==================== design 1
### Metal layers overlaid, design 1

Drawn at 2 px/um. Two of the layers only.
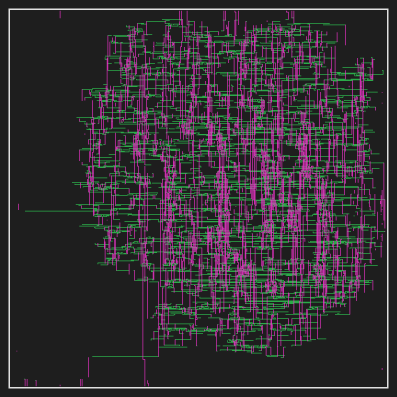

File: config.mk
export PLATFORM = sky130hd
export DESIGN_NAME = moving_average_master
export DESIGN_NICKNAME = d
export VERILOG_FILES = /design/src/rtl/moving_average_master_pkg.sv /design/src/rtl/moving_average_core.sv /design/src/rtl/moving_average_master.sv
export SDC_FILE = /design/constraint.sdc
export NUM_CORES = 1
export LEC_CHECK = 0
export CAP_MARGIN = 40
export CORE_MARGIN = 2
export CORE_UTILIZATION = 35
export CTS_CLUSTER_SIZE = 20
export DETAILED_ROUTE_END_ITERATION = 7
export PLACE_DENSITY = 0.62
export SYNTH_ARGS = -nofsm -noshare
export SYNTH_HDL_FRONTEND = slang
export SYNTH_HIERARCHICAL = 1
export SYNTH_SLANG_ARGS = --single-unit
File: constraint.sdc
create_clock -name clk -period 9.3 [get_ports clk]
set_input_delay 0.93 -clock clk [delete_from_list [all_inputs] [get_ports clk]]
set_output_delay 0.93 -clock clk [all_outputs]
set_load 0.05 [all_outputs]
File: src/rtl/moving_average_master_pkg.sv
// Shared widths, window-select encodings and tile pin positions for the moving-average filter.
package moving_average_master_pkg;

    localparam int unsigned DATA_W  = 10;
    localparam int unsigned NMAX    = 16;
    localparam int unsigned SEL_W   = 2;

    localparam int unsigned SUM2_W  = DATA_W + 1;
    localparam int unsigned SUM4_W  = DATA_W + 2;
    localparam int unsigned SUM8_W  = DATA_W + 3;
    localparam int unsigned SUM16_W = DATA_W + 4;

    typedef enum logic [SEL_W-1:0] {
        SEL_N2  = 2'b00,
        SEL_N4  = 2'b01,
        SEL_N8  = 2'b10,
        SEL_N16 = 2'b11
    } sel_e;

    localparam int unsigned UIO_STROBE_IN  = 0;
    localparam int unsigned UIO_DIN_HI     = 2;
    localparam int unsigned UIO_SEL        = 6;
    localparam int unsigned UIO_STROBE_OUT = 1;
    localparam int unsigned UIO_DOUT_HI    = 4;

    localparam logic [7:0] UIO_OE_MASK = 8'b0011_0010;

endpackage

File: src/rtl/moving_average_core.sv
// Boxcar filter core: strobe edge detect, 16-deep history, four running sums, registered mean.
module moving_average_core
    import moving_average_master_pkg::*;
(
    input  logic              clk,
    input  logic              rst,
    input  logic              ena,
    input  logic              strobe_in,
    input  logic [DATA_W-1:0] data_in,
    input  logic [SEL_W-1:0]  filter_select,
    output logic [DATA_W-1:0] data_out,
    output logic              strobe_out
);

    logic                strobe_d;
    logic                pending;
    logic                accept_c;
    logic [DATA_W-1:0]   hist [NMAX];
    logic [SUM2_W-1:0]   sum2;
    logic [SUM4_W-1:0]   sum4;
    logic [SUM8_W-1:0]   sum8;
    logic [SUM16_W-1:0]  sum16;
    logic [DATA_W-1:0]   avg_c;

    assign accept_c = strobe_in & ~strobe_d & ena;

    // Each sum adds the new sample and drops the one leaving its window (pre-shift tap).
    always_ff @(posedge clk or posedge rst) begin
        if (rst) begin
            strobe_d <= 1'b0;
            pending  <= 1'b0;
            sum2     <= '0;
            sum4     <= '0;
            sum8     <= '0;
            sum16    <= '0;
            for (int i = 0; i < int'(NMAX); i++) begin
                hist[i] <= '0;
            end
        end else begin
            strobe_d <= strobe_in;
            pending  <= accept_c;
            if (accept_c) begin
                sum2  <= sum2  + SUM2_W'(data_in)  - SUM2_W'(hist[1]);
                sum4  <= sum4  + SUM4_W'(data_in)  - SUM4_W'(hist[3]);
                sum8  <= sum8  + SUM8_W'(data_in)  - SUM8_W'(hist[7]);
                sum16 <= sum16 + SUM16_W'(data_in) - SUM16_W'(hist[15]);
                for (int i = int'(NMAX) - 1; i > 0; i--) begin
                    hist[i] <= hist[i-1];
                end
                hist[0] <= data_in;
            end
        end
    end

    // Window select is applied at the output edge, so a change lands on the next result.
    always_comb begin
        avg_c = DATA_W'(sum16 >> 4);
        case (sel_e'(filter_select))
            SEL_N2:  avg_c = DATA_W'(sum2 >> 1);
            SEL_N4:  avg_c = DATA_W'(sum4 >> 2);
            SEL_N8:  avg_c = DATA_W'(sum8 >> 3);
            SEL_N16: avg_c = DATA_W'(sum16 >> 4);
            default: avg_c = DATA_W'(sum16 >> 4);
        endcase
    end

    always_ff @(posedge clk or posedge rst) begin
        if (rst) begin
            data_out   <= '0;
            strobe_out <= 1'b0;
        end else begin
            strobe_out <= pending;
            if (pending) begin
                data_out <= avg_c;
            end
        end
    end

endmodule

File: src/rtl/moving_average_master.sv
// Tile wrapper: unpacks sample/strobe/select from the pins and packs the filtered result back out.
module moving_average_master
    import moving_average_master_pkg::*;
(
    input  logic       clk,
    input  logic       rst_n,
    input  logic       ena,
    input  logic [7:0] ui_in,
    input  logic [7:0] uio_in,
    output logic [7:0] uo_out,
    output logic [7:0] uio_out,
    output logic [7:0] uio_oe
);

    logic [DATA_W-1:0] data_in;
    logic [DATA_W-1:0] data_out;
    logic              strobe_out;
    logic              unused_ok;

    assign data_in   = {uio_in[UIO_DIN_HI +: 2], ui_in};
    assign unused_ok = &{1'b0, uio_in[1], uio_in[5:4]};

    // rst_n keeps its legacy name but is active-high.
    moving_average_core u_core (
        .clk           (clk),
        .rst           (rst_n),
        .ena           (ena),
        .strobe_in     (uio_in[UIO_STROBE_IN]),
        .data_in       (data_in),
        .filter_select (uio_in[UIO_SEL +: SEL_W]),
        .data_out      (data_out),
        .strobe_out    (strobe_out)
    );

    always_comb begin
        uio_out                      = '0;
        uio_out[UIO_STROBE_OUT]      = strobe_out;
        uio_out[UIO_DOUT_HI +: 2]    = data_out[DATA_W-1 -: 2];
    end

    assign uo_out = data_out[7:0];
    assign uio_oe = UIO_OE_MASK;

endmodule

==================== design 2
[config.mk]
export PLATFORM = sky130hd
export DESIGN_NAME = coherent_memory_control
export DESIGN_NICKNAME = d
export VERILOG_FILES = /design/src/rtl/cpu_types_pkg.sv /design/src/rtl/memctrl_pkg.sv /design/src/rtl/rr_arbiter.sv /design/src/rtl/coherent_memory_control.sv
export SDC_FILE = /design/constraint.sdc
export NUM_CORES = 1
export LEC_CHECK = 0
export ABC_AREA = 1
export CORE_AREA = 2 2 352 354
export DETAILED_ROUTE_END_ITERATION = 8
export DIE_AREA = 0 0 354 356
export GPL_TIMING_DRIVEN = 0
export HOLD_SLACK_MARGIN = 0.03
export SLEW_MARGIN = 20
export SYNTH_ARGS = -nofsm -noshare
export SYNTH_HDL_FRONTEND = slang
export SYNTH_SLANG_ARGS = --single-unit
[constraint.sdc]
create_clock -name CLK -period 1.95 [get_ports CLK]
set_input_delay 0.39 -clock CLK [delete_from_list [all_inputs] [get_ports CLK]]
set_output_delay 0.39 -clock CLK [all_outputs]
set_load 0.05 [all_outputs]
[src/rtl/cpu_types_pkg.sv]
// Shared CPU/RAM types used across the multicore datapath.
package cpu_types_pkg;

   typedef enum logic [1:0] {
      FREE   = 2'd0,
      BUSY   = 2'd1,
      ACCESS = 2'd2,
      ERROR  = 2'd3
   } ramstate_t;

endpackage

[src/rtl/memctrl_pkg.sv]
// Coherent memory controller FSM states and block address helper.
package memctrl_pkg;

   typedef enum logic [2:0] {
      IDLE   = 3'd0,
      SNOOP  = 3'd1,
      C2C    = 3'd2,
      RAMRD  = 3'd3,
      RAMWR  = 3'd4,
      IFETCH = 3'd5
   } memctrl_state_t;

   // Replace the word-select field (k bits above the byte offset) of addr with word.
   function automatic logic [31:0] WORD_OFFSET(input logic [31:0] addr,
                                               input logic [31:0] word,
                                               input int unsigned k);
      logic [31:0] mask;
      mask = (32'd1 << (k + 32'd2)) - 32'd1;
      return (addr & ~mask) | ((word << 2) & mask);
   endfunction

endpackage

[src/rtl/rr_arbiter.sv]
// Picks one requester, searching upward from ptr with wrap; emits one-hot grant and index.
module rr_arbiter #(
   parameter int unsigned CPUS    = 4,
   parameter int unsigned CPUID_W = $clog2(CPUS)
) (
   input  logic [CPUS-1:0]    req,
   input  logic [CPUID_W-1:0] ptr,
   output logic [CPUS-1:0]    grant,
   output logic [CPUID_W-1:0] idx
);

   int unsigned cand;
   logic        found;

   always_comb begin
      grant = '0;
      idx   = '0;
      found = 1'b0;
      cand  = 0;
      for (int unsigned i = 0; i < CPUS; i++) begin
         cand = int'(ptr) + i;
         if (cand >= CPUS) cand = cand - CPUS;
         if (!found && req[CPUID_W'(cand)]) begin
            found                 = 1'b1;
            grant[CPUID_W'(cand)] = 1'b1;
            idx                   = CPUID_W'(cand);
         end
      end
   end

endmodule

[src/rtl/coherent_memory_control.sv]
// N-core MSI snooping bus controller onto a single RAM port.
// MEMCTRL_RR_ARB_EN: round-robin within a request class; undefined gives fixed lowest-index priority.
module coherent_memory_control
   import cpu_types_pkg::*;
   import memctrl_pkg::*;
#(
   parameter int unsigned CPUS            = 4,
   parameter int unsigned WORDS_PER_BLOCK = 2,
   parameter int unsigned CPUID_W         = $clog2(CPUS)
) (
   input  logic                 CLK,
   input  logic                 RST,
   input  logic [CPUS-1:0]      iREN,
   input  logic [CPUS-1:0]      dREN,
   input  logic [CPUS-1:0]      dWEN,
   input  logic [CPUS-1:0]      cctrans,
   input  logic [CPUS-1:0]      ccwrite,
   input  logic [CPUS-1:0]      snoophit,
   input  logic [CPUS-1:0][31:0] iaddr,
   input  logic [CPUS-1:0][31:0] daddr,
   input  logic [CPUS-1:0][31:0] dstore,
   output logic [CPUS-1:0]      iwait,
   output logic [CPUS-1:0]      dwait,
   output logic [CPUS-1:0][31:0] iload,
   output logic [CPUS-1:0][31:0] dload,
   output logic [CPUS-1:0]      ccwait,
   output logic [CPUS-1:0]      ccinv,
   output logic [CPUS-1:0][31:0] ccsnoopaddr,
   input  ramstate_t            ramstate,
   input  logic [31:0]          ramload,
   output logic                 ramREN,
   output logic                 ramWEN,
   output logic [31:0]          ramaddr,
   output logic [31:0]          ramstore
);

   localparam int unsigned WORD_K = $clog2(WORDS_PER_BLOCK);
   localparam int unsigned WORD_W = (WORD_K == 0) ? 1 : WORD_K;
   localparam logic [WORD_W-1:0] LAST_WORD = WORD_W'(WORDS_PER_BLOCK - 1);

   memctrl_state_t      state, state_nx;
   logic [WORD_W-1:0]   word, word_nx;
   logic [CPUID_W-1:0]  req, req_nx, sup, sup_nx;
   logic                rdx, rdx_nx;
   logic [CPUID_W-1:0]  ptr;
   logic [CPUS-1:0]     wr_req, rd_req, cls_req, grant;
   logic [CPUID_W-1:0]  grant_idx, snoop_sup;
   logic                snoop_hit, ram_done, last_word;
   logic [31:0]         blk_addr;

   assign wr_req    = dWEN;
   assign rd_req    = dREN & cctrans;
   assign cls_req   = (|wr_req) ? wr_req : ((|rd_req) ? rd_req : iREN);
   assign ram_done  = (ramstate == ACCESS);
   assign last_word = (word == LAST_WORD);
   assign blk_addr  = WORD_OFFSET(daddr[req], 32'(word), WORD_K);

`ifdef MEMCTRL_RR_ARB_EN
   logic txn_done;

   assign txn_done = ram_done &&
                     ((state == IFETCH) ||
                      (((state == C2C) || (state == RAMRD) || (state == RAMWR)) && last_word));

   // Next search starts just past the core that finished.
   always_ff @(posedge CLK) begin
      if (RST)           ptr <= '0;
      else if (txn_done) ptr <= (req == CPUID_W'(CPUS - 1)) ? '0 : req + CPUID_W'(1);
   end
`else
   assign ptr = '0;
`endif

   rr_arbiter #(.CPUS(CPUS), .CPUID_W(CPUID_W)) u_arb (
      .req   (cls_req),
      .ptr   (ptr),
      .grant (grant),
      .idx   (grant_idx)
   );

   // Lowest-index other core holding the block in M supplies it.
   always_comb begin
      snoop_hit = 1'b0;
      snoop_sup = '0;
      for (int unsigned i = 0; i < CPUS; i++) begin
         if (!snoop_hit && snoophit[CPUID_W'(i)] && (CPUID_W'(i) != req)) begin
            snoop_hit = 1'b1;
            snoop_sup = CPUID_W'(i);
         end
      end
   end

   always_comb begin
      state_nx = state;
      word_nx  = word;
      req_nx   = req;
      sup_nx   = sup;
      rdx_nx   = rdx;
      case (state)
         IDLE: begin
            word_nx = '0;
            if (|grant) begin
               req_nx   = grant_idx;
               rdx_nx   = ccwrite[grant_idx];
               state_nx = (|wr_req) ? RAMWR : ((|rd_req) ? SNOOP : IFETCH);
            end
         end
         SNOOP: begin
            sup_nx   = snoop_sup;
            state_nx = snoop_hit ? C2C : RAMRD;
         end
         C2C, RAMRD, RAMWR: begin
            if (ram_done) begin
               if (last_word) begin
                  word_nx  = '0;
                  state_nx = IDLE;
               end else begin
                  word_nx = word + WORD_W'(1);
               end
            end
         end
         IFETCH: begin
            if (ram_done) state_nx = IDLE;
         end
         default: state_nx = IDLE;
      endcase
   end

   always_ff @(posedge CLK) begin
      if (RST) begin
         state <= IDLE;
         word  <= '0;
         req   <= '0;
         sup   <= '0;
         rdx   <= 1'b0;
      end else begin
         state <= state_nx;
         word  <= word_nx;
         req   <= req_nx;
         sup   <= sup_nx;
         rdx   <= rdx_nx;
      end
   end

   // Bus outputs; forced to their idle values while RST is high.
   always_comb begin
      iwait       = '1;
      dwait       = '1;
      iload       = '0;
      dload       = '0;
      ccwait      = '0;
      ccinv       = '0;
      ccsnoopaddr = '0;
      ramREN      = 1'b0;
      ramWEN      = 1'b0;
      ramaddr     = '0;
      ramstore    = '0;
      if (!RST) begin
         case (state)
            SNOOP: begin
               for (int unsigned i = 0; i < CPUS; i++) begin
                  if (CPUID_W'(i) != req) begin
                     ccwait[CPUID_W'(i)]      = 1'b1;
                     ccinv[CPUID_W'(i)]       = rdx;
                     ccsnoopaddr[CPUID_W'(i)] = daddr[req];
                  end
               end
            end
            C2C: begin
               ccwait[sup]      = 1'b1;
               ccsnoopaddr[sup] = daddr[req];
               ramWEN           = 1'b1;
               ramaddr          = blk_addr;
               ramstore         = dstore[sup];
               dload[req]       = dstore[sup];
               if (ram_done) begin
                  dwait[req] = 1'b0;
                  dwait[sup] = 1'b0;
               end
            end
            RAMRD: begin
               for (int unsigned i = 0; i < CPUS; i++) begin
                  if (CPUID_W'(i) != req) ccsnoopaddr[CPUID_W'(i)] = daddr[req];
               end
               ramREN     = 1'b1;
               ramaddr    = blk_addr;
               dload[req] = ramload;
               if (ram_done) dwait[req] = 1'b0;
            end
            RAMWR: begin
               ramWEN   = 1'b1;
               ramaddr  = blk_addr;
               ramstore = dstore[req];
               if (ram_done) dwait[req] = 1'b0;
            end
            IFETCH: begin
               ramREN     = 1'b1;
               ramaddr    = iaddr[req];
               iload[req] = ramload;
               if (ram_done) iwait[req] = 1'b0;
            end
            default: ;
         endcase
      end
   end

endmodule
==================== design 3
--- config.mk ---
export PLATFORM = sky130hd
export DESIGN_NAME = mem_io_responder
export DESIGN_NICKNAME = d
export VERILOG_FILES = /design/src/rtl/mem_io_responder.sv
export SDC_FILE = /design/constraint.sdc
export NUM_CORES = 2
export LEC_CHECK = 0
export CAP_MARGIN = 10
export CORE_MARGIN = 2
export CORE_UTILIZATION = 40
export CTS_CLUSTER_DIAMETER = 50
export DETAILED_ROUTE_END_ITERATION = 6
export PLACE_DENSITY = 0.53
export SLEW_MARGIN = 5
export SYNTH_ARGS = -nofsm -noshare
export SYNTH_HDL_FRONTEND = slang
export SYNTH_SLANG_ARGS = --single-unit
--- constraint.sdc ---
create_clock -name clk -period 4.9 [get_ports clk]
set_input_delay 0.735 -clock clk [delete_from_list [all_inputs] [get_ports clk]]
set_output_delay 0.735 -clock clk [all_outputs]
set_load 0.02 [all_outputs]
--- src/rtl/mem_io_responder.sv ---
// mem_io_responder
//
// Memory/IO-side responder for the control sequencer's load/store strobes.
// A RAM operation completes after a programmable number of wait states,
// an IN operation completes when the device offers data, and an OUT
// operation completes when the device accepts data. Every accepted operation
// ends with a single-cycle done pulse, which releases the control stall.
//
// Ports:
//   clk, rst_n         rising-edge clock, asynchronous active-low reset
//   do_memload         load strobe (1 cycle)
//   do_memstore        store strobe (1 cycle)
//   is_io              1 = IN/OUT operation, 0 = RAM operation
//   addr, wdata        address/port and store data, sampled with the strobe
//   rdata              last load result, held until the next load completes
//   done               1-cycle completion pulse
//   busy               high from the cycle after acceptance until done
//   err                sticky protocol-error flag
//   io_port            port number of the current IO operation
//   in_valid/in_ready/in_data      input-device handshake
//   out_valid/out_ready/out_data   output-device handshake

module mem_io_responder #(
    parameter int WORD_SIZE = 16,
    parameter int ADDR_SIZE = 16,
    parameter int MEM_DEPTH = 256,
    parameter int MEM_WAIT  = 2,
    parameter int PORT_BITS = 4
) (
    input  logic                 clk,
    input  logic                 rst_n,
    input  logic                 do_memload,
    input  logic                 do_memstore,
    input  logic                 is_io,
    input  logic [ADDR_SIZE-1:0] addr,
    input  logic [WORD_SIZE-1:0] wdata,
    output logic [WORD_SIZE-1:0] rdata,
    output logic                 done,
    output logic                 busy,
    output logic                 err,
    output logic [PORT_BITS-1:0] io_port,
    input  logic                 in_valid,
    output logic                 in_ready,
    input  logic [WORD_SIZE-1:0] in_data,
    output logic                 out_valid,
    input  logic                 out_ready,
    output logic [WORD_SIZE-1:0] out_data
);

    localparam int IDX_W = (MEM_DEPTH > 1) ? $clog2(MEM_DEPTH) : 1;

    typedef enum logic [1:0] {
        IDLE,
        MEMWAIT,
        IOIN,
        IOOUT
    } state_t;

    state_t               state_q, state_d;
    logic [3:0]           cnt_q, cnt_d;
    logic [IDX_W-1:0]     idx_q, idx_d;
    logic                 store_q, store_d;
    logic [WORD_SIZE-1:0] wdata_q, wdata_d;
    logic [WORD_SIZE-1:0] rdata_q, rdata_d;
    logic                 done_q, done_d;
    logic                 err_q, err_d;
    logic [PORT_BITS-1:0] io_port_q, io_port_d;
    logic [WORD_SIZE-1:0] out_data_q, out_data_d;
    logic                 mem_we;

    logic [WORD_SIZE-1:0] mem [MEM_DEPTH];

    logic any_strobe;
    logic both_strobes;
    logic one_strobe;

    assign any_strobe   = do_memload | do_memstore;
    assign both_strobes = do_memload & do_memstore;
    assign one_strobe   = do_memload ^ do_memstore;

    // Upper address bits beyond the RAM index are intentionally dropped:
    // RAM addresses wrap modulo MEM_DEPTH.
    generate
        if (ADDR_SIZE > IDX_W) begin : g_addr_wrap
            logic unused_addr_hi;
            assign unused_addr_hi = ^addr[ADDR_SIZE-1:IDX_W];
        end
    endgenerate

    // Next-state and datapath logic. Protocol errors only raise err; the
    // offending strobe is dropped and any in-flight operation carries on.
    always_comb begin
        state_d    = state_q;
        cnt_d      = cnt_q;
        idx_d      = idx_q;
        store_d    = store_q;
        wdata_d    = wdata_q;
        rdata_d    = rdata_q;
        done_d     = 1'b0;
        io_port_d  = io_port_q;
        out_data_d = out_data_q;
        mem_we     = 1'b0;
        err_d      = err_q | both_strobes | (any_strobe & (state_q != IDLE));

        case (state_q)
            IDLE: begin
                if (one_strobe) begin
                    idx_d   = addr[IDX_W-1:0];
                    wdata_d = wdata;
                    store_d = do_memstore;
                    if (!is_io) begin
                        state_d = MEMWAIT;
                        cnt_d   = 4'(MEM_WAIT);
                    end else begin
                        io_port_d = addr[PORT_BITS-1:0];
                        if (do_memstore) begin
                            state_d    = IOOUT;
                            out_data_d = wdata;
                        end else begin
                            state_d = IOIN;
                        end
                    end
                end
            end
            MEMWAIT: begin
                if (cnt_q == 4'd0) begin
                    // Gating the write with rst_n keeps a reset that lands
                    // on the access edge from corrupting RAM.
                    if (store_q) begin
                        mem_we = rst_n;
                    end else begin
                        rdata_d = mem[idx_q];
                    end
                    done_d  = 1'b1;
                    state_d = IDLE;
                end else begin
                    cnt_d = cnt_q - 4'd1;
                end
            end
            IOIN: begin
                if (in_valid) begin
                    rdata_d = in_data;
                    done_d  = 1'b1;
                    state_d = IDLE;
                end
            end
            IOOUT: begin
                if (out_ready) begin
                    done_d  = 1'b1;
                    state_d = IDLE;
                end
            end
            default: begin
                state_d = IDLE;
            end
        endcase
    end

    always_ff @(posedge clk or negedge rst_n) begin
        if (!rst_n) begin
            state_q    <= IDLE;
            cnt_q      <= '0;
            idx_q      <= '0;
            store_q    <= 1'b0;
            wdata_q    <= '0;
            rdata_q    <= '0;
            done_q     <= 1'b0;
            err_q      <= 1'b0;
            io_port_q  <= '0;
            out_data_q <= '0;
        end else begin
            state_q    <= state_d;
            cnt_q      <= cnt_d;
            idx_q      <= idx_d;
            store_q    <= store_d;
            wdata_q    <= wdata_d;
            rdata_q    <= rdata_d;
            done_q     <= done_d;
            err_q      <= err_d;
            io_port_q  <= io_port_d;
            out_data_q <= out_data_d;
        end
    end

    // RAM array has no reset; its contents survive rst_n.
    always_ff @(posedge clk) begin
        if (mem_we) begin
            mem[idx_q] <= wdata_q;
        end
    end

    assign rdata     = rdata_q;
    assign done      = done_q;
    assign busy      = (state_q != IDLE);
    assign err       = err_q;
    assign io_port   = io_port_q;
    assign in_ready  = (state_q == IOIN);
    assign out_valid = (state_q == IOOUT);
    assign out_data  = out_data_q;

endmodule
### Signal wires on met2, design 3

Drawn at 1 px/um.
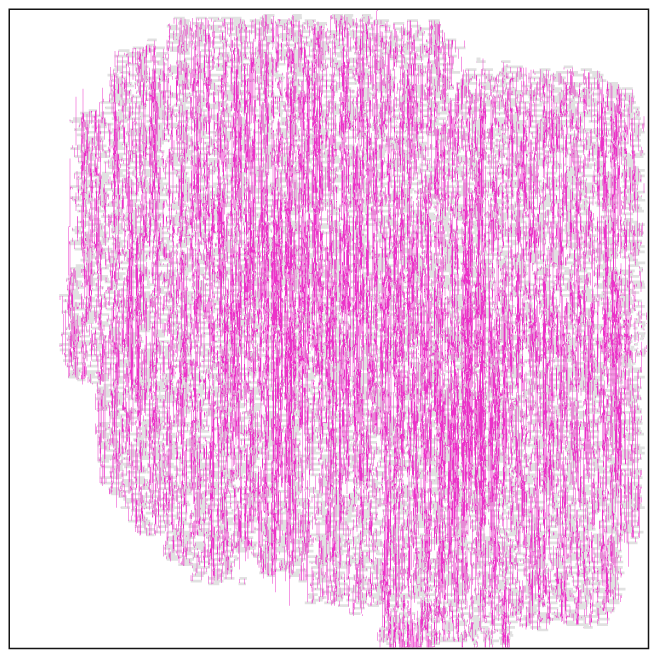
The layer holds 48% of the routed length. The layer carries 218 mm of wire. The wires run mostly vertical. The longest straight run is 227 um.

==> impl_metrics.tcl, design 3 <==
# metrics dict for downstream scripts
set metrics [dict create \
    biggestCellCategory "sequential cells" \
    top_cells_by_count "sky130_fd_sc_hd__edfxtp_1, sky130_fd_sc_hd__mux4_2, sky130_fd_sc_hd__nor2_1" \
    power.density_mw_per_mm2 607 \
    outcome "complete, no violations" \
    p_switching_uw 37100 \
    fin_crit_ns 4.60 \
    synthesis.yosys.warnings 0 \
    synth-edff-count 4096 \
    clock_latency_on_the_worst_skew_pair_ns 1.00 \
    static-leakage-power_uw 0.0589 \
    vias 79600 \
    min-delay-start "wdata[5]" \
    report.final.setup_viol 0 \
    fraction_of_the_yosys_area_taken_by_sequential_cells_pct 77.6 \
    area_delta_synth_final_pct 16.3 \
    timing.critical_path.from "idx_q[3]$_DFFE_PN0P_" \
    yosys.area_share.simple_pct 2.12 \
    die_width_um 638 \
    power.sequential.fraction_pct 40.6 \
    timing_hold_violations_final 0 \
    ys_ff 4165 \
    sh_comb_area_pct 17.9 \
    post_synth_main_logic_family "multiplexers" \
    asyncSetResetFlopFracSynth_pct 1.66 \
    drt_iter0_markers 9218 \
    utilization_pct 46.8 \
    yosys.area_share.xor_xnor_pct 0.0109 \
    ff_latch_area_sq_mm 0.125 \
    tapcell.inserted 5265 \
    clock_power_share_pct 30.9 \
    synth.top_cell.area_share_pct 76.6 \
    postSynthAreaPerCell_sq_um 21.6 \
    postCtsSetupRepairBufs 0 \
    power.switching_fraction_pct 32.7 \
    grt_pass1_vias 80300 \
    placementRows 232 \
    ctsResizeCount 0 \
    post_drt_wl_per_cell_um 32.9 \
    layout_top_cell "sky130_fd_sc_hd__edfxtp_1" \
    cp_cell_sequence "buf_12 -> buf_4 -> mux4_2 -> mux2i_1 -> a2111oi_0 -> o21ai_0 -> a31oi_1 -> buf_4 -> o31a_1" \
    most_common_cell_in_the_netlist "sky130_fd_sc_hd__edfxtp_1" \
    warnings 104 \
    post_route_cells_drive_above_1_share_pct 28.6 \
]
design 3: per-stage QoR:
| stage | setup slack (ns) | hold WS (ns) | instance area (sq um) |
|---|---|---|---|
| finish | 0.302 | 0.301 | 187000 |
| global route | 0.377 | 0.291 | 187000 |
| CTS | 0.456 | 0.224 | 187000 |
| detailed placement | 0.489 | 0.482 | 171000 |
| global placement | 0.489 | 0.472 | 171000 |
| floorplan | 0.913 | 0.439 | 161000 |
design 3: logic make-up after synthesis:
family	after synthesis
xor+xnor	2
simple gates	764
buf+inv	444
mux	1333
fa+ha+maj	3
compound gates	730
flops	4165
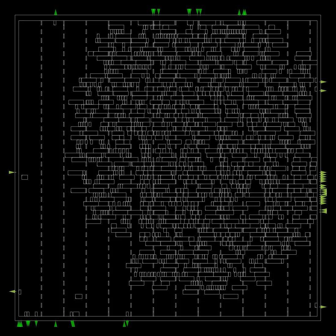
*Cell placement, design 1*
Rows: 67
Taps Inserted: 448
fraction of standard cell area that is sequential: 41.5%
Core Box Area: 0.0335 sq mm

### Signal wires on met2, design 1

Drawn at 2 px/um.
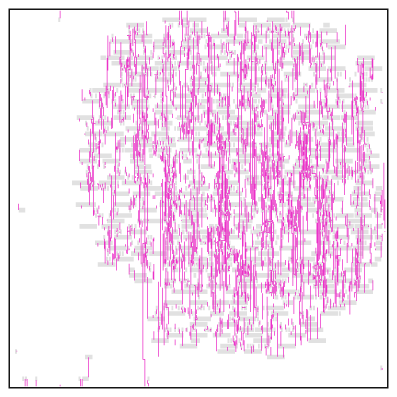
1121 nets have wire on it. The wires run mostly vertical. The layer carries 11200 um of wire.
routed wire length: 24.8 mm
Global Route met2 Usage: 22.3%

## Picture notes: 'Metal layers overlaid' of design 1
Key: green = metal 1 [wire length 12000 um]; magenta = metal 2 [wire length 11200 um]
All-Layer GR Usage: 14.2%
DR vias: 8500
WL per Instance: 13.7 um

==> impl_metrics.tcl, design 1 <==
# metrics dict for downstream scripts
set metrics [dict create \
    outcome "complete, no violations" \
    cts-root-to-sink-buffers 3 \
    clock_buffer_count 34 \
    placement.setup.worst_slack_ns 5.12 \
    combinationalPower_uw 1990 \
    clock_sinks 223 \
    postCtsSetupRepairBufs 0 \
    fraction_of_the_yosys_area_taken_by_sequential_cells_pct 46.9 \
    power.share.combinational_pct 45.0 \
    r2r-start "u_core/hist[121]$_DFFE_PP0P_" \
    routedLengthMet1_mm 12.0 \
    largest_register_ffs 160 \
    num_io_pins 43 \
    clock_latency_on_the_worst_skew_pair_ns 0.54 \
    ys_sh_aoi_pct 8.65 \
    bufAreaShareNonClock_pct 2.62 \
    final_global_route_overflow_total 0 \
    synth_chip_area_sq_mm 0.0119 \
    mi_logic_area_sq_mm 0.00552 \
    postSynthAreaPerCell_sq_um 8.89 \
    relSlewSlack_pct 43.2 \
]
==> design 1: critical path: stages <==
cell                              delay (ns)
sky130_fd_sc_hd__clkdlybuf4s50_1        0.45
sky130_fd_sc_hd__inv_1                  0.17
sky130_fd_sc_hd__fa_1                   0.58
sky130_fd_sc_hd__inv_1                  0.07
sky130_fd_sc_hd__fa_1                   0.55
sky130_fd_sc_hd__a211oi_2               0.34
sky130_fd_sc_hd__o21ai_1                0.19
sky130_fd_sc_hd__a2111oi_2              0.37
sky130_fd_sc_hd__o21ai_0                0.15
sky130_fd_sc_hd__o31ai_1                0.10
sky130_fd_sc_hd__xor2_1                 0.18
### Pin placement, design 2

Drawn at 1.5 px/um. Pins as bars across the die edge, other pins in grey.
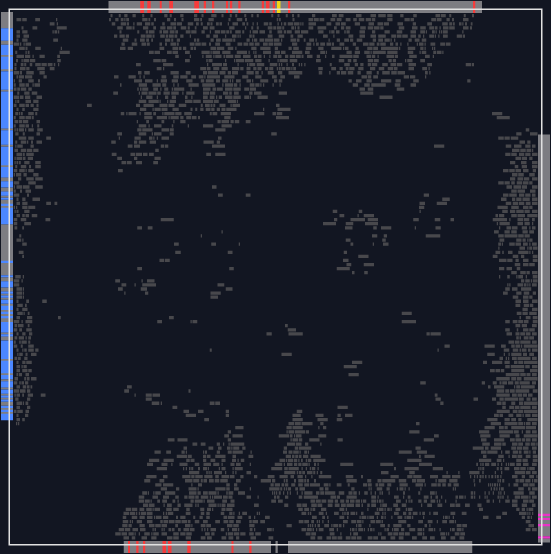
Key: yellow = `ramstate` [pins 2, direction input, edge north]; magenta = `ccinv` [pins 4, direction output, edge east]; blue = `dload` [pins 128, direction output, edge west]; red = `ramload` [pins 32, direction input, edge 21 north, 11 south]
All pins by edge: 270 north, 240 south, 200 east, 200 west.

### Signal wires on met2, design 2

Drawn at 1 px/um.
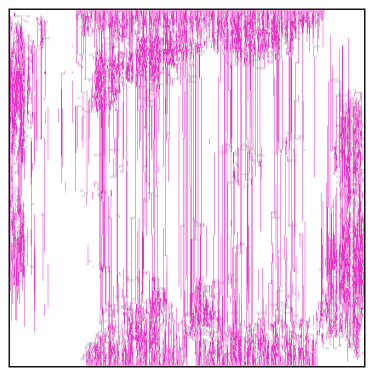
The layer carries 60.7 mm of wire. The longest straight run is 277 um.

==> impl_metrics.tcl, design 2 <==
# metrics dict for downstream scripts
set metrics [dict create \
    fraction_of_the_yosys_area_taken_by_sequential_cells_pct 2.66 \
    path_clk_slew_ns 0.05 \
    area_delta_synth_final_pct 276 \
    insertedDiodeCount 7 \
    worstHoldPathType "reg2reg" \
    grt_setup_unrepaired "yes" \
    routed_wire_length_mm 115 \
    grt_util_met3_pct 4.95 \
    sh_comb_area_pct 38.3 \
    postSynthAreaPerCell_sq_um 4.79 \
    grt_use_met2_pct 31.6 \
    r2r-start "req[1]$_SDFFE_PP0P_" \
    yosys-top-cells-area "sky130_fd_sc_hd__nor2_1, sky130_fd_sc_hd__nand2_1, sky130_fd_sc_hd__a22oi_1" \
    top_cells_by_count "sky130_fd_sc_hd__nor2_1, sky130_fd_sc_hd__nand2_1, sky130_fd_sc_hd__inv_1" \
    dr.pass1.iters 5 \
    setup_slack_of_the_most_critical_reg_to_reg_path_ns -0.06 \
    cts_hold_repair.buffers 0 \
    static-leakage-power_uw 0.00931 \
    clock_buffer_count 3 \
    routedLengthMet1_mm 42.4 \
    grt_pass1_vias 15600 \
    clock_sinks 9 \
    design.final.nets 2960 \
    final_global_route_overflow_total 0 \
    dr_drc_count 0 \
    p_total_uw 5830 \
    outcome "finished, violations left" \
    violations "setup timing" \
    finalClockSkew_ns 0.00970 \
    postLayoutSetupSlackWorst_ns -0.687 \
    clock_latency_on_the_worst_skew_pair_ns 0.25 \
    synth-edff-count 0 \
    max_freq_mhz 379 \
    vias_per_cell 3.77 \
    numPlacedInstances 3972 \
    maximum_number_of_pins_on_one_net_before_global_route_repair 11 \
    report.final.setup_viol 473 \
    worstPathArrival_ns 2.25 \
    relSlewSlack_pct 56.4 \
    postCtsSetupRepairBufs 140 \
    setup.worst_path.start_class "register" \
    fin_crit_ns 2.64 \
    synth_chip_area_sq_mm 0.00678 \
    leading_area_contributor_after_synthesis "sky130_fd_sc_hd__nor2_1" \
    wl_met2_mm 60.7 \
]
design 2: where the power goes:
part / switching [uW] / internal (uW)
logic: 2820 / 2400
clock network: 116 / 273
registers: 19.6 / 197
total: 2960 / 2870
design 2: cells by family after synthesis:
family | Yosys count | share of synthesized area (%)
AND/OR/NAND/NOR | 854 | 49.7
flip-flops | 9 | 2.66
buffers and inverters | 248 | 14.6
AND-OR/OR-AND | 304 | 33.1
design 2: sequential cells by signal (all words and copies together) (netlist names):
name / cells
state: 3
last_word: 1
sup: 2
req: 2
rdx: 1

==================== design 4
<file path="src/rtl/regfile_exec_ctrl_if.sv">
// Bus between the execution controller and its environment: instruction
// handshake, register-file read/write ports, window select and status.
//   slave  : the controller side (regfile_exec_ctrl)
//   master : the instruction source / register file side
interface regfile_exec_ctrl_if #(
  parameter int DATA_W = 16
);
  logic              instr_valid;
  logic [15:0]       instr;
  logic              instr_ready;
  logic [DATA_W-1:0] read_data1;
  logic [DATA_W-1:0] read_data2;
  logic [1:0]        window;
  logic [1:0]        Ri;
  logic [1:0]        Rj;
  logic [DATA_W-1:0] writedata;
  logic              reg_write;
  logic              zero;
  logic              carry;
  logic              done;
  logic              illegal;

  modport slave (
    input  instr_valid, instr, read_data1, read_data2,
    output instr_ready, window, Ri, Rj, writedata, reg_write,
           zero, carry, done, illegal
  );

  modport master (
    output instr_valid, instr, read_data1, read_data2,
    input  instr_ready, window, Ri, Rj, writedata, reg_write,
           zero, carry, done, illegal
  );
endinterface

</file>
<file path="src/rtl/regfile_exec_ctrl.sv">
// Register-file execution controller. Accepts one 16-bit instruction at a
// time ([15:12] opcode, [11:10] ri, [9:8] rj, [7:0] imm), reads the operands
// through the register file's combinational ports, and either writes an ALU /
// MVI result back to Ri or updates the register window.
// Ports:
//   clk  - clock, rising edge
//   rst  - asynchronous active-low reset
//   bus  - regfile_exec_ctrl_if.slave (handshake, register-file ports, flags)
module regfile_exec_ctrl #(
  parameter int DATA_W = 16
) (
  input logic               clk,
  input logic               rst,
  regfile_exec_ctrl_if.slave bus
);

  localparam logic [1:0] IDLE = 2'd0;
  localparam logic [1:0] READ = 2'd1;
  localparam logic [1:0] WB   = 2'd2;

  localparam logic [3:0] OP_NOP  = 4'b0000;
  localparam logic [3:0] OP_ADD  = 4'b0001;
  localparam logic [3:0] OP_SUB  = 4'b0010;
  localparam logic [3:0] OP_AND  = 4'b0011;
  localparam logic [3:0] OP_OR   = 4'b0100;
  localparam logic [3:0] OP_MVI  = 4'b0101;
  localparam logic [3:0] OP_WINC = 4'b1000;
  localparam logic [3:0] OP_WDEC = 4'b1001;
  localparam logic [3:0] OP_WSET = 4'b1010;

  logic [1:0]        state_q, state_d;
  logic [15:0]       instr_q;
  logic [1:0]        window_q, window_d;
  logic [DATA_W-1:0] wdata_q;
  logic              zero_q, carry_q;

  logic [3:0]        op;
  logic [7:0]        imm;
  logic              wr_op;
  logic              ill_op;
  // One extra bit: carry out for ADD, borrow for SUB, zero otherwise.
  logic [DATA_W:0]   res;

  assign op  = instr_q[15:12];
  assign imm = instr_q[7:0];

  always_comb begin
    wr_op    = 1'b0;
    ill_op   = 1'b0;
    res      = '0;
    window_d = window_q;
    case (op)
      OP_ADD: begin
        wr_op = 1'b1;
        res   = {1'b0, bus.read_data1} + {1'b0, bus.read_data2};
      end
      OP_SUB: begin
        wr_op = 1'b1;
        res   = {1'b0, bus.read_data1} - {1'b0, bus.read_data2};
      end
      OP_AND: begin
        wr_op = 1'b1;
        res   = {1'b0, bus.read_data1 & bus.read_data2};
      end
      OP_OR: begin
        wr_op = 1'b1;
        res   = {1'b0, bus.read_data1 | bus.read_data2};
      end
      OP_MVI: begin
        wr_op = 1'b1;
        res   = (DATA_W+1)'(imm);
      end
      OP_NOP:  ;
      OP_WINC: window_d = window_q + 2'd1;
      OP_WDEC: window_d = window_q - 2'd1;
      OP_WSET: window_d = imm[1:0];
      default: ill_op = 1'b1;
    endcase
  end

  always_comb begin
    state_d = state_q;
    case (state_q)
      IDLE:    if (bus.instr_valid) state_d = READ;
      READ:    state_d = wr_op ? WB : IDLE;
      WB:      state_d = IDLE;
      default: state_d = IDLE;
    endcase
  end

  always_ff @(posedge clk or negedge rst) begin
    if (!rst) begin
      state_q  <= IDLE;
      instr_q  <= '0;
      window_q <= '0;
      wdata_q  <= '0;
      zero_q   <= 1'b0;
      carry_q  <= 1'b0;
    end else begin
      state_q <= state_d;
      if (state_q == IDLE && bus.instr_valid) instr_q <= bus.instr;
      if (state_q == READ) begin
        if (wr_op) begin
          wdata_q <= res[DATA_W-1:0];
          carry_q <= res[DATA_W];
          zero_q  <= (res[DATA_W-1:0] == '0);
        end else begin
          window_q <= window_d;
        end
      end
    end
  end

  // Ri/Rj come straight from the latched instruction so they stay stable
  // through READ and WB (the write address is Ri).
  assign bus.instr_ready = (state_q == IDLE);
  assign bus.window      = window_q;
  assign bus.Ri          = instr_q[11:10];
  assign bus.Rj          = instr_q[9:8];
  assign bus.writedata   = wdata_q;
  assign bus.reg_write   = (state_q == WB);
  assign bus.zero        = zero_q;
  assign bus.carry       = carry_q;
  assign bus.done        = (state_q == WB) || (state_q == READ && !wr_op);
  assign bus.illegal     = (state_q == READ) && ill_op;

endmodule
</file>
<file path="src/flat_wrapper.sv">
// flat-port wrapper written by rule: the top's interface ports become plain ports
module regfile_exec_ctrl_flat 
#(
  parameter int DATA_W = 16
)
  (clk, rst, bus_instr_valid, bus_instr, bus_read_data1, bus_read_data2, bus_instr_ready, bus_window, bus_Ri, bus_Rj, bus_writedata, bus_reg_write, bus_zero, bus_carry, bus_done, bus_illegal);
  regfile_exec_ctrl_if #(.DATA_W(DATA_W)) bus_i ();
  input logic clk;
  input logic rst;
  input wire logic [$bits(bus_i.instr_valid)-1:0] bus_instr_valid;
  input wire logic [$bits(bus_i.instr)-1:0] bus_instr;
  input wire logic [$bits(bus_i.read_data1)-1:0] bus_read_data1;
  input wire logic [$bits(bus_i.read_data2)-1:0] bus_read_data2;
  output wire logic [$bits(bus_i.instr_ready)-1:0] bus_instr_ready;
  output wire logic [$bits(bus_i.window)-1:0] bus_window;
  output wire logic [$bits(bus_i.Ri)-1:0] bus_Ri;
  output wire logic [$bits(bus_i.Rj)-1:0] bus_Rj;
  output wire logic [$bits(bus_i.writedata)-1:0] bus_writedata;
  output wire logic [$bits(bus_i.reg_write)-1:0] bus_reg_write;
  output wire logic [$bits(bus_i.zero)-1:0] bus_zero;
  output wire logic [$bits(bus_i.carry)-1:0] bus_carry;
  output wire logic [$bits(bus_i.done)-1:0] bus_done;
  output wire logic [$bits(bus_i.illegal)-1:0] bus_illegal;
  assign bus_i.instr_valid = bus_instr_valid;
  assign bus_i.instr = bus_instr;
  assign bus_i.read_data1 = bus_read_data1;
  assign bus_i.read_data2 = bus_read_data2;
  assign bus_instr_ready = bus_i.instr_ready;
  assign bus_window = bus_i.window;
  assign bus_Ri = bus_i.Ri;
  assign bus_Rj = bus_i.Rj;
  assign bus_writedata = bus_i.writedata;
  assign bus_reg_write = bus_i.reg_write;
  assign bus_zero = bus_i.zero;
  assign bus_carry = bus_i.carry;
  assign bus_done = bus_i.done;
  assign bus_illegal = bus_i.illegal;
  regfile_exec_ctrl #(.DATA_W(DATA_W)) u_core (.clk(clk), .rst(rst), .bus(bus_i));
endmodule
</file>
<file path="config.mk">
export PLATFORM = sky130hd
export DESIGN_NAME = regfile_exec_ctrl_flat
export DESIGN_NICKNAME = d
export VERILOG_FILES = /design/src/rtl/regfile_exec_ctrl_if.sv /design/src/rtl/regfile_exec_ctrl.sv /design/src/flat_wrapper.sv
export SDC_FILE = /design/constraint.sdc
export NUM_CORES = 1
export LEC_CHECK = 0
export CAP_MARGIN = 20
export CORE_MARGIN = 4
export CORE_UTILIZATION = 45
export CTS_CLUSTER_SIZE = 8
export DETAILED_ROUTE_END_ITERATION = 10
export GPL_TIMING_DRIVEN = 0
export PLACE_DENSITY = 0.74
export SYNTH_ARGS = -nofsm -noshare
export SYNTH_HDL_FRONTEND = slang
export SYNTH_SLANG_ARGS = --single-unit
</file>
<file path="constraint.sdc">
create_clock -name clk -period 4 [get_ports clk]
set_input_delay 0.8 -clock clk [delete_from_list [all_inputs] [get_ports clk]]
set_output_delay 0.8 -clock clk [all_outputs]
set_load 0.01 [all_outputs]
</file>
==================== design 5
--- src/rtl/call_stack_if.sv ---
// Call-stack port bundle: push/pop requests toward the stack (master side)
// and the registered stack status back (slave side is the stack itself).
interface call_stack_if #(
  parameter int WIDTH = 12,
  parameter int DEPTH = 8
);
  localparam int CW = $clog2(DEPTH + 1);

  logic             cen;
  logic             push_i;
  logic             pop_i;
  logic [WIDTH-1:0] pc_i;
  logic             err_clr_i;
  logic [WIDTH-1:0] pc_o;
  logic [CW-1:0]    count_o;
  logic             empty_o;
  logic             full_o;
  logic             ovf_o;
  logic             unf_o;

  modport master (
    output cen, push_i, pop_i, pc_i, err_clr_i,
    input  pc_o, count_o, empty_o, full_o, ovf_o, unf_o
  );

  modport slave (
    input  cen, push_i, pop_i, pc_i, err_clr_i,
    output pc_o, count_o, empty_o, full_o, ovf_o, unf_o
  );
endinterface

--- src/rtl/call_stack.sv ---
// Return-address stack with registered top-of-stack output, sticky
// overflow/underflow flags and optional overwrite-oldest on overflow.
module call_stack #(
  parameter int WIDTH    = 12,
  parameter int DEPTH    = 8,
  parameter int OVF_WRAP = 0
) (
  input logic         clk,
  input logic         rst,
  call_stack_if.slave bus
);
  localparam int AW = $clog2(DEPTH);
  localparam int CW = $clog2(DEPTH + 1);

  logic [WIDTH-1:0] mem [DEPTH];
  logic [AW-1:0]    sp, sp_n, wr_idx;
  logic [CW-1:0]    cnt, cnt_n;
  logic [WIDTH-1:0] pc_q, pc_n;
  logic             ovf_q, unf_q, ovf_n, unf_n;
  logic             ovf_set, unf_set, wr_en;
  logic             empty, full;

  assign empty = (cnt == '0);
  assign full  = (cnt == CW'(DEPTH));

  // sp addresses the current top entry; storage is circular, so the slot
  // above the top of a full stack is the oldest entry (overwritten on wrap).
  always_comb begin
    wr_en   = 1'b0;
    wr_idx  = sp + AW'(1);
    sp_n    = sp;
    cnt_n   = cnt;
    pc_n    = pc_q;
    ovf_set = 1'b0;
    unf_set = 1'b0;
    if (bus.push_i && bus.pop_i && !empty) begin
      wr_en  = 1'b1;
      wr_idx = sp;
      pc_n   = bus.pc_i;
    end else if (bus.push_i) begin
      if (!full) begin
        wr_en = 1'b1;
        sp_n  = sp + AW'(1);
        cnt_n = cnt + CW'(1);
        pc_n  = bus.pc_i;
      end else begin
        ovf_set = 1'b1;
        if (OVF_WRAP != 0) begin
          wr_en = 1'b1;
          sp_n  = sp + AW'(1);
          pc_n  = bus.pc_i;
        end
      end
    end else if (bus.pop_i) begin
      if (empty) begin
        unf_set = 1'b1;
      end else begin
        sp_n  = sp - AW'(1);
        cnt_n = cnt - CW'(1);
        pc_n  = (cnt == CW'(1)) ? '0 : mem[sp - AW'(1)];
      end
    end
    ovf_n = ovf_set | (ovf_q & ~bus.err_clr_i);
    unf_n = unf_set | (unf_q & ~bus.err_clr_i);
  end

  always_ff @(posedge clk) begin
    if (!rst) begin
      sp    <= '0;
      cnt   <= '0;
      pc_q  <= '0;
      ovf_q <= 1'b0;
      unf_q <= 1'b0;
    end else if (bus.cen) begin
      sp    <= sp_n;
      cnt   <= cnt_n;
      pc_q  <= pc_n;
      ovf_q <= ovf_n;
      unf_q <= unf_n;
    end
  end

  always_ff @(posedge clk) begin
    if (rst && bus.cen && wr_en) begin
      mem[wr_idx] <= bus.pc_i;
    end
  end

  assign bus.pc_o    = pc_q;
  assign bus.count_o = cnt;
  assign bus.empty_o = empty;
  assign bus.full_o  = full;
  assign bus.ovf_o   = ovf_q;
  assign bus.unf_o   = unf_q;
endmodule

--- src/flat_wrapper.sv ---
// flat-port wrapper written by rule: the top's interface ports become plain ports
module call_stack_flat 
#(
  parameter int WIDTH    = 12,
  parameter int DEPTH    = 8,
  parameter int OVF_WRAP = 0
)
  (clk, rst, bus_cen, bus_push_i, bus_pop_i, bus_pc_i, bus_err_clr_i, bus_pc_o, bus_count_o, bus_empty_o, bus_full_o, bus_ovf_o, bus_unf_o);
  call_stack_if #(.WIDTH(WIDTH), .DEPTH(DEPTH)) bus_i ();
  input logic clk;
  input logic rst;
  input wire logic [$bits(bus_i.cen)-1:0] bus_cen;
  input wire logic [$bits(bus_i.push_i)-1:0] bus_push_i;
  input wire logic [$bits(bus_i.pop_i)-1:0] bus_pop_i;
  input wire logic [$bits(bus_i.pc_i)-1:0] bus_pc_i;
  input wire logic [$bits(bus_i.err_clr_i)-1:0] bus_err_clr_i;
  output wire logic [$bits(bus_i.pc_o)-1:0] bus_pc_o;
  output wire logic [$bits(bus_i.count_o)-1:0] bus_count_o;
  output wire logic [$bits(bus_i.empty_o)-1:0] bus_empty_o;
  output wire logic [$bits(bus_i.full_o)-1:0] bus_full_o;
  output wire logic [$bits(bus_i.ovf_o)-1:0] bus_ovf_o;
  output wire logic [$bits(bus_i.unf_o)-1:0] bus_unf_o;
  assign bus_i.cen = bus_cen;
  assign bus_i.push_i = bus_push_i;
  assign bus_i.pop_i = bus_pop_i;
  assign bus_i.pc_i = bus_pc_i;
  assign bus_i.err_clr_i = bus_err_clr_i;
  assign bus_pc_o = bus_i.pc_o;
  assign bus_count_o = bus_i.count_o;
  assign bus_empty_o = bus_i.empty_o;
  assign bus_full_o = bus_i.full_o;
  assign bus_ovf_o = bus_i.ovf_o;
  assign bus_unf_o = bus_i.unf_o;
  call_stack #(.WIDTH(WIDTH), .DEPTH(DEPTH), .OVF_WRAP(OVF_WRAP)) u_core (.clk(clk), .rst(rst), .bus(bus_i));
endmodule
--- config.mk ---
export PLATFORM = sky130hd
export DESIGN_NAME = call_stack_flat
export DESIGN_NICKNAME = d
export VERILOG_FILES = /design/src/rtl/call_stack_if.sv /design/src/rtl/call_stack.sv /design/src/flat_wrapper.sv
export SDC_FILE = /design/constraint.sdc
export NUM_CORES = 1
export LEC_CHECK = 0
export CORE_MARGIN = 3
export CORE_UTILIZATION = 50
export CTS_BUF_LIST = sky130_fd_sc_hd__clkbuf_4 sky130_fd_sc_hd__clkbuf_8
export CTS_CLUSTER_DIAMETER = 40
export DETAILED_ROUTE_END_ITERATION = 10
export GPL_TIMING_DRIVEN = 0
export PLACE_DENSITY = 0.77
export SLEW_MARGIN = 0
export SYNTH_ARGS = -nofsm -noshare
export SYNTH_HDL_FRONTEND = slang
export SYNTH_SLANG_ARGS = --single-unit
export TNS_END_PERCENT = 1
--- constraint.sdc ---
create_clock -name clk -period 5.05 [get_ports clk]
set_clock_uncertainty 0.2 [all_clocks]
set_input_delay 1.01 -clock clk [delete_from_list [all_inputs] [get_ports clk]]
set_output_delay 1.01 -clock clk [all_outputs]
set_load 0.02 [all_outputs]
==================== design 6
==> src/rtl/ysyx_24120013_exu_pipe.sv <==
// Handshaked execute unit: 12-op ALU with iterative shift-add MUL.
// Each result is held in an output register until writeback accepts it.
module ysyx_24120013_exu_pipe #(
  parameter int ADDR_WIDTH = 5,
  parameter int DATA_WIDTH = 32,
  parameter int IMM_WIDTH  = 20
) (
  input  logic                  clk,
  input  logic                  rst,
  input  logic                  in_valid,
  output logic                  in_ready,
  input  logic [3:0]            op,
  input  logic                  use_imm,
  input  logic [IMM_WIDTH-1:0]  imm,
  input  logic [DATA_WIDTH-1:0] src1,
  input  logic [DATA_WIDTH-1:0] src2,
  input  logic [ADDR_WIDTH-1:0] des_addr,
  output logic                  out_valid,
  input  logic                  out_ready,
  output logic                  busy,
  output logic                  EXU_wen,
  output logic [ADDR_WIDTH-1:0] EXU_waddr,
  output logic [DATA_WIDTH-1:0] EXU_wdata
);

  localparam int SW = $clog2(DATA_WIDTH);

  typedef enum logic [1:0] {
    S_IDLE,
    S_MUL,
    S_DONE
  } state_t;

  state_t state, state_n;

  logic [DATA_WIDTH-1:0] opb;
  logic [DATA_WIDTH-1:0] alu;
  logic [DATA_WIDTH-1:0] res_q;
  logic [DATA_WIDTH-1:0] acc;
  logic [DATA_WIDTH-1:0] acc_step;
  logic [DATA_WIDTH-1:0] mcand;
  logic [DATA_WIDTH-1:0] mplier;
  logic [ADDR_WIDTH-1:0] addr_q;
  logic [SW-1:0]         cnt;
  logic [SW-1:0]         shamt;
  logic                  accept;
  logic                  hand;
  logic                  is_mul;
  logic                  mul_last;

  assign opb = use_imm ? DATA_WIDTH'($signed(imm)) : src2;
  assign shamt = opb[SW-1:0];
  assign is_mul = (op == 4'd10);
  assign accept = in_valid & in_ready;
  assign hand = out_valid & out_ready;
  assign mul_last = (state == S_MUL) && (cnt == '0);
  assign acc_step = mplier[0] ? acc + mcand : acc;

  always_comb begin
    alu = '0;
    unique case (op)
      4'd0:    alu = src1 + opb;
      4'd1:    alu = src1 - opb;
      4'd2:    alu = src1 & opb;
      4'd3:    alu = src1 | opb;
      4'd4:    alu = src1 ^ opb;
      4'd5:    alu = src1 << shamt;
      4'd6:    alu = src1 >> shamt;
      4'd7:    alu = $signed(src1) >>> shamt;
      4'd8:    alu = {{(DATA_WIDTH-1){1'b0}},
                      $signed(src1) < $signed(opb)};
      4'd9:    alu = {{(DATA_WIDTH-1){1'b0}}, src1 < opb};
      4'd11:   alu = opb;
      default: alu = '0;
    endcase
  end

  always_ff @(posedge clk or negedge rst) begin
    if (!rst) state <= S_IDLE;
    else      state <= state_n;
  end

  // An accept in DONE implies a hand-off, so it re-enters via IDLE rules.
  always_comb begin
    state_n = state;
    if (accept)
      state_n = is_mul ? S_MUL : S_DONE;
    else if (mul_last)
      state_n = S_DONE;
    else if ((state == S_DONE) && hand)
      state_n = S_IDLE;
  end

  always_comb begin
    in_ready  = 1'b0;
    busy      = 1'b0;
    out_valid = 1'b0;
    unique case (state)
      S_IDLE: in_ready = rst;
      S_MUL:  busy = 1'b1;
      S_DONE: begin
        out_valid = 1'b1;
        in_ready  = out_ready;
      end
      default: ;
    endcase
  end

  always_ff @(posedge clk or negedge rst) begin
    if (!rst) begin
      res_q  <= '0;
      addr_q <= '0;
      acc    <= '0;
      mcand  <= '0;
      mplier <= '0;
      cnt    <= '0;
    end else if (accept) begin
      addr_q <= des_addr;
      if (is_mul) begin
        acc    <= '0;
        mcand  <= src1;
        mplier <= opb;
        cnt    <= SW'(DATA_WIDTH - 1);
      end else begin
        res_q <= alu;
      end
    end else if (state == S_MUL) begin
      acc    <= acc_step;
      mcand  <= mcand << 1;
      mplier <= mplier >> 1;
      cnt    <= cnt - 1'b1;
      if (cnt == '0) res_q <= acc_step;
    end
  end

  assign EXU_waddr = out_valid ? addr_q : '0;
  assign EXU_wdata = out_valid ? res_q : '0;
  assign EXU_wen = hand && (EXU_waddr != '0);

endmodule

==> config.mk <==
export PLATFORM = sky130hd
export DESIGN_NAME = ysyx_24120013_exu_pipe
export DESIGN_NICKNAME = d
export VERILOG_FILES = /design/src/rtl/ysyx_24120013_exu_pipe.sv
export SDC_FILE = /design/constraint.sdc
export NUM_CORES = 1
export LEC_CHECK = 0
export ABC_AREA = 1
export ABC_CLOCK_PERIOD_IN_PS = 6600
export CAP_MARGIN = 10
export CELL_PAD_IN_SITES_DETAIL_PLACEMENT = 0
export CELL_PAD_IN_SITES_GLOBAL_PLACEMENT = 1
export CORE_UTILIZATION = 39
export CTS_CLUSTER_DIAMETER = 200
export DETAILED_ROUTE_END_ITERATION = 16
export GPL_TIMING_DRIVEN = 0
export HOLD_SLACK_MARGIN = 0.08
export PLACE_DENSITY = 0.76
export SLEW_MARGIN = 40
export SYNTH_ARGS = -nofsm -noshare
export SYNTH_HDL_FRONTEND = slang
export SYNTH_SLANG_ARGS = --single-unit
==> constraint.sdc <==
create_clock -name clk -period 6.6 [get_ports clk]
set_clock_uncertainty 0.1 [all_clocks]
set_input_delay 1.32 -clock clk [delete_from_list [all_inputs] [get_ports clk]]
set_output_delay 1.32 -clock clk [all_outputs]
set_load 0.005 [all_outputs]
==================== design 7
<file path="src/rtl/uart_pkg.sv">
// Shared UART definitions: baud divisor record, reset-default divisor and interval-limit helper.
package uart_pkg;

  localparam int DEF_DIV_INT  = 27;
  localparam int DEF_DIV_FRAC = 2;
  localparam int CFG_CNT_W    = 16;
  localparam int CFG_FRAC_W   = 4;

  typedef struct packed {
    logic [CFG_CNT_W-1:0]  div_int;
    logic [CFG_FRAC_W-1:0] div_frac;
  } baud_cfg_t;

  // Terminal count of an interval: divisors 0 and 1 both give a one-cycle interval.
  function automatic logic [31:0] baud_lim(input logic [31:0] div_int, input logic carry);
    logic [31:0] base;
    base = (div_int > 32'd1) ? (div_int - 32'd1) : 32'd0;
    return base + {31'd0, carry};
  endfunction

endpackage

</file>
<file path="src/rtl/uart_baud_frac_acc.sv">
// Fractional phase accumulator; carry is valid only while adv is high and lengthens the next interval.
module uart_baud_frac_acc #(
  parameter int FRAC_W = 4
) (
  input  logic              clk,
  input  logic              rst,
  input  logic              clr,
  input  logic              adv,
  input  logic [FRAC_W-1:0] frac,
  output logic              carry
);

  logic [FRAC_W-1:0] acc;
  logic [FRAC_W:0]   sum;

  assign sum   = {1'b0, acc} + {1'b0, frac};
  assign carry = adv & sum[FRAC_W];

  always_ff @(posedge clk) begin
    if (rst) begin
      acc <= '0;
    end else if (clr) begin
      acc <= '0;
    end else if (adv) begin
      acc <= sum[FRAC_W-1:0];
    end
  end

endmodule

</file>
<file path="src/rtl/uart_baud_gen_frac.sv">
// Fractional baud generator: os_tick every div_int + div_frac/2^FRAC_W cycles on average, bit_tick every OVS os_ticks.
module uart_baud_gen_frac #(
  parameter int CNT_W        = 16,
  parameter int FRAC_W       = 4,
  parameter int OVS          = 16,
  parameter int DEF_DIV_INT  = uart_pkg::DEF_DIV_INT,
  parameter int DEF_DIV_FRAC = uart_pkg::DEF_DIV_FRAC
) (
  input  logic                    clk,
  input  logic                    rst,
  input  logic                    en,
  input  logic                    resync,
  input  logic [CNT_W-1:0]        div_int,
  input  logic [FRAC_W-1:0]       div_frac,
  input  logic                    div_load,
  output logic                    div_pend,
  output logic                    os_tick,
  output logic                    bit_tick,
  output logic [$clog2(OVS)-1:0]  phase
);

  import uart_pkg::*;

  localparam int PH_W = $clog2(OVS);
  localparam logic [PH_W-1:0] PH_LAST = PH_W'(OVS - 1);

  typedef struct packed {
    logic [CNT_W-1:0]  div_int;
    logic [FRAC_W-1:0] div_frac;
  } cfg_t;

  localparam cfg_t DEF_CFG = {CNT_W'(DEF_DIV_INT), FRAC_W'(DEF_DIV_FRAC)};

  logic [CNT_W-1:0] cnt;
  logic [CNT_W-1:0] lim;
  cfg_t             act;
  cfg_t             shd;
  cfg_t             load_cfg;
  cfg_t             eff_cfg;
  logic             nxt_pend;
  logic             hold;
  logic             at_end;
  logic             carry;

  // A load in the same cycle as an interval end or a hold takes effect immediately.
  always_comb begin
    load_cfg = {div_int, div_frac};
    nxt_pend = div_load | div_pend;
    eff_cfg  = act;
    if (div_load) begin
      eff_cfg = load_cfg;
    end else if (div_pend) begin
      eff_cfg = shd;
    end
    hold   = ~en | resync;
    at_end = ~hold && (cnt == lim);
  end

  uart_baud_frac_acc #(
    .FRAC_W(FRAC_W)
  ) u_acc (
    .clk  (clk),
    .rst  (rst),
    .clr  (hold),
    .adv  (at_end),
    .frac (eff_cfg.div_frac),
    .carry(carry)
  );

  always_ff @(posedge clk) begin
    if (rst) begin
      cnt      <= '0;
      lim      <= CNT_W'(baud_lim(32'(DEF_DIV_INT), 1'b0));
      act      <= DEF_CFG;
      shd      <= DEF_CFG;
      div_pend <= 1'b0;
      phase    <= '0;
      os_tick  <= 1'b0;
      bit_tick <= 1'b0;
    end else begin
      os_tick  <= 1'b0;
      bit_tick <= 1'b0;
      if (div_load) begin
        shd <= load_cfg;
      end
      if (hold) begin
        cnt      <= '0;
        phase    <= '0;
        act      <= eff_cfg;
        div_pend <= 1'b0;
        lim      <= CNT_W'(baud_lim(32'(eff_cfg.div_int), 1'b0));
      end else if (at_end) begin
        cnt      <= '0;
        act      <= eff_cfg;
        div_pend <= 1'b0;
        lim      <= CNT_W'(baud_lim(32'(eff_cfg.div_int), carry));
        os_tick  <= 1'b1;
        bit_tick <= (phase == PH_LAST);
        phase    <= (phase == PH_LAST) ? '0 : phase + 1'b1;
      end else begin
        cnt      <= cnt + 1'b1;
        div_pend <= nxt_pend;
      end
    end
  end

endmodule

</file>
<file path="config.mk">
export PLATFORM = sky130hd
export DESIGN_NAME = uart_baud_gen_frac
export DESIGN_NICKNAME = d
export VERILOG_FILES = /design/src/rtl/uart_pkg.sv /design/src/rtl/uart_baud_frac_acc.sv /design/src/rtl/uart_baud_gen_frac.sv
export SDC_FILE = /design/constraint.sdc
export NUM_CORES = 1
export LEC_CHECK = 0
export CORE_ASPECT_RATIO = 0.5
export CORE_MARGIN = 4
export CORE_UTILIZATION = 30
export DETAILED_ROUTE_END_ITERATION = 10
export PLACE_DENSITY = 0.49
export SLEW_MARGIN = 20
export SYNTH_ARGS = -nofsm -noshare
export SYNTH_HDL_FRONTEND = slang
export SYNTH_SLANG_ARGS = --single-unit
</file>
<file path="constraint.sdc">
create_clock -name clk -period 3.7 [get_ports clk]
set_input_delay 0.555 -clock clk [delete_from_list [all_inputs] [get_ports clk]]
set_output_delay 0.555 -clock clk [all_outputs]
set_load 0.1 [all_outputs]
</file>
### Cell placement, design 5

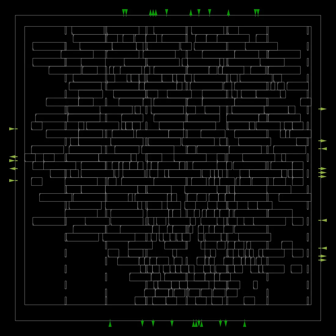
Rows: 35
Layout Cells excl Fill: 502
final core utilization: 61.6%
fraction of standard cell area that is sequential: 57.4%
Core Box Area: 0.00933 sq mm

### Pin placement, design 5

Drawn at 4 px/um. Pins as bars across the die edge, other pins in grey.
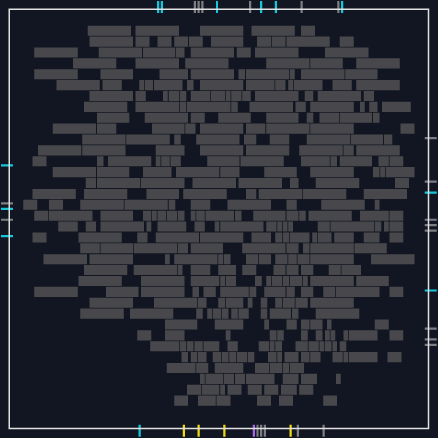
Key: cyan = `bus_pc_i` [pins 12, direction input, edge 6 north, 3 west, 2 east, 1 south]; yellow = `bus_count_o` [pins 4, direction output, edge south]; purple = `bus_push_i` [pins 1, direction input, edge south]
count of input and output buffers: 37
Die Y: 104 um
width of the die: 104 um

==> impl_metrics.tcl, design 5 <==
# metrics dict for downstream scripts
set metrics [dict create \
    area_delta_synth_final_pct 18.6 \
    hold-path-endpoint "u_core.bus.pc_o[6]$_SDFFE_PN0P_" \
    regToRegEndpoint "u_core.mem[7][0]$_DFFE_PP_" \
    drv_cap 0 \
    synth.lib_cells_used.distinct 41 \
    ctsResizeCount 0 \
    drt.antenna.violating_nets 0 \
    totalNegativeSetupSlack_ns 0 \
    largest_pwr_group "sequential cells" \
    critPathTopFamily "buffers and inverters" \
    maximum_number_of_pins_on_one_net_before_global_route_repair 17 \
    clock-root-buffer "sky130_fd_sc_hd__clkbuf_8" \
    timing_hold_violations_final 0 \
    insertedDiodeCount 0 \
    postCtsSetupRepairBufs 0 \
    yosys-top-cells-area "sky130_fd_sc_hd__edfxtp_1, sky130_fd_sc_hd__mux4_2, sky130_fd_sc_hd__dfxtp_1" \
    grt_most_used_layer "met2" \
    setup_slack_of_the_most_critical_reg_to_reg_path_ns 1.04 \
    finalMaxSlewViolations 0 \
    htree_levels 4 \
    sh_comb_area_pct 25.0 \
    warnings 29 \
    outcome "complete, no violations" \
    asyncSetResetFlopFracSynth_pct 0 \
    clock_latency_on_the_worst_skew_pair_ns 0.44 \
    top_layer "met4" \
    vias_per_cell 5.94 \
    num_io_pins 38 \
]
[design 5: logic make-up after synthesis]
logic type | synth area share, %
multiplexers | 12.2
adder cells (fa/ha/maj) | 1.29
XOR/XNOR | 0.903
flip-flops | 68.1
AND/OR/NAND/NOR | 5.03
buffers and inverters | 2.84
AND-OR/OR-AND | 9.58
[design 5: sequential cells by signal, indices dropped and copies added, names as in the netlist]
| signal | flops |
|---|---|
| u_core.bus.unf_o | 1 |
| u_core.mem | 96 |
| u_core.bus.ovf_o | 1 |
| u_core.bus.pc_o | 12 |
| u_core.sp | 3 |
| u_core.bus.count_o | 4 |
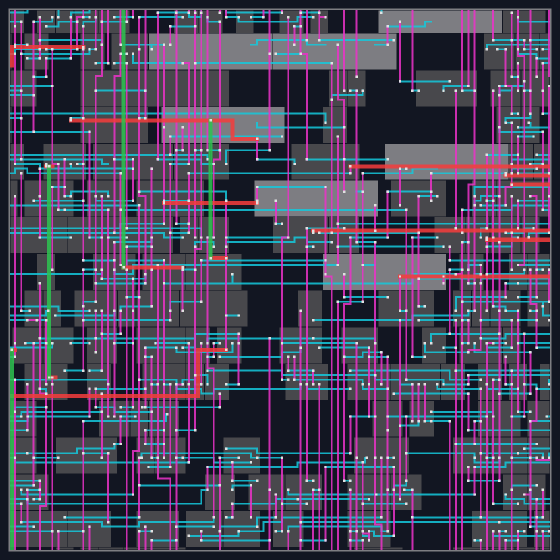
*Close-up of the layout, design 4*
Region (27, 27) to (67, 67) um. Cells in grey, sequential cells in the stronger grey; small squares are vias.
Key: green = metal 4; red = metal 3; cyan = metal 1; magenta = metal 2
Most frequent: nand2_1 (9), o21ai_0 (8). Netlist names of flops here include `u_core.bus.writedata` (6), `u_core.bus.zero` (1). 129 logic cells have their middle in the window. Sequential cells in the window: 7.

==> impl_metrics.tcl, design 4 <==
# metrics dict for downstream scripts
set metrics [dict create \
    dpl-instance-area_sq_mm 0.00417 \
    drt.antenna.violating_nets 0 \
    outcome "complete, no violations" \
    cp-end-kind "register" \
    yosys.area_share.xor_xnor_pct 5.04 \
    report.final.setup_viol 0 \
    setup_slack_of_the_most_critical_reg_to_reg_path_ns 0.31 \
    gp_congestion 0.902 \
    tapcell.inserted 96 \
    globalRouteTotalUtil_pct 22.6 \
    drv_cap 0 \
    worst-r2r-cell-count 15 \
    static-leakage-power_uw 0.00192 \
    synth_nets 448 \
    clockNetworkAreaShare_pct 3.10 \
    path_clk_slew_ns 0.08 \
    critical_path.max_fanout 4 \
    placement.setup.worst_slack_ns -0.839 \
    cp.buffers_inverters 1 \
    synth-edff-count 0 \
    layout_top_cell "sky130_fd_sc_hd__clkdlybuf4s50_1" \
    fraction_of_the_yosys_area_taken_by_sequential_cells_pct 29.0 \
    standard_cell_with_the_maximum_stage_delay_on_the_critical_path "sky130_fd_sc_hd__or3_4" \
    non_clock_buffer_count 106 \
    crit_path_frequent_cell "sky130_fd_sc_hd__xor2_1" \
    relSlewSlack_pct 42.3 \
    p_switching_uw 945 \
    finalMaxSlewViolations 0 \
    layout.non_clock_inverters 15 \
]
## design 4: metrics by stage
step | utilization (%) | setup TNS (ns)
detailed placement | 60.1 | -4.34
finish | 63.9 | 0
floorplan | - | 0
global placement | 60.1 | -3.82
global route | 63.9 | -0.0241
CTS | 63.1 | 0
## design 4: power by group through the flow
stage	sequential, uW	clock, uW	combinational (uW)
floorplan	650	0	776
global placement	634	0	1270
detailed placement	639	0	1290
CTS	630	414	1330
global route	662	426	1470
finish	642	407	1350
## design 4: timing repair
item,CTS,global route
endpoints found under the setup margin,7,6
hold buffers,0,0
gates resized,19,13
pin swaps,5,10
setup buffers,2,1
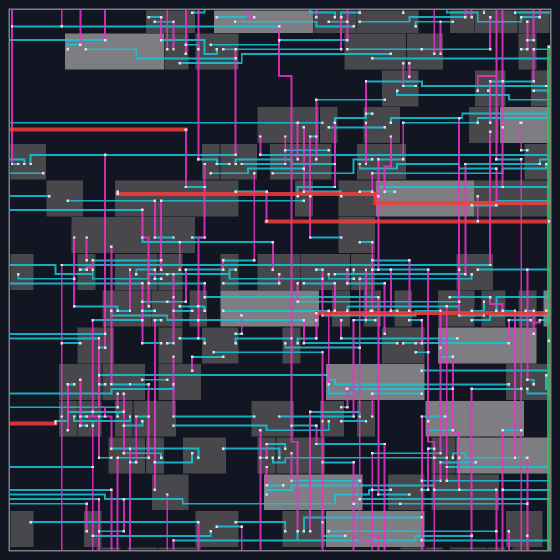
*Close-up of the layout, design 7*
Region (70, 27) to (110, 67) um. Cells in grey, sequential cells in the stronger grey; small squares are vias.
Key: magenta = metal 2; green = metal 4; cyan = metal 1; red = metal 3
90 logic cells have their middle in the window. Netlist names of flops here include `lim` (9), `act` (2). Most frequent: dfxtp_1 (11), buf_4 (10), nor2_1 (9). Sequential cells in the window: 11.

### Signal wires on met2, design 7

Drawn at 3 px/um.
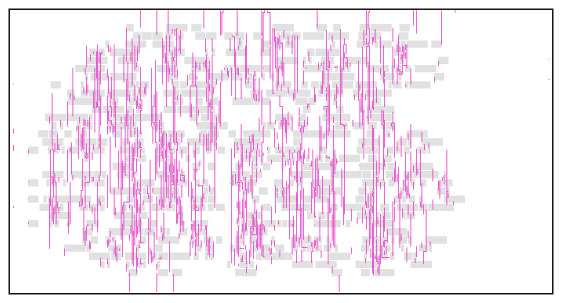
The longest straight run is 40.1 um. 491 nets have wire on it. The layer holds 41% of the routed length. The wires run mostly vertical.
Global Route met2 Usage: 21.0%
DR vias: 3803
routed wire length: 11.8 mm

==> impl_metrics.tcl, design 7 <==
# metrics dict for downstream scripts
set metrics [dict create \
    drt.antenna.violating_nets 0 \
    utilization_pct 38.7 \
    warnings 27 \
    yosys.area_share.simple_pct 22.9 \
    dpl-instance-area_sq_mm 0.00529 \
    final_design_area_no_fill_sq_mm 0.00563 \
    drt_iter0_markers 187 \
    yosys.area_share.xor_xnor_pct 9.99 \
    worstHoldPathType "reg2reg" \
    cts-root-to-sink-buffers 2 \
    clock_sinks 83 \
    globalRouteTotalUtil_pct 14.1 \
    standard_cell_with_the_maximum_stage_delay_on_the_critical_path "sky130_fd_sc_hd__clkdlybuf4s50_1" \
    top_layer "met4" \
    num_io_pins 32 \
    power.density_mw_per_mm2 406 \
    clock_tree_from_tritoncts "done" \
    yosys-stat-cells 530 \
    p_total_uw 2280 \
    area_delta_synth_final_pct 25.8 \
    worstPathArrival_ns 3.62 \
    synth.top_cell.area_share_pct 37.2 \
    clockNetworkAreaShare_pct 5.69 \
    dr.pass1.iters 4 \
    fraction_of_the_yosys_area_taken_by_sequential_cells_pct 37.2 \
    clock_buffer_count 12 \
    hold-path-endpoint "act[12]$_SDFFE_PP0P_" \
    route.met3.wl_um 399 \
    postCtsSetupRepairBufs 0 \
    outcome "complete, no violations" \
    die-height_um 94.3 \
    timing.critical_path.from "div_int[0]" \
    min-delay-start "act[12]$_SDFFE_PP0P_" \
    layout_worst_path_cycle_share_pct 92.0 \
    cp-end-kind "register" \
    cts_hold_repair.buffers 0 \
]
design 7: synthesized netlist by cell type, drive strengths merged, types with 12 or more instances:
cell type and count:
a21oi 28, nand3 12, nor2 50, clkbuf 18, nor3 12, dfxtp 83
o21a 15, nand2 74, nand4 12, mux2i 27, xnor2 35, xor2 16
o21ai 33
design 7: critical path: cells and delay by family:
family	cells	cell delay, ns
and+or+nand+nor	8	1.10
AOI/OAI and AO/OA	5	0.93
buffers and inverters	3	0.65
adders and majority gates	2	0.39
design 7: report_power, final:
part           total (uW)  internal (uW)  switching (uW)
logic                 339            156             183
clock network         979            611             368
registers             964            936            27.9
total                2280           1700             579
### Metal layers overlaid, design 6

Drawn at 1.5 px/um. Two of the layers only.
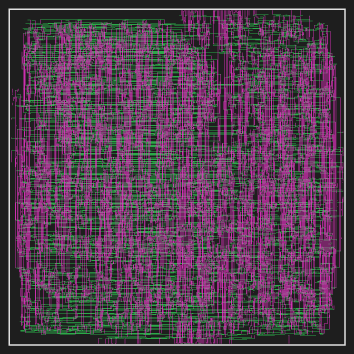
Key: green = metal 1 [wire length 41.3 mm]; magenta = metal 2 [wire length 46.7 mm]
All-Layer GR Usage: 42.4%
DR vias: 25100

==> impl_metrics.tcl, design 6 <==
# metrics dict for downstream scripts
set metrics [dict create \
    cp-endpoint "res_q[27]$_DFFE_PN0P_" \
    cp_num_cells 21 \
    portBuffers 138 \
    final_design_area_no_fill_sq_mm 0.0219 \
    most_common_cell_in_the_netlist "sky130_fd_sc_hd__nand2_1" \
    outcome "complete, no violations" \
    leading_area_contributor_after_synthesis "sky130_fd_sc_hd__nand2_1" \
    final_global_route_overflow_total 0 \
    r2r-start "mcand[0]$_DFFE_PN0P_" \
    cts-root-to-sink-buffers 2 \
    yosys.area_share.simple_pct 43.0 \
    global_route_wire_length_before_repair_mm 154 \
    insertedDiodeCount 3 \
    antenna_violations_before_repair 3 \
    cts_made_buffers 17 \
    critical_path.max_fanout 11 \
    cp_cell_sequence "clkdlybuf4s50_1 -> inv_2 -> buf_2 -> or2_1 -> o21ai_4 -> clkbuf_1 -> ha_1 -> buf_2 -> inv_1 -> a21oi_1 -> nor2_1 -> nor2_1 -> nand2_1 -> nand2_1 -> nand2_1 -> nand2_1 -> nand3_1 -> nand3_1 -> nand4_1 -> nand2_1 -> a21oi_1" \
    critPathTopFamily "buffers and inverters" \
    die-height_um 223 \
    vias_per_cell 6.05 \
    dr.pass1.iters 6 \
    yosys-mux-area-fraction_pct 0 \
    post_synth_main_logic_family "simple AND/OR/NAND/NOR gates" \
    ff_latch_area_sq_mm 0.00350 \
    dr_drc_count 0 \
    placementRows 80 \
    grt_pass1_vias 23500 \
    timing.hold.ws_ns 0.385 \
    worst_case_vdd_ir_drop_v 0.000229 \
    p_total_uw 7610 \
    tapcell.inserted 615 \
    synth.top_cell.area_share_pct 19.2 \
    non_clock_buffer_count 293 \
    critical_path.max_stage_delay_ns 0.69 \
    drv_cap 0 \
]
-- design 6: routing by layer --
layer / vias to the layer above / wire, um / global-route usage [%]
met5: - / 12 / 0
met4: 2 / 8430 / 28.6
met3: 384 / 11400 / 8.75
met2: 1587 / 46700 / 66.4
met1: 11700 / 41300 / 52.4
li1: 11400 / - / -
-- design 6: report_power, final --
part	switching, uW	internal, uW	leakage [uW]
clock	385	699	0.000315
sequential	339	1270	0.00168
combinational	3310	1600	0.00904
-- design 6: sequential cells by signal (all words and copies together), names as in the netlist --
name and flops:
state 2, acc 32, mplier 32, mcand 32
addr_q 5, res_q 32, cnt 5


==> layout pictures side by side <==
Close-up of the layout.
image #1
Region (74, 74) to (114, 114) um. Cells in grey, sequential cells in the stronger grey; small squares are vias.
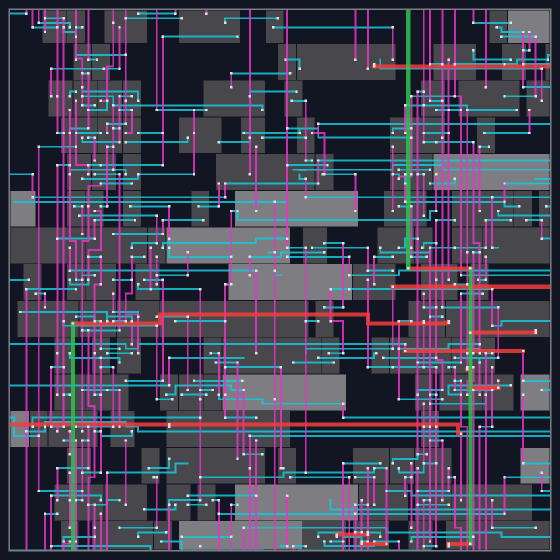
image #2
Region (91, 91) to (131, 131) um. Cells in grey, sequential cells in the stronger grey; small squares are vias.
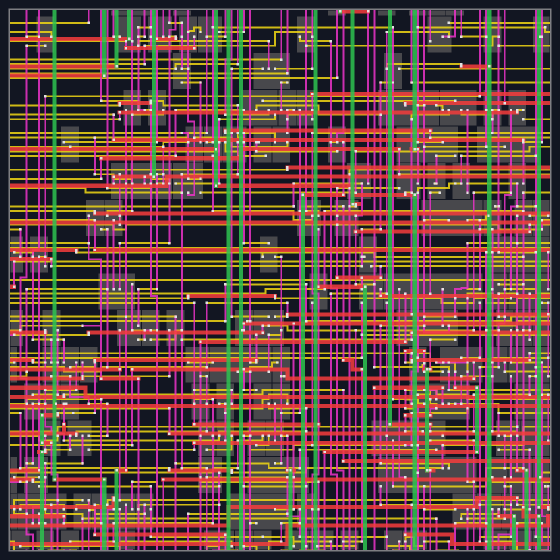
image #3
Region (299, 299) to (339, 339) um. Cells in grey, sequential cells in the stronger grey; small squares are vias.
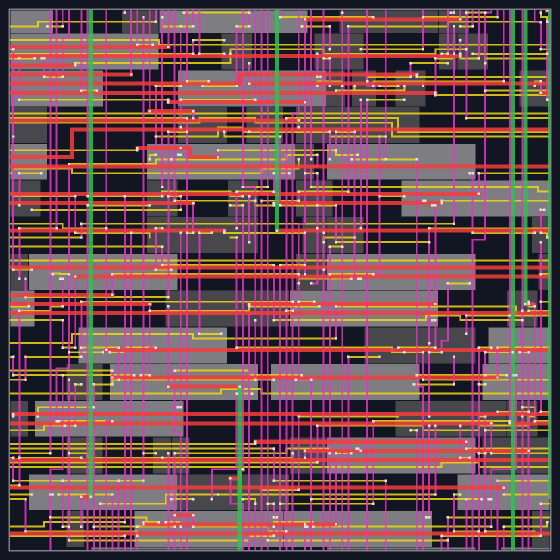
image #4
Region (32, 32) to (72, 72) um. Cells in grey, sequential cells in the stronger grey; small squares are vias.
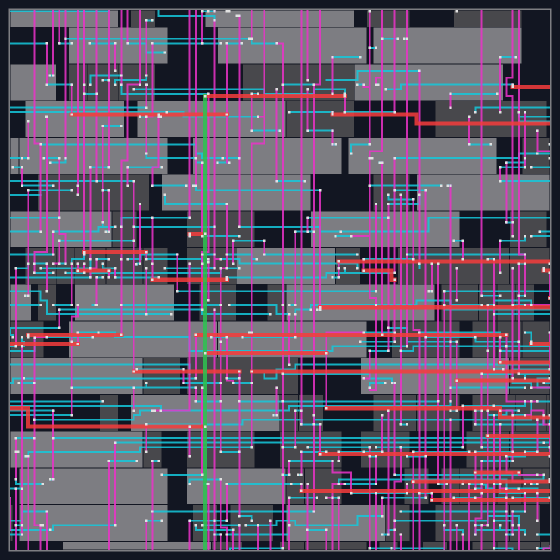
design 1 -> image #1
design 3 -> image #3
design 5 -> image #4
design 6 -> image #2


==> gallery <==
Metal layers overlaid.
picture 1
Drawn at 1 px/um. Two of the layers only.
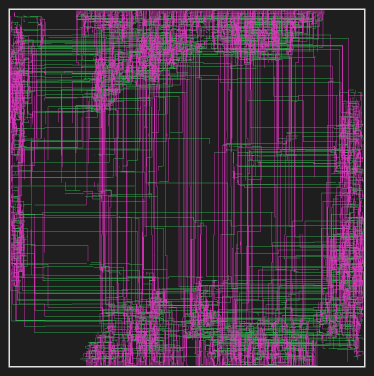
picture 2
Drawn at 3 px/um. Two of the layers only.
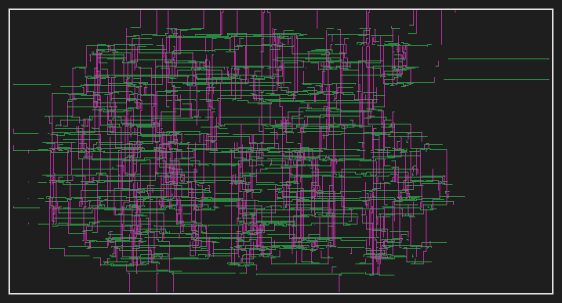
picture 3
Drawn at 4 px/um. Two of the layers only.
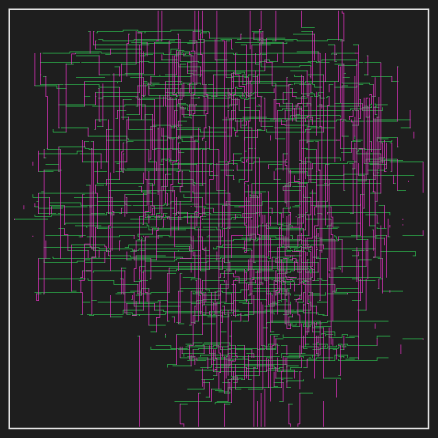
picture 4
Drawn at 4 px/um. Two of the layers only.
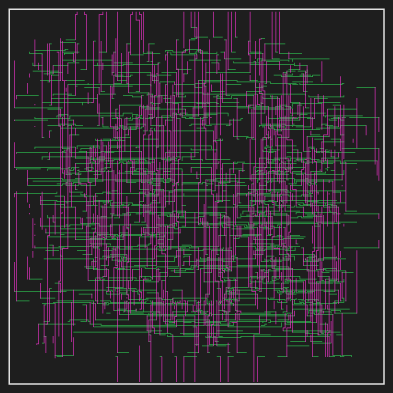
picture 5
Drawn at 1 px/um. Two of the layers only.
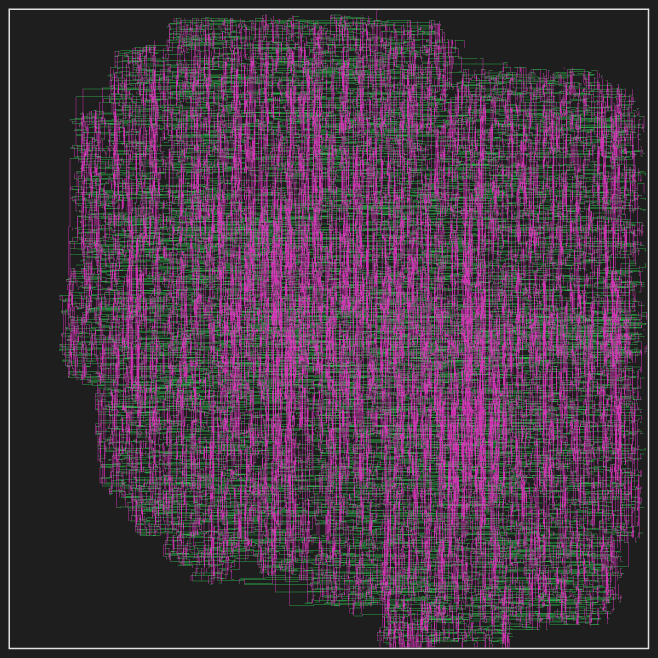
Picture 1 comes from design 2.
Picture 5 comes from design 3.
Picture 2 comes from design 7.
Picture 3 comes from design 5.
Picture 4 comes from design 4.
- most wire: picture 5
- smallest die: picture 4

Key to picture 5:
Key: magenta = metal 2 [wire length 218 mm]; green = metal 1 [wire length 188 mm]

Power and IR drop assume default switching activity.
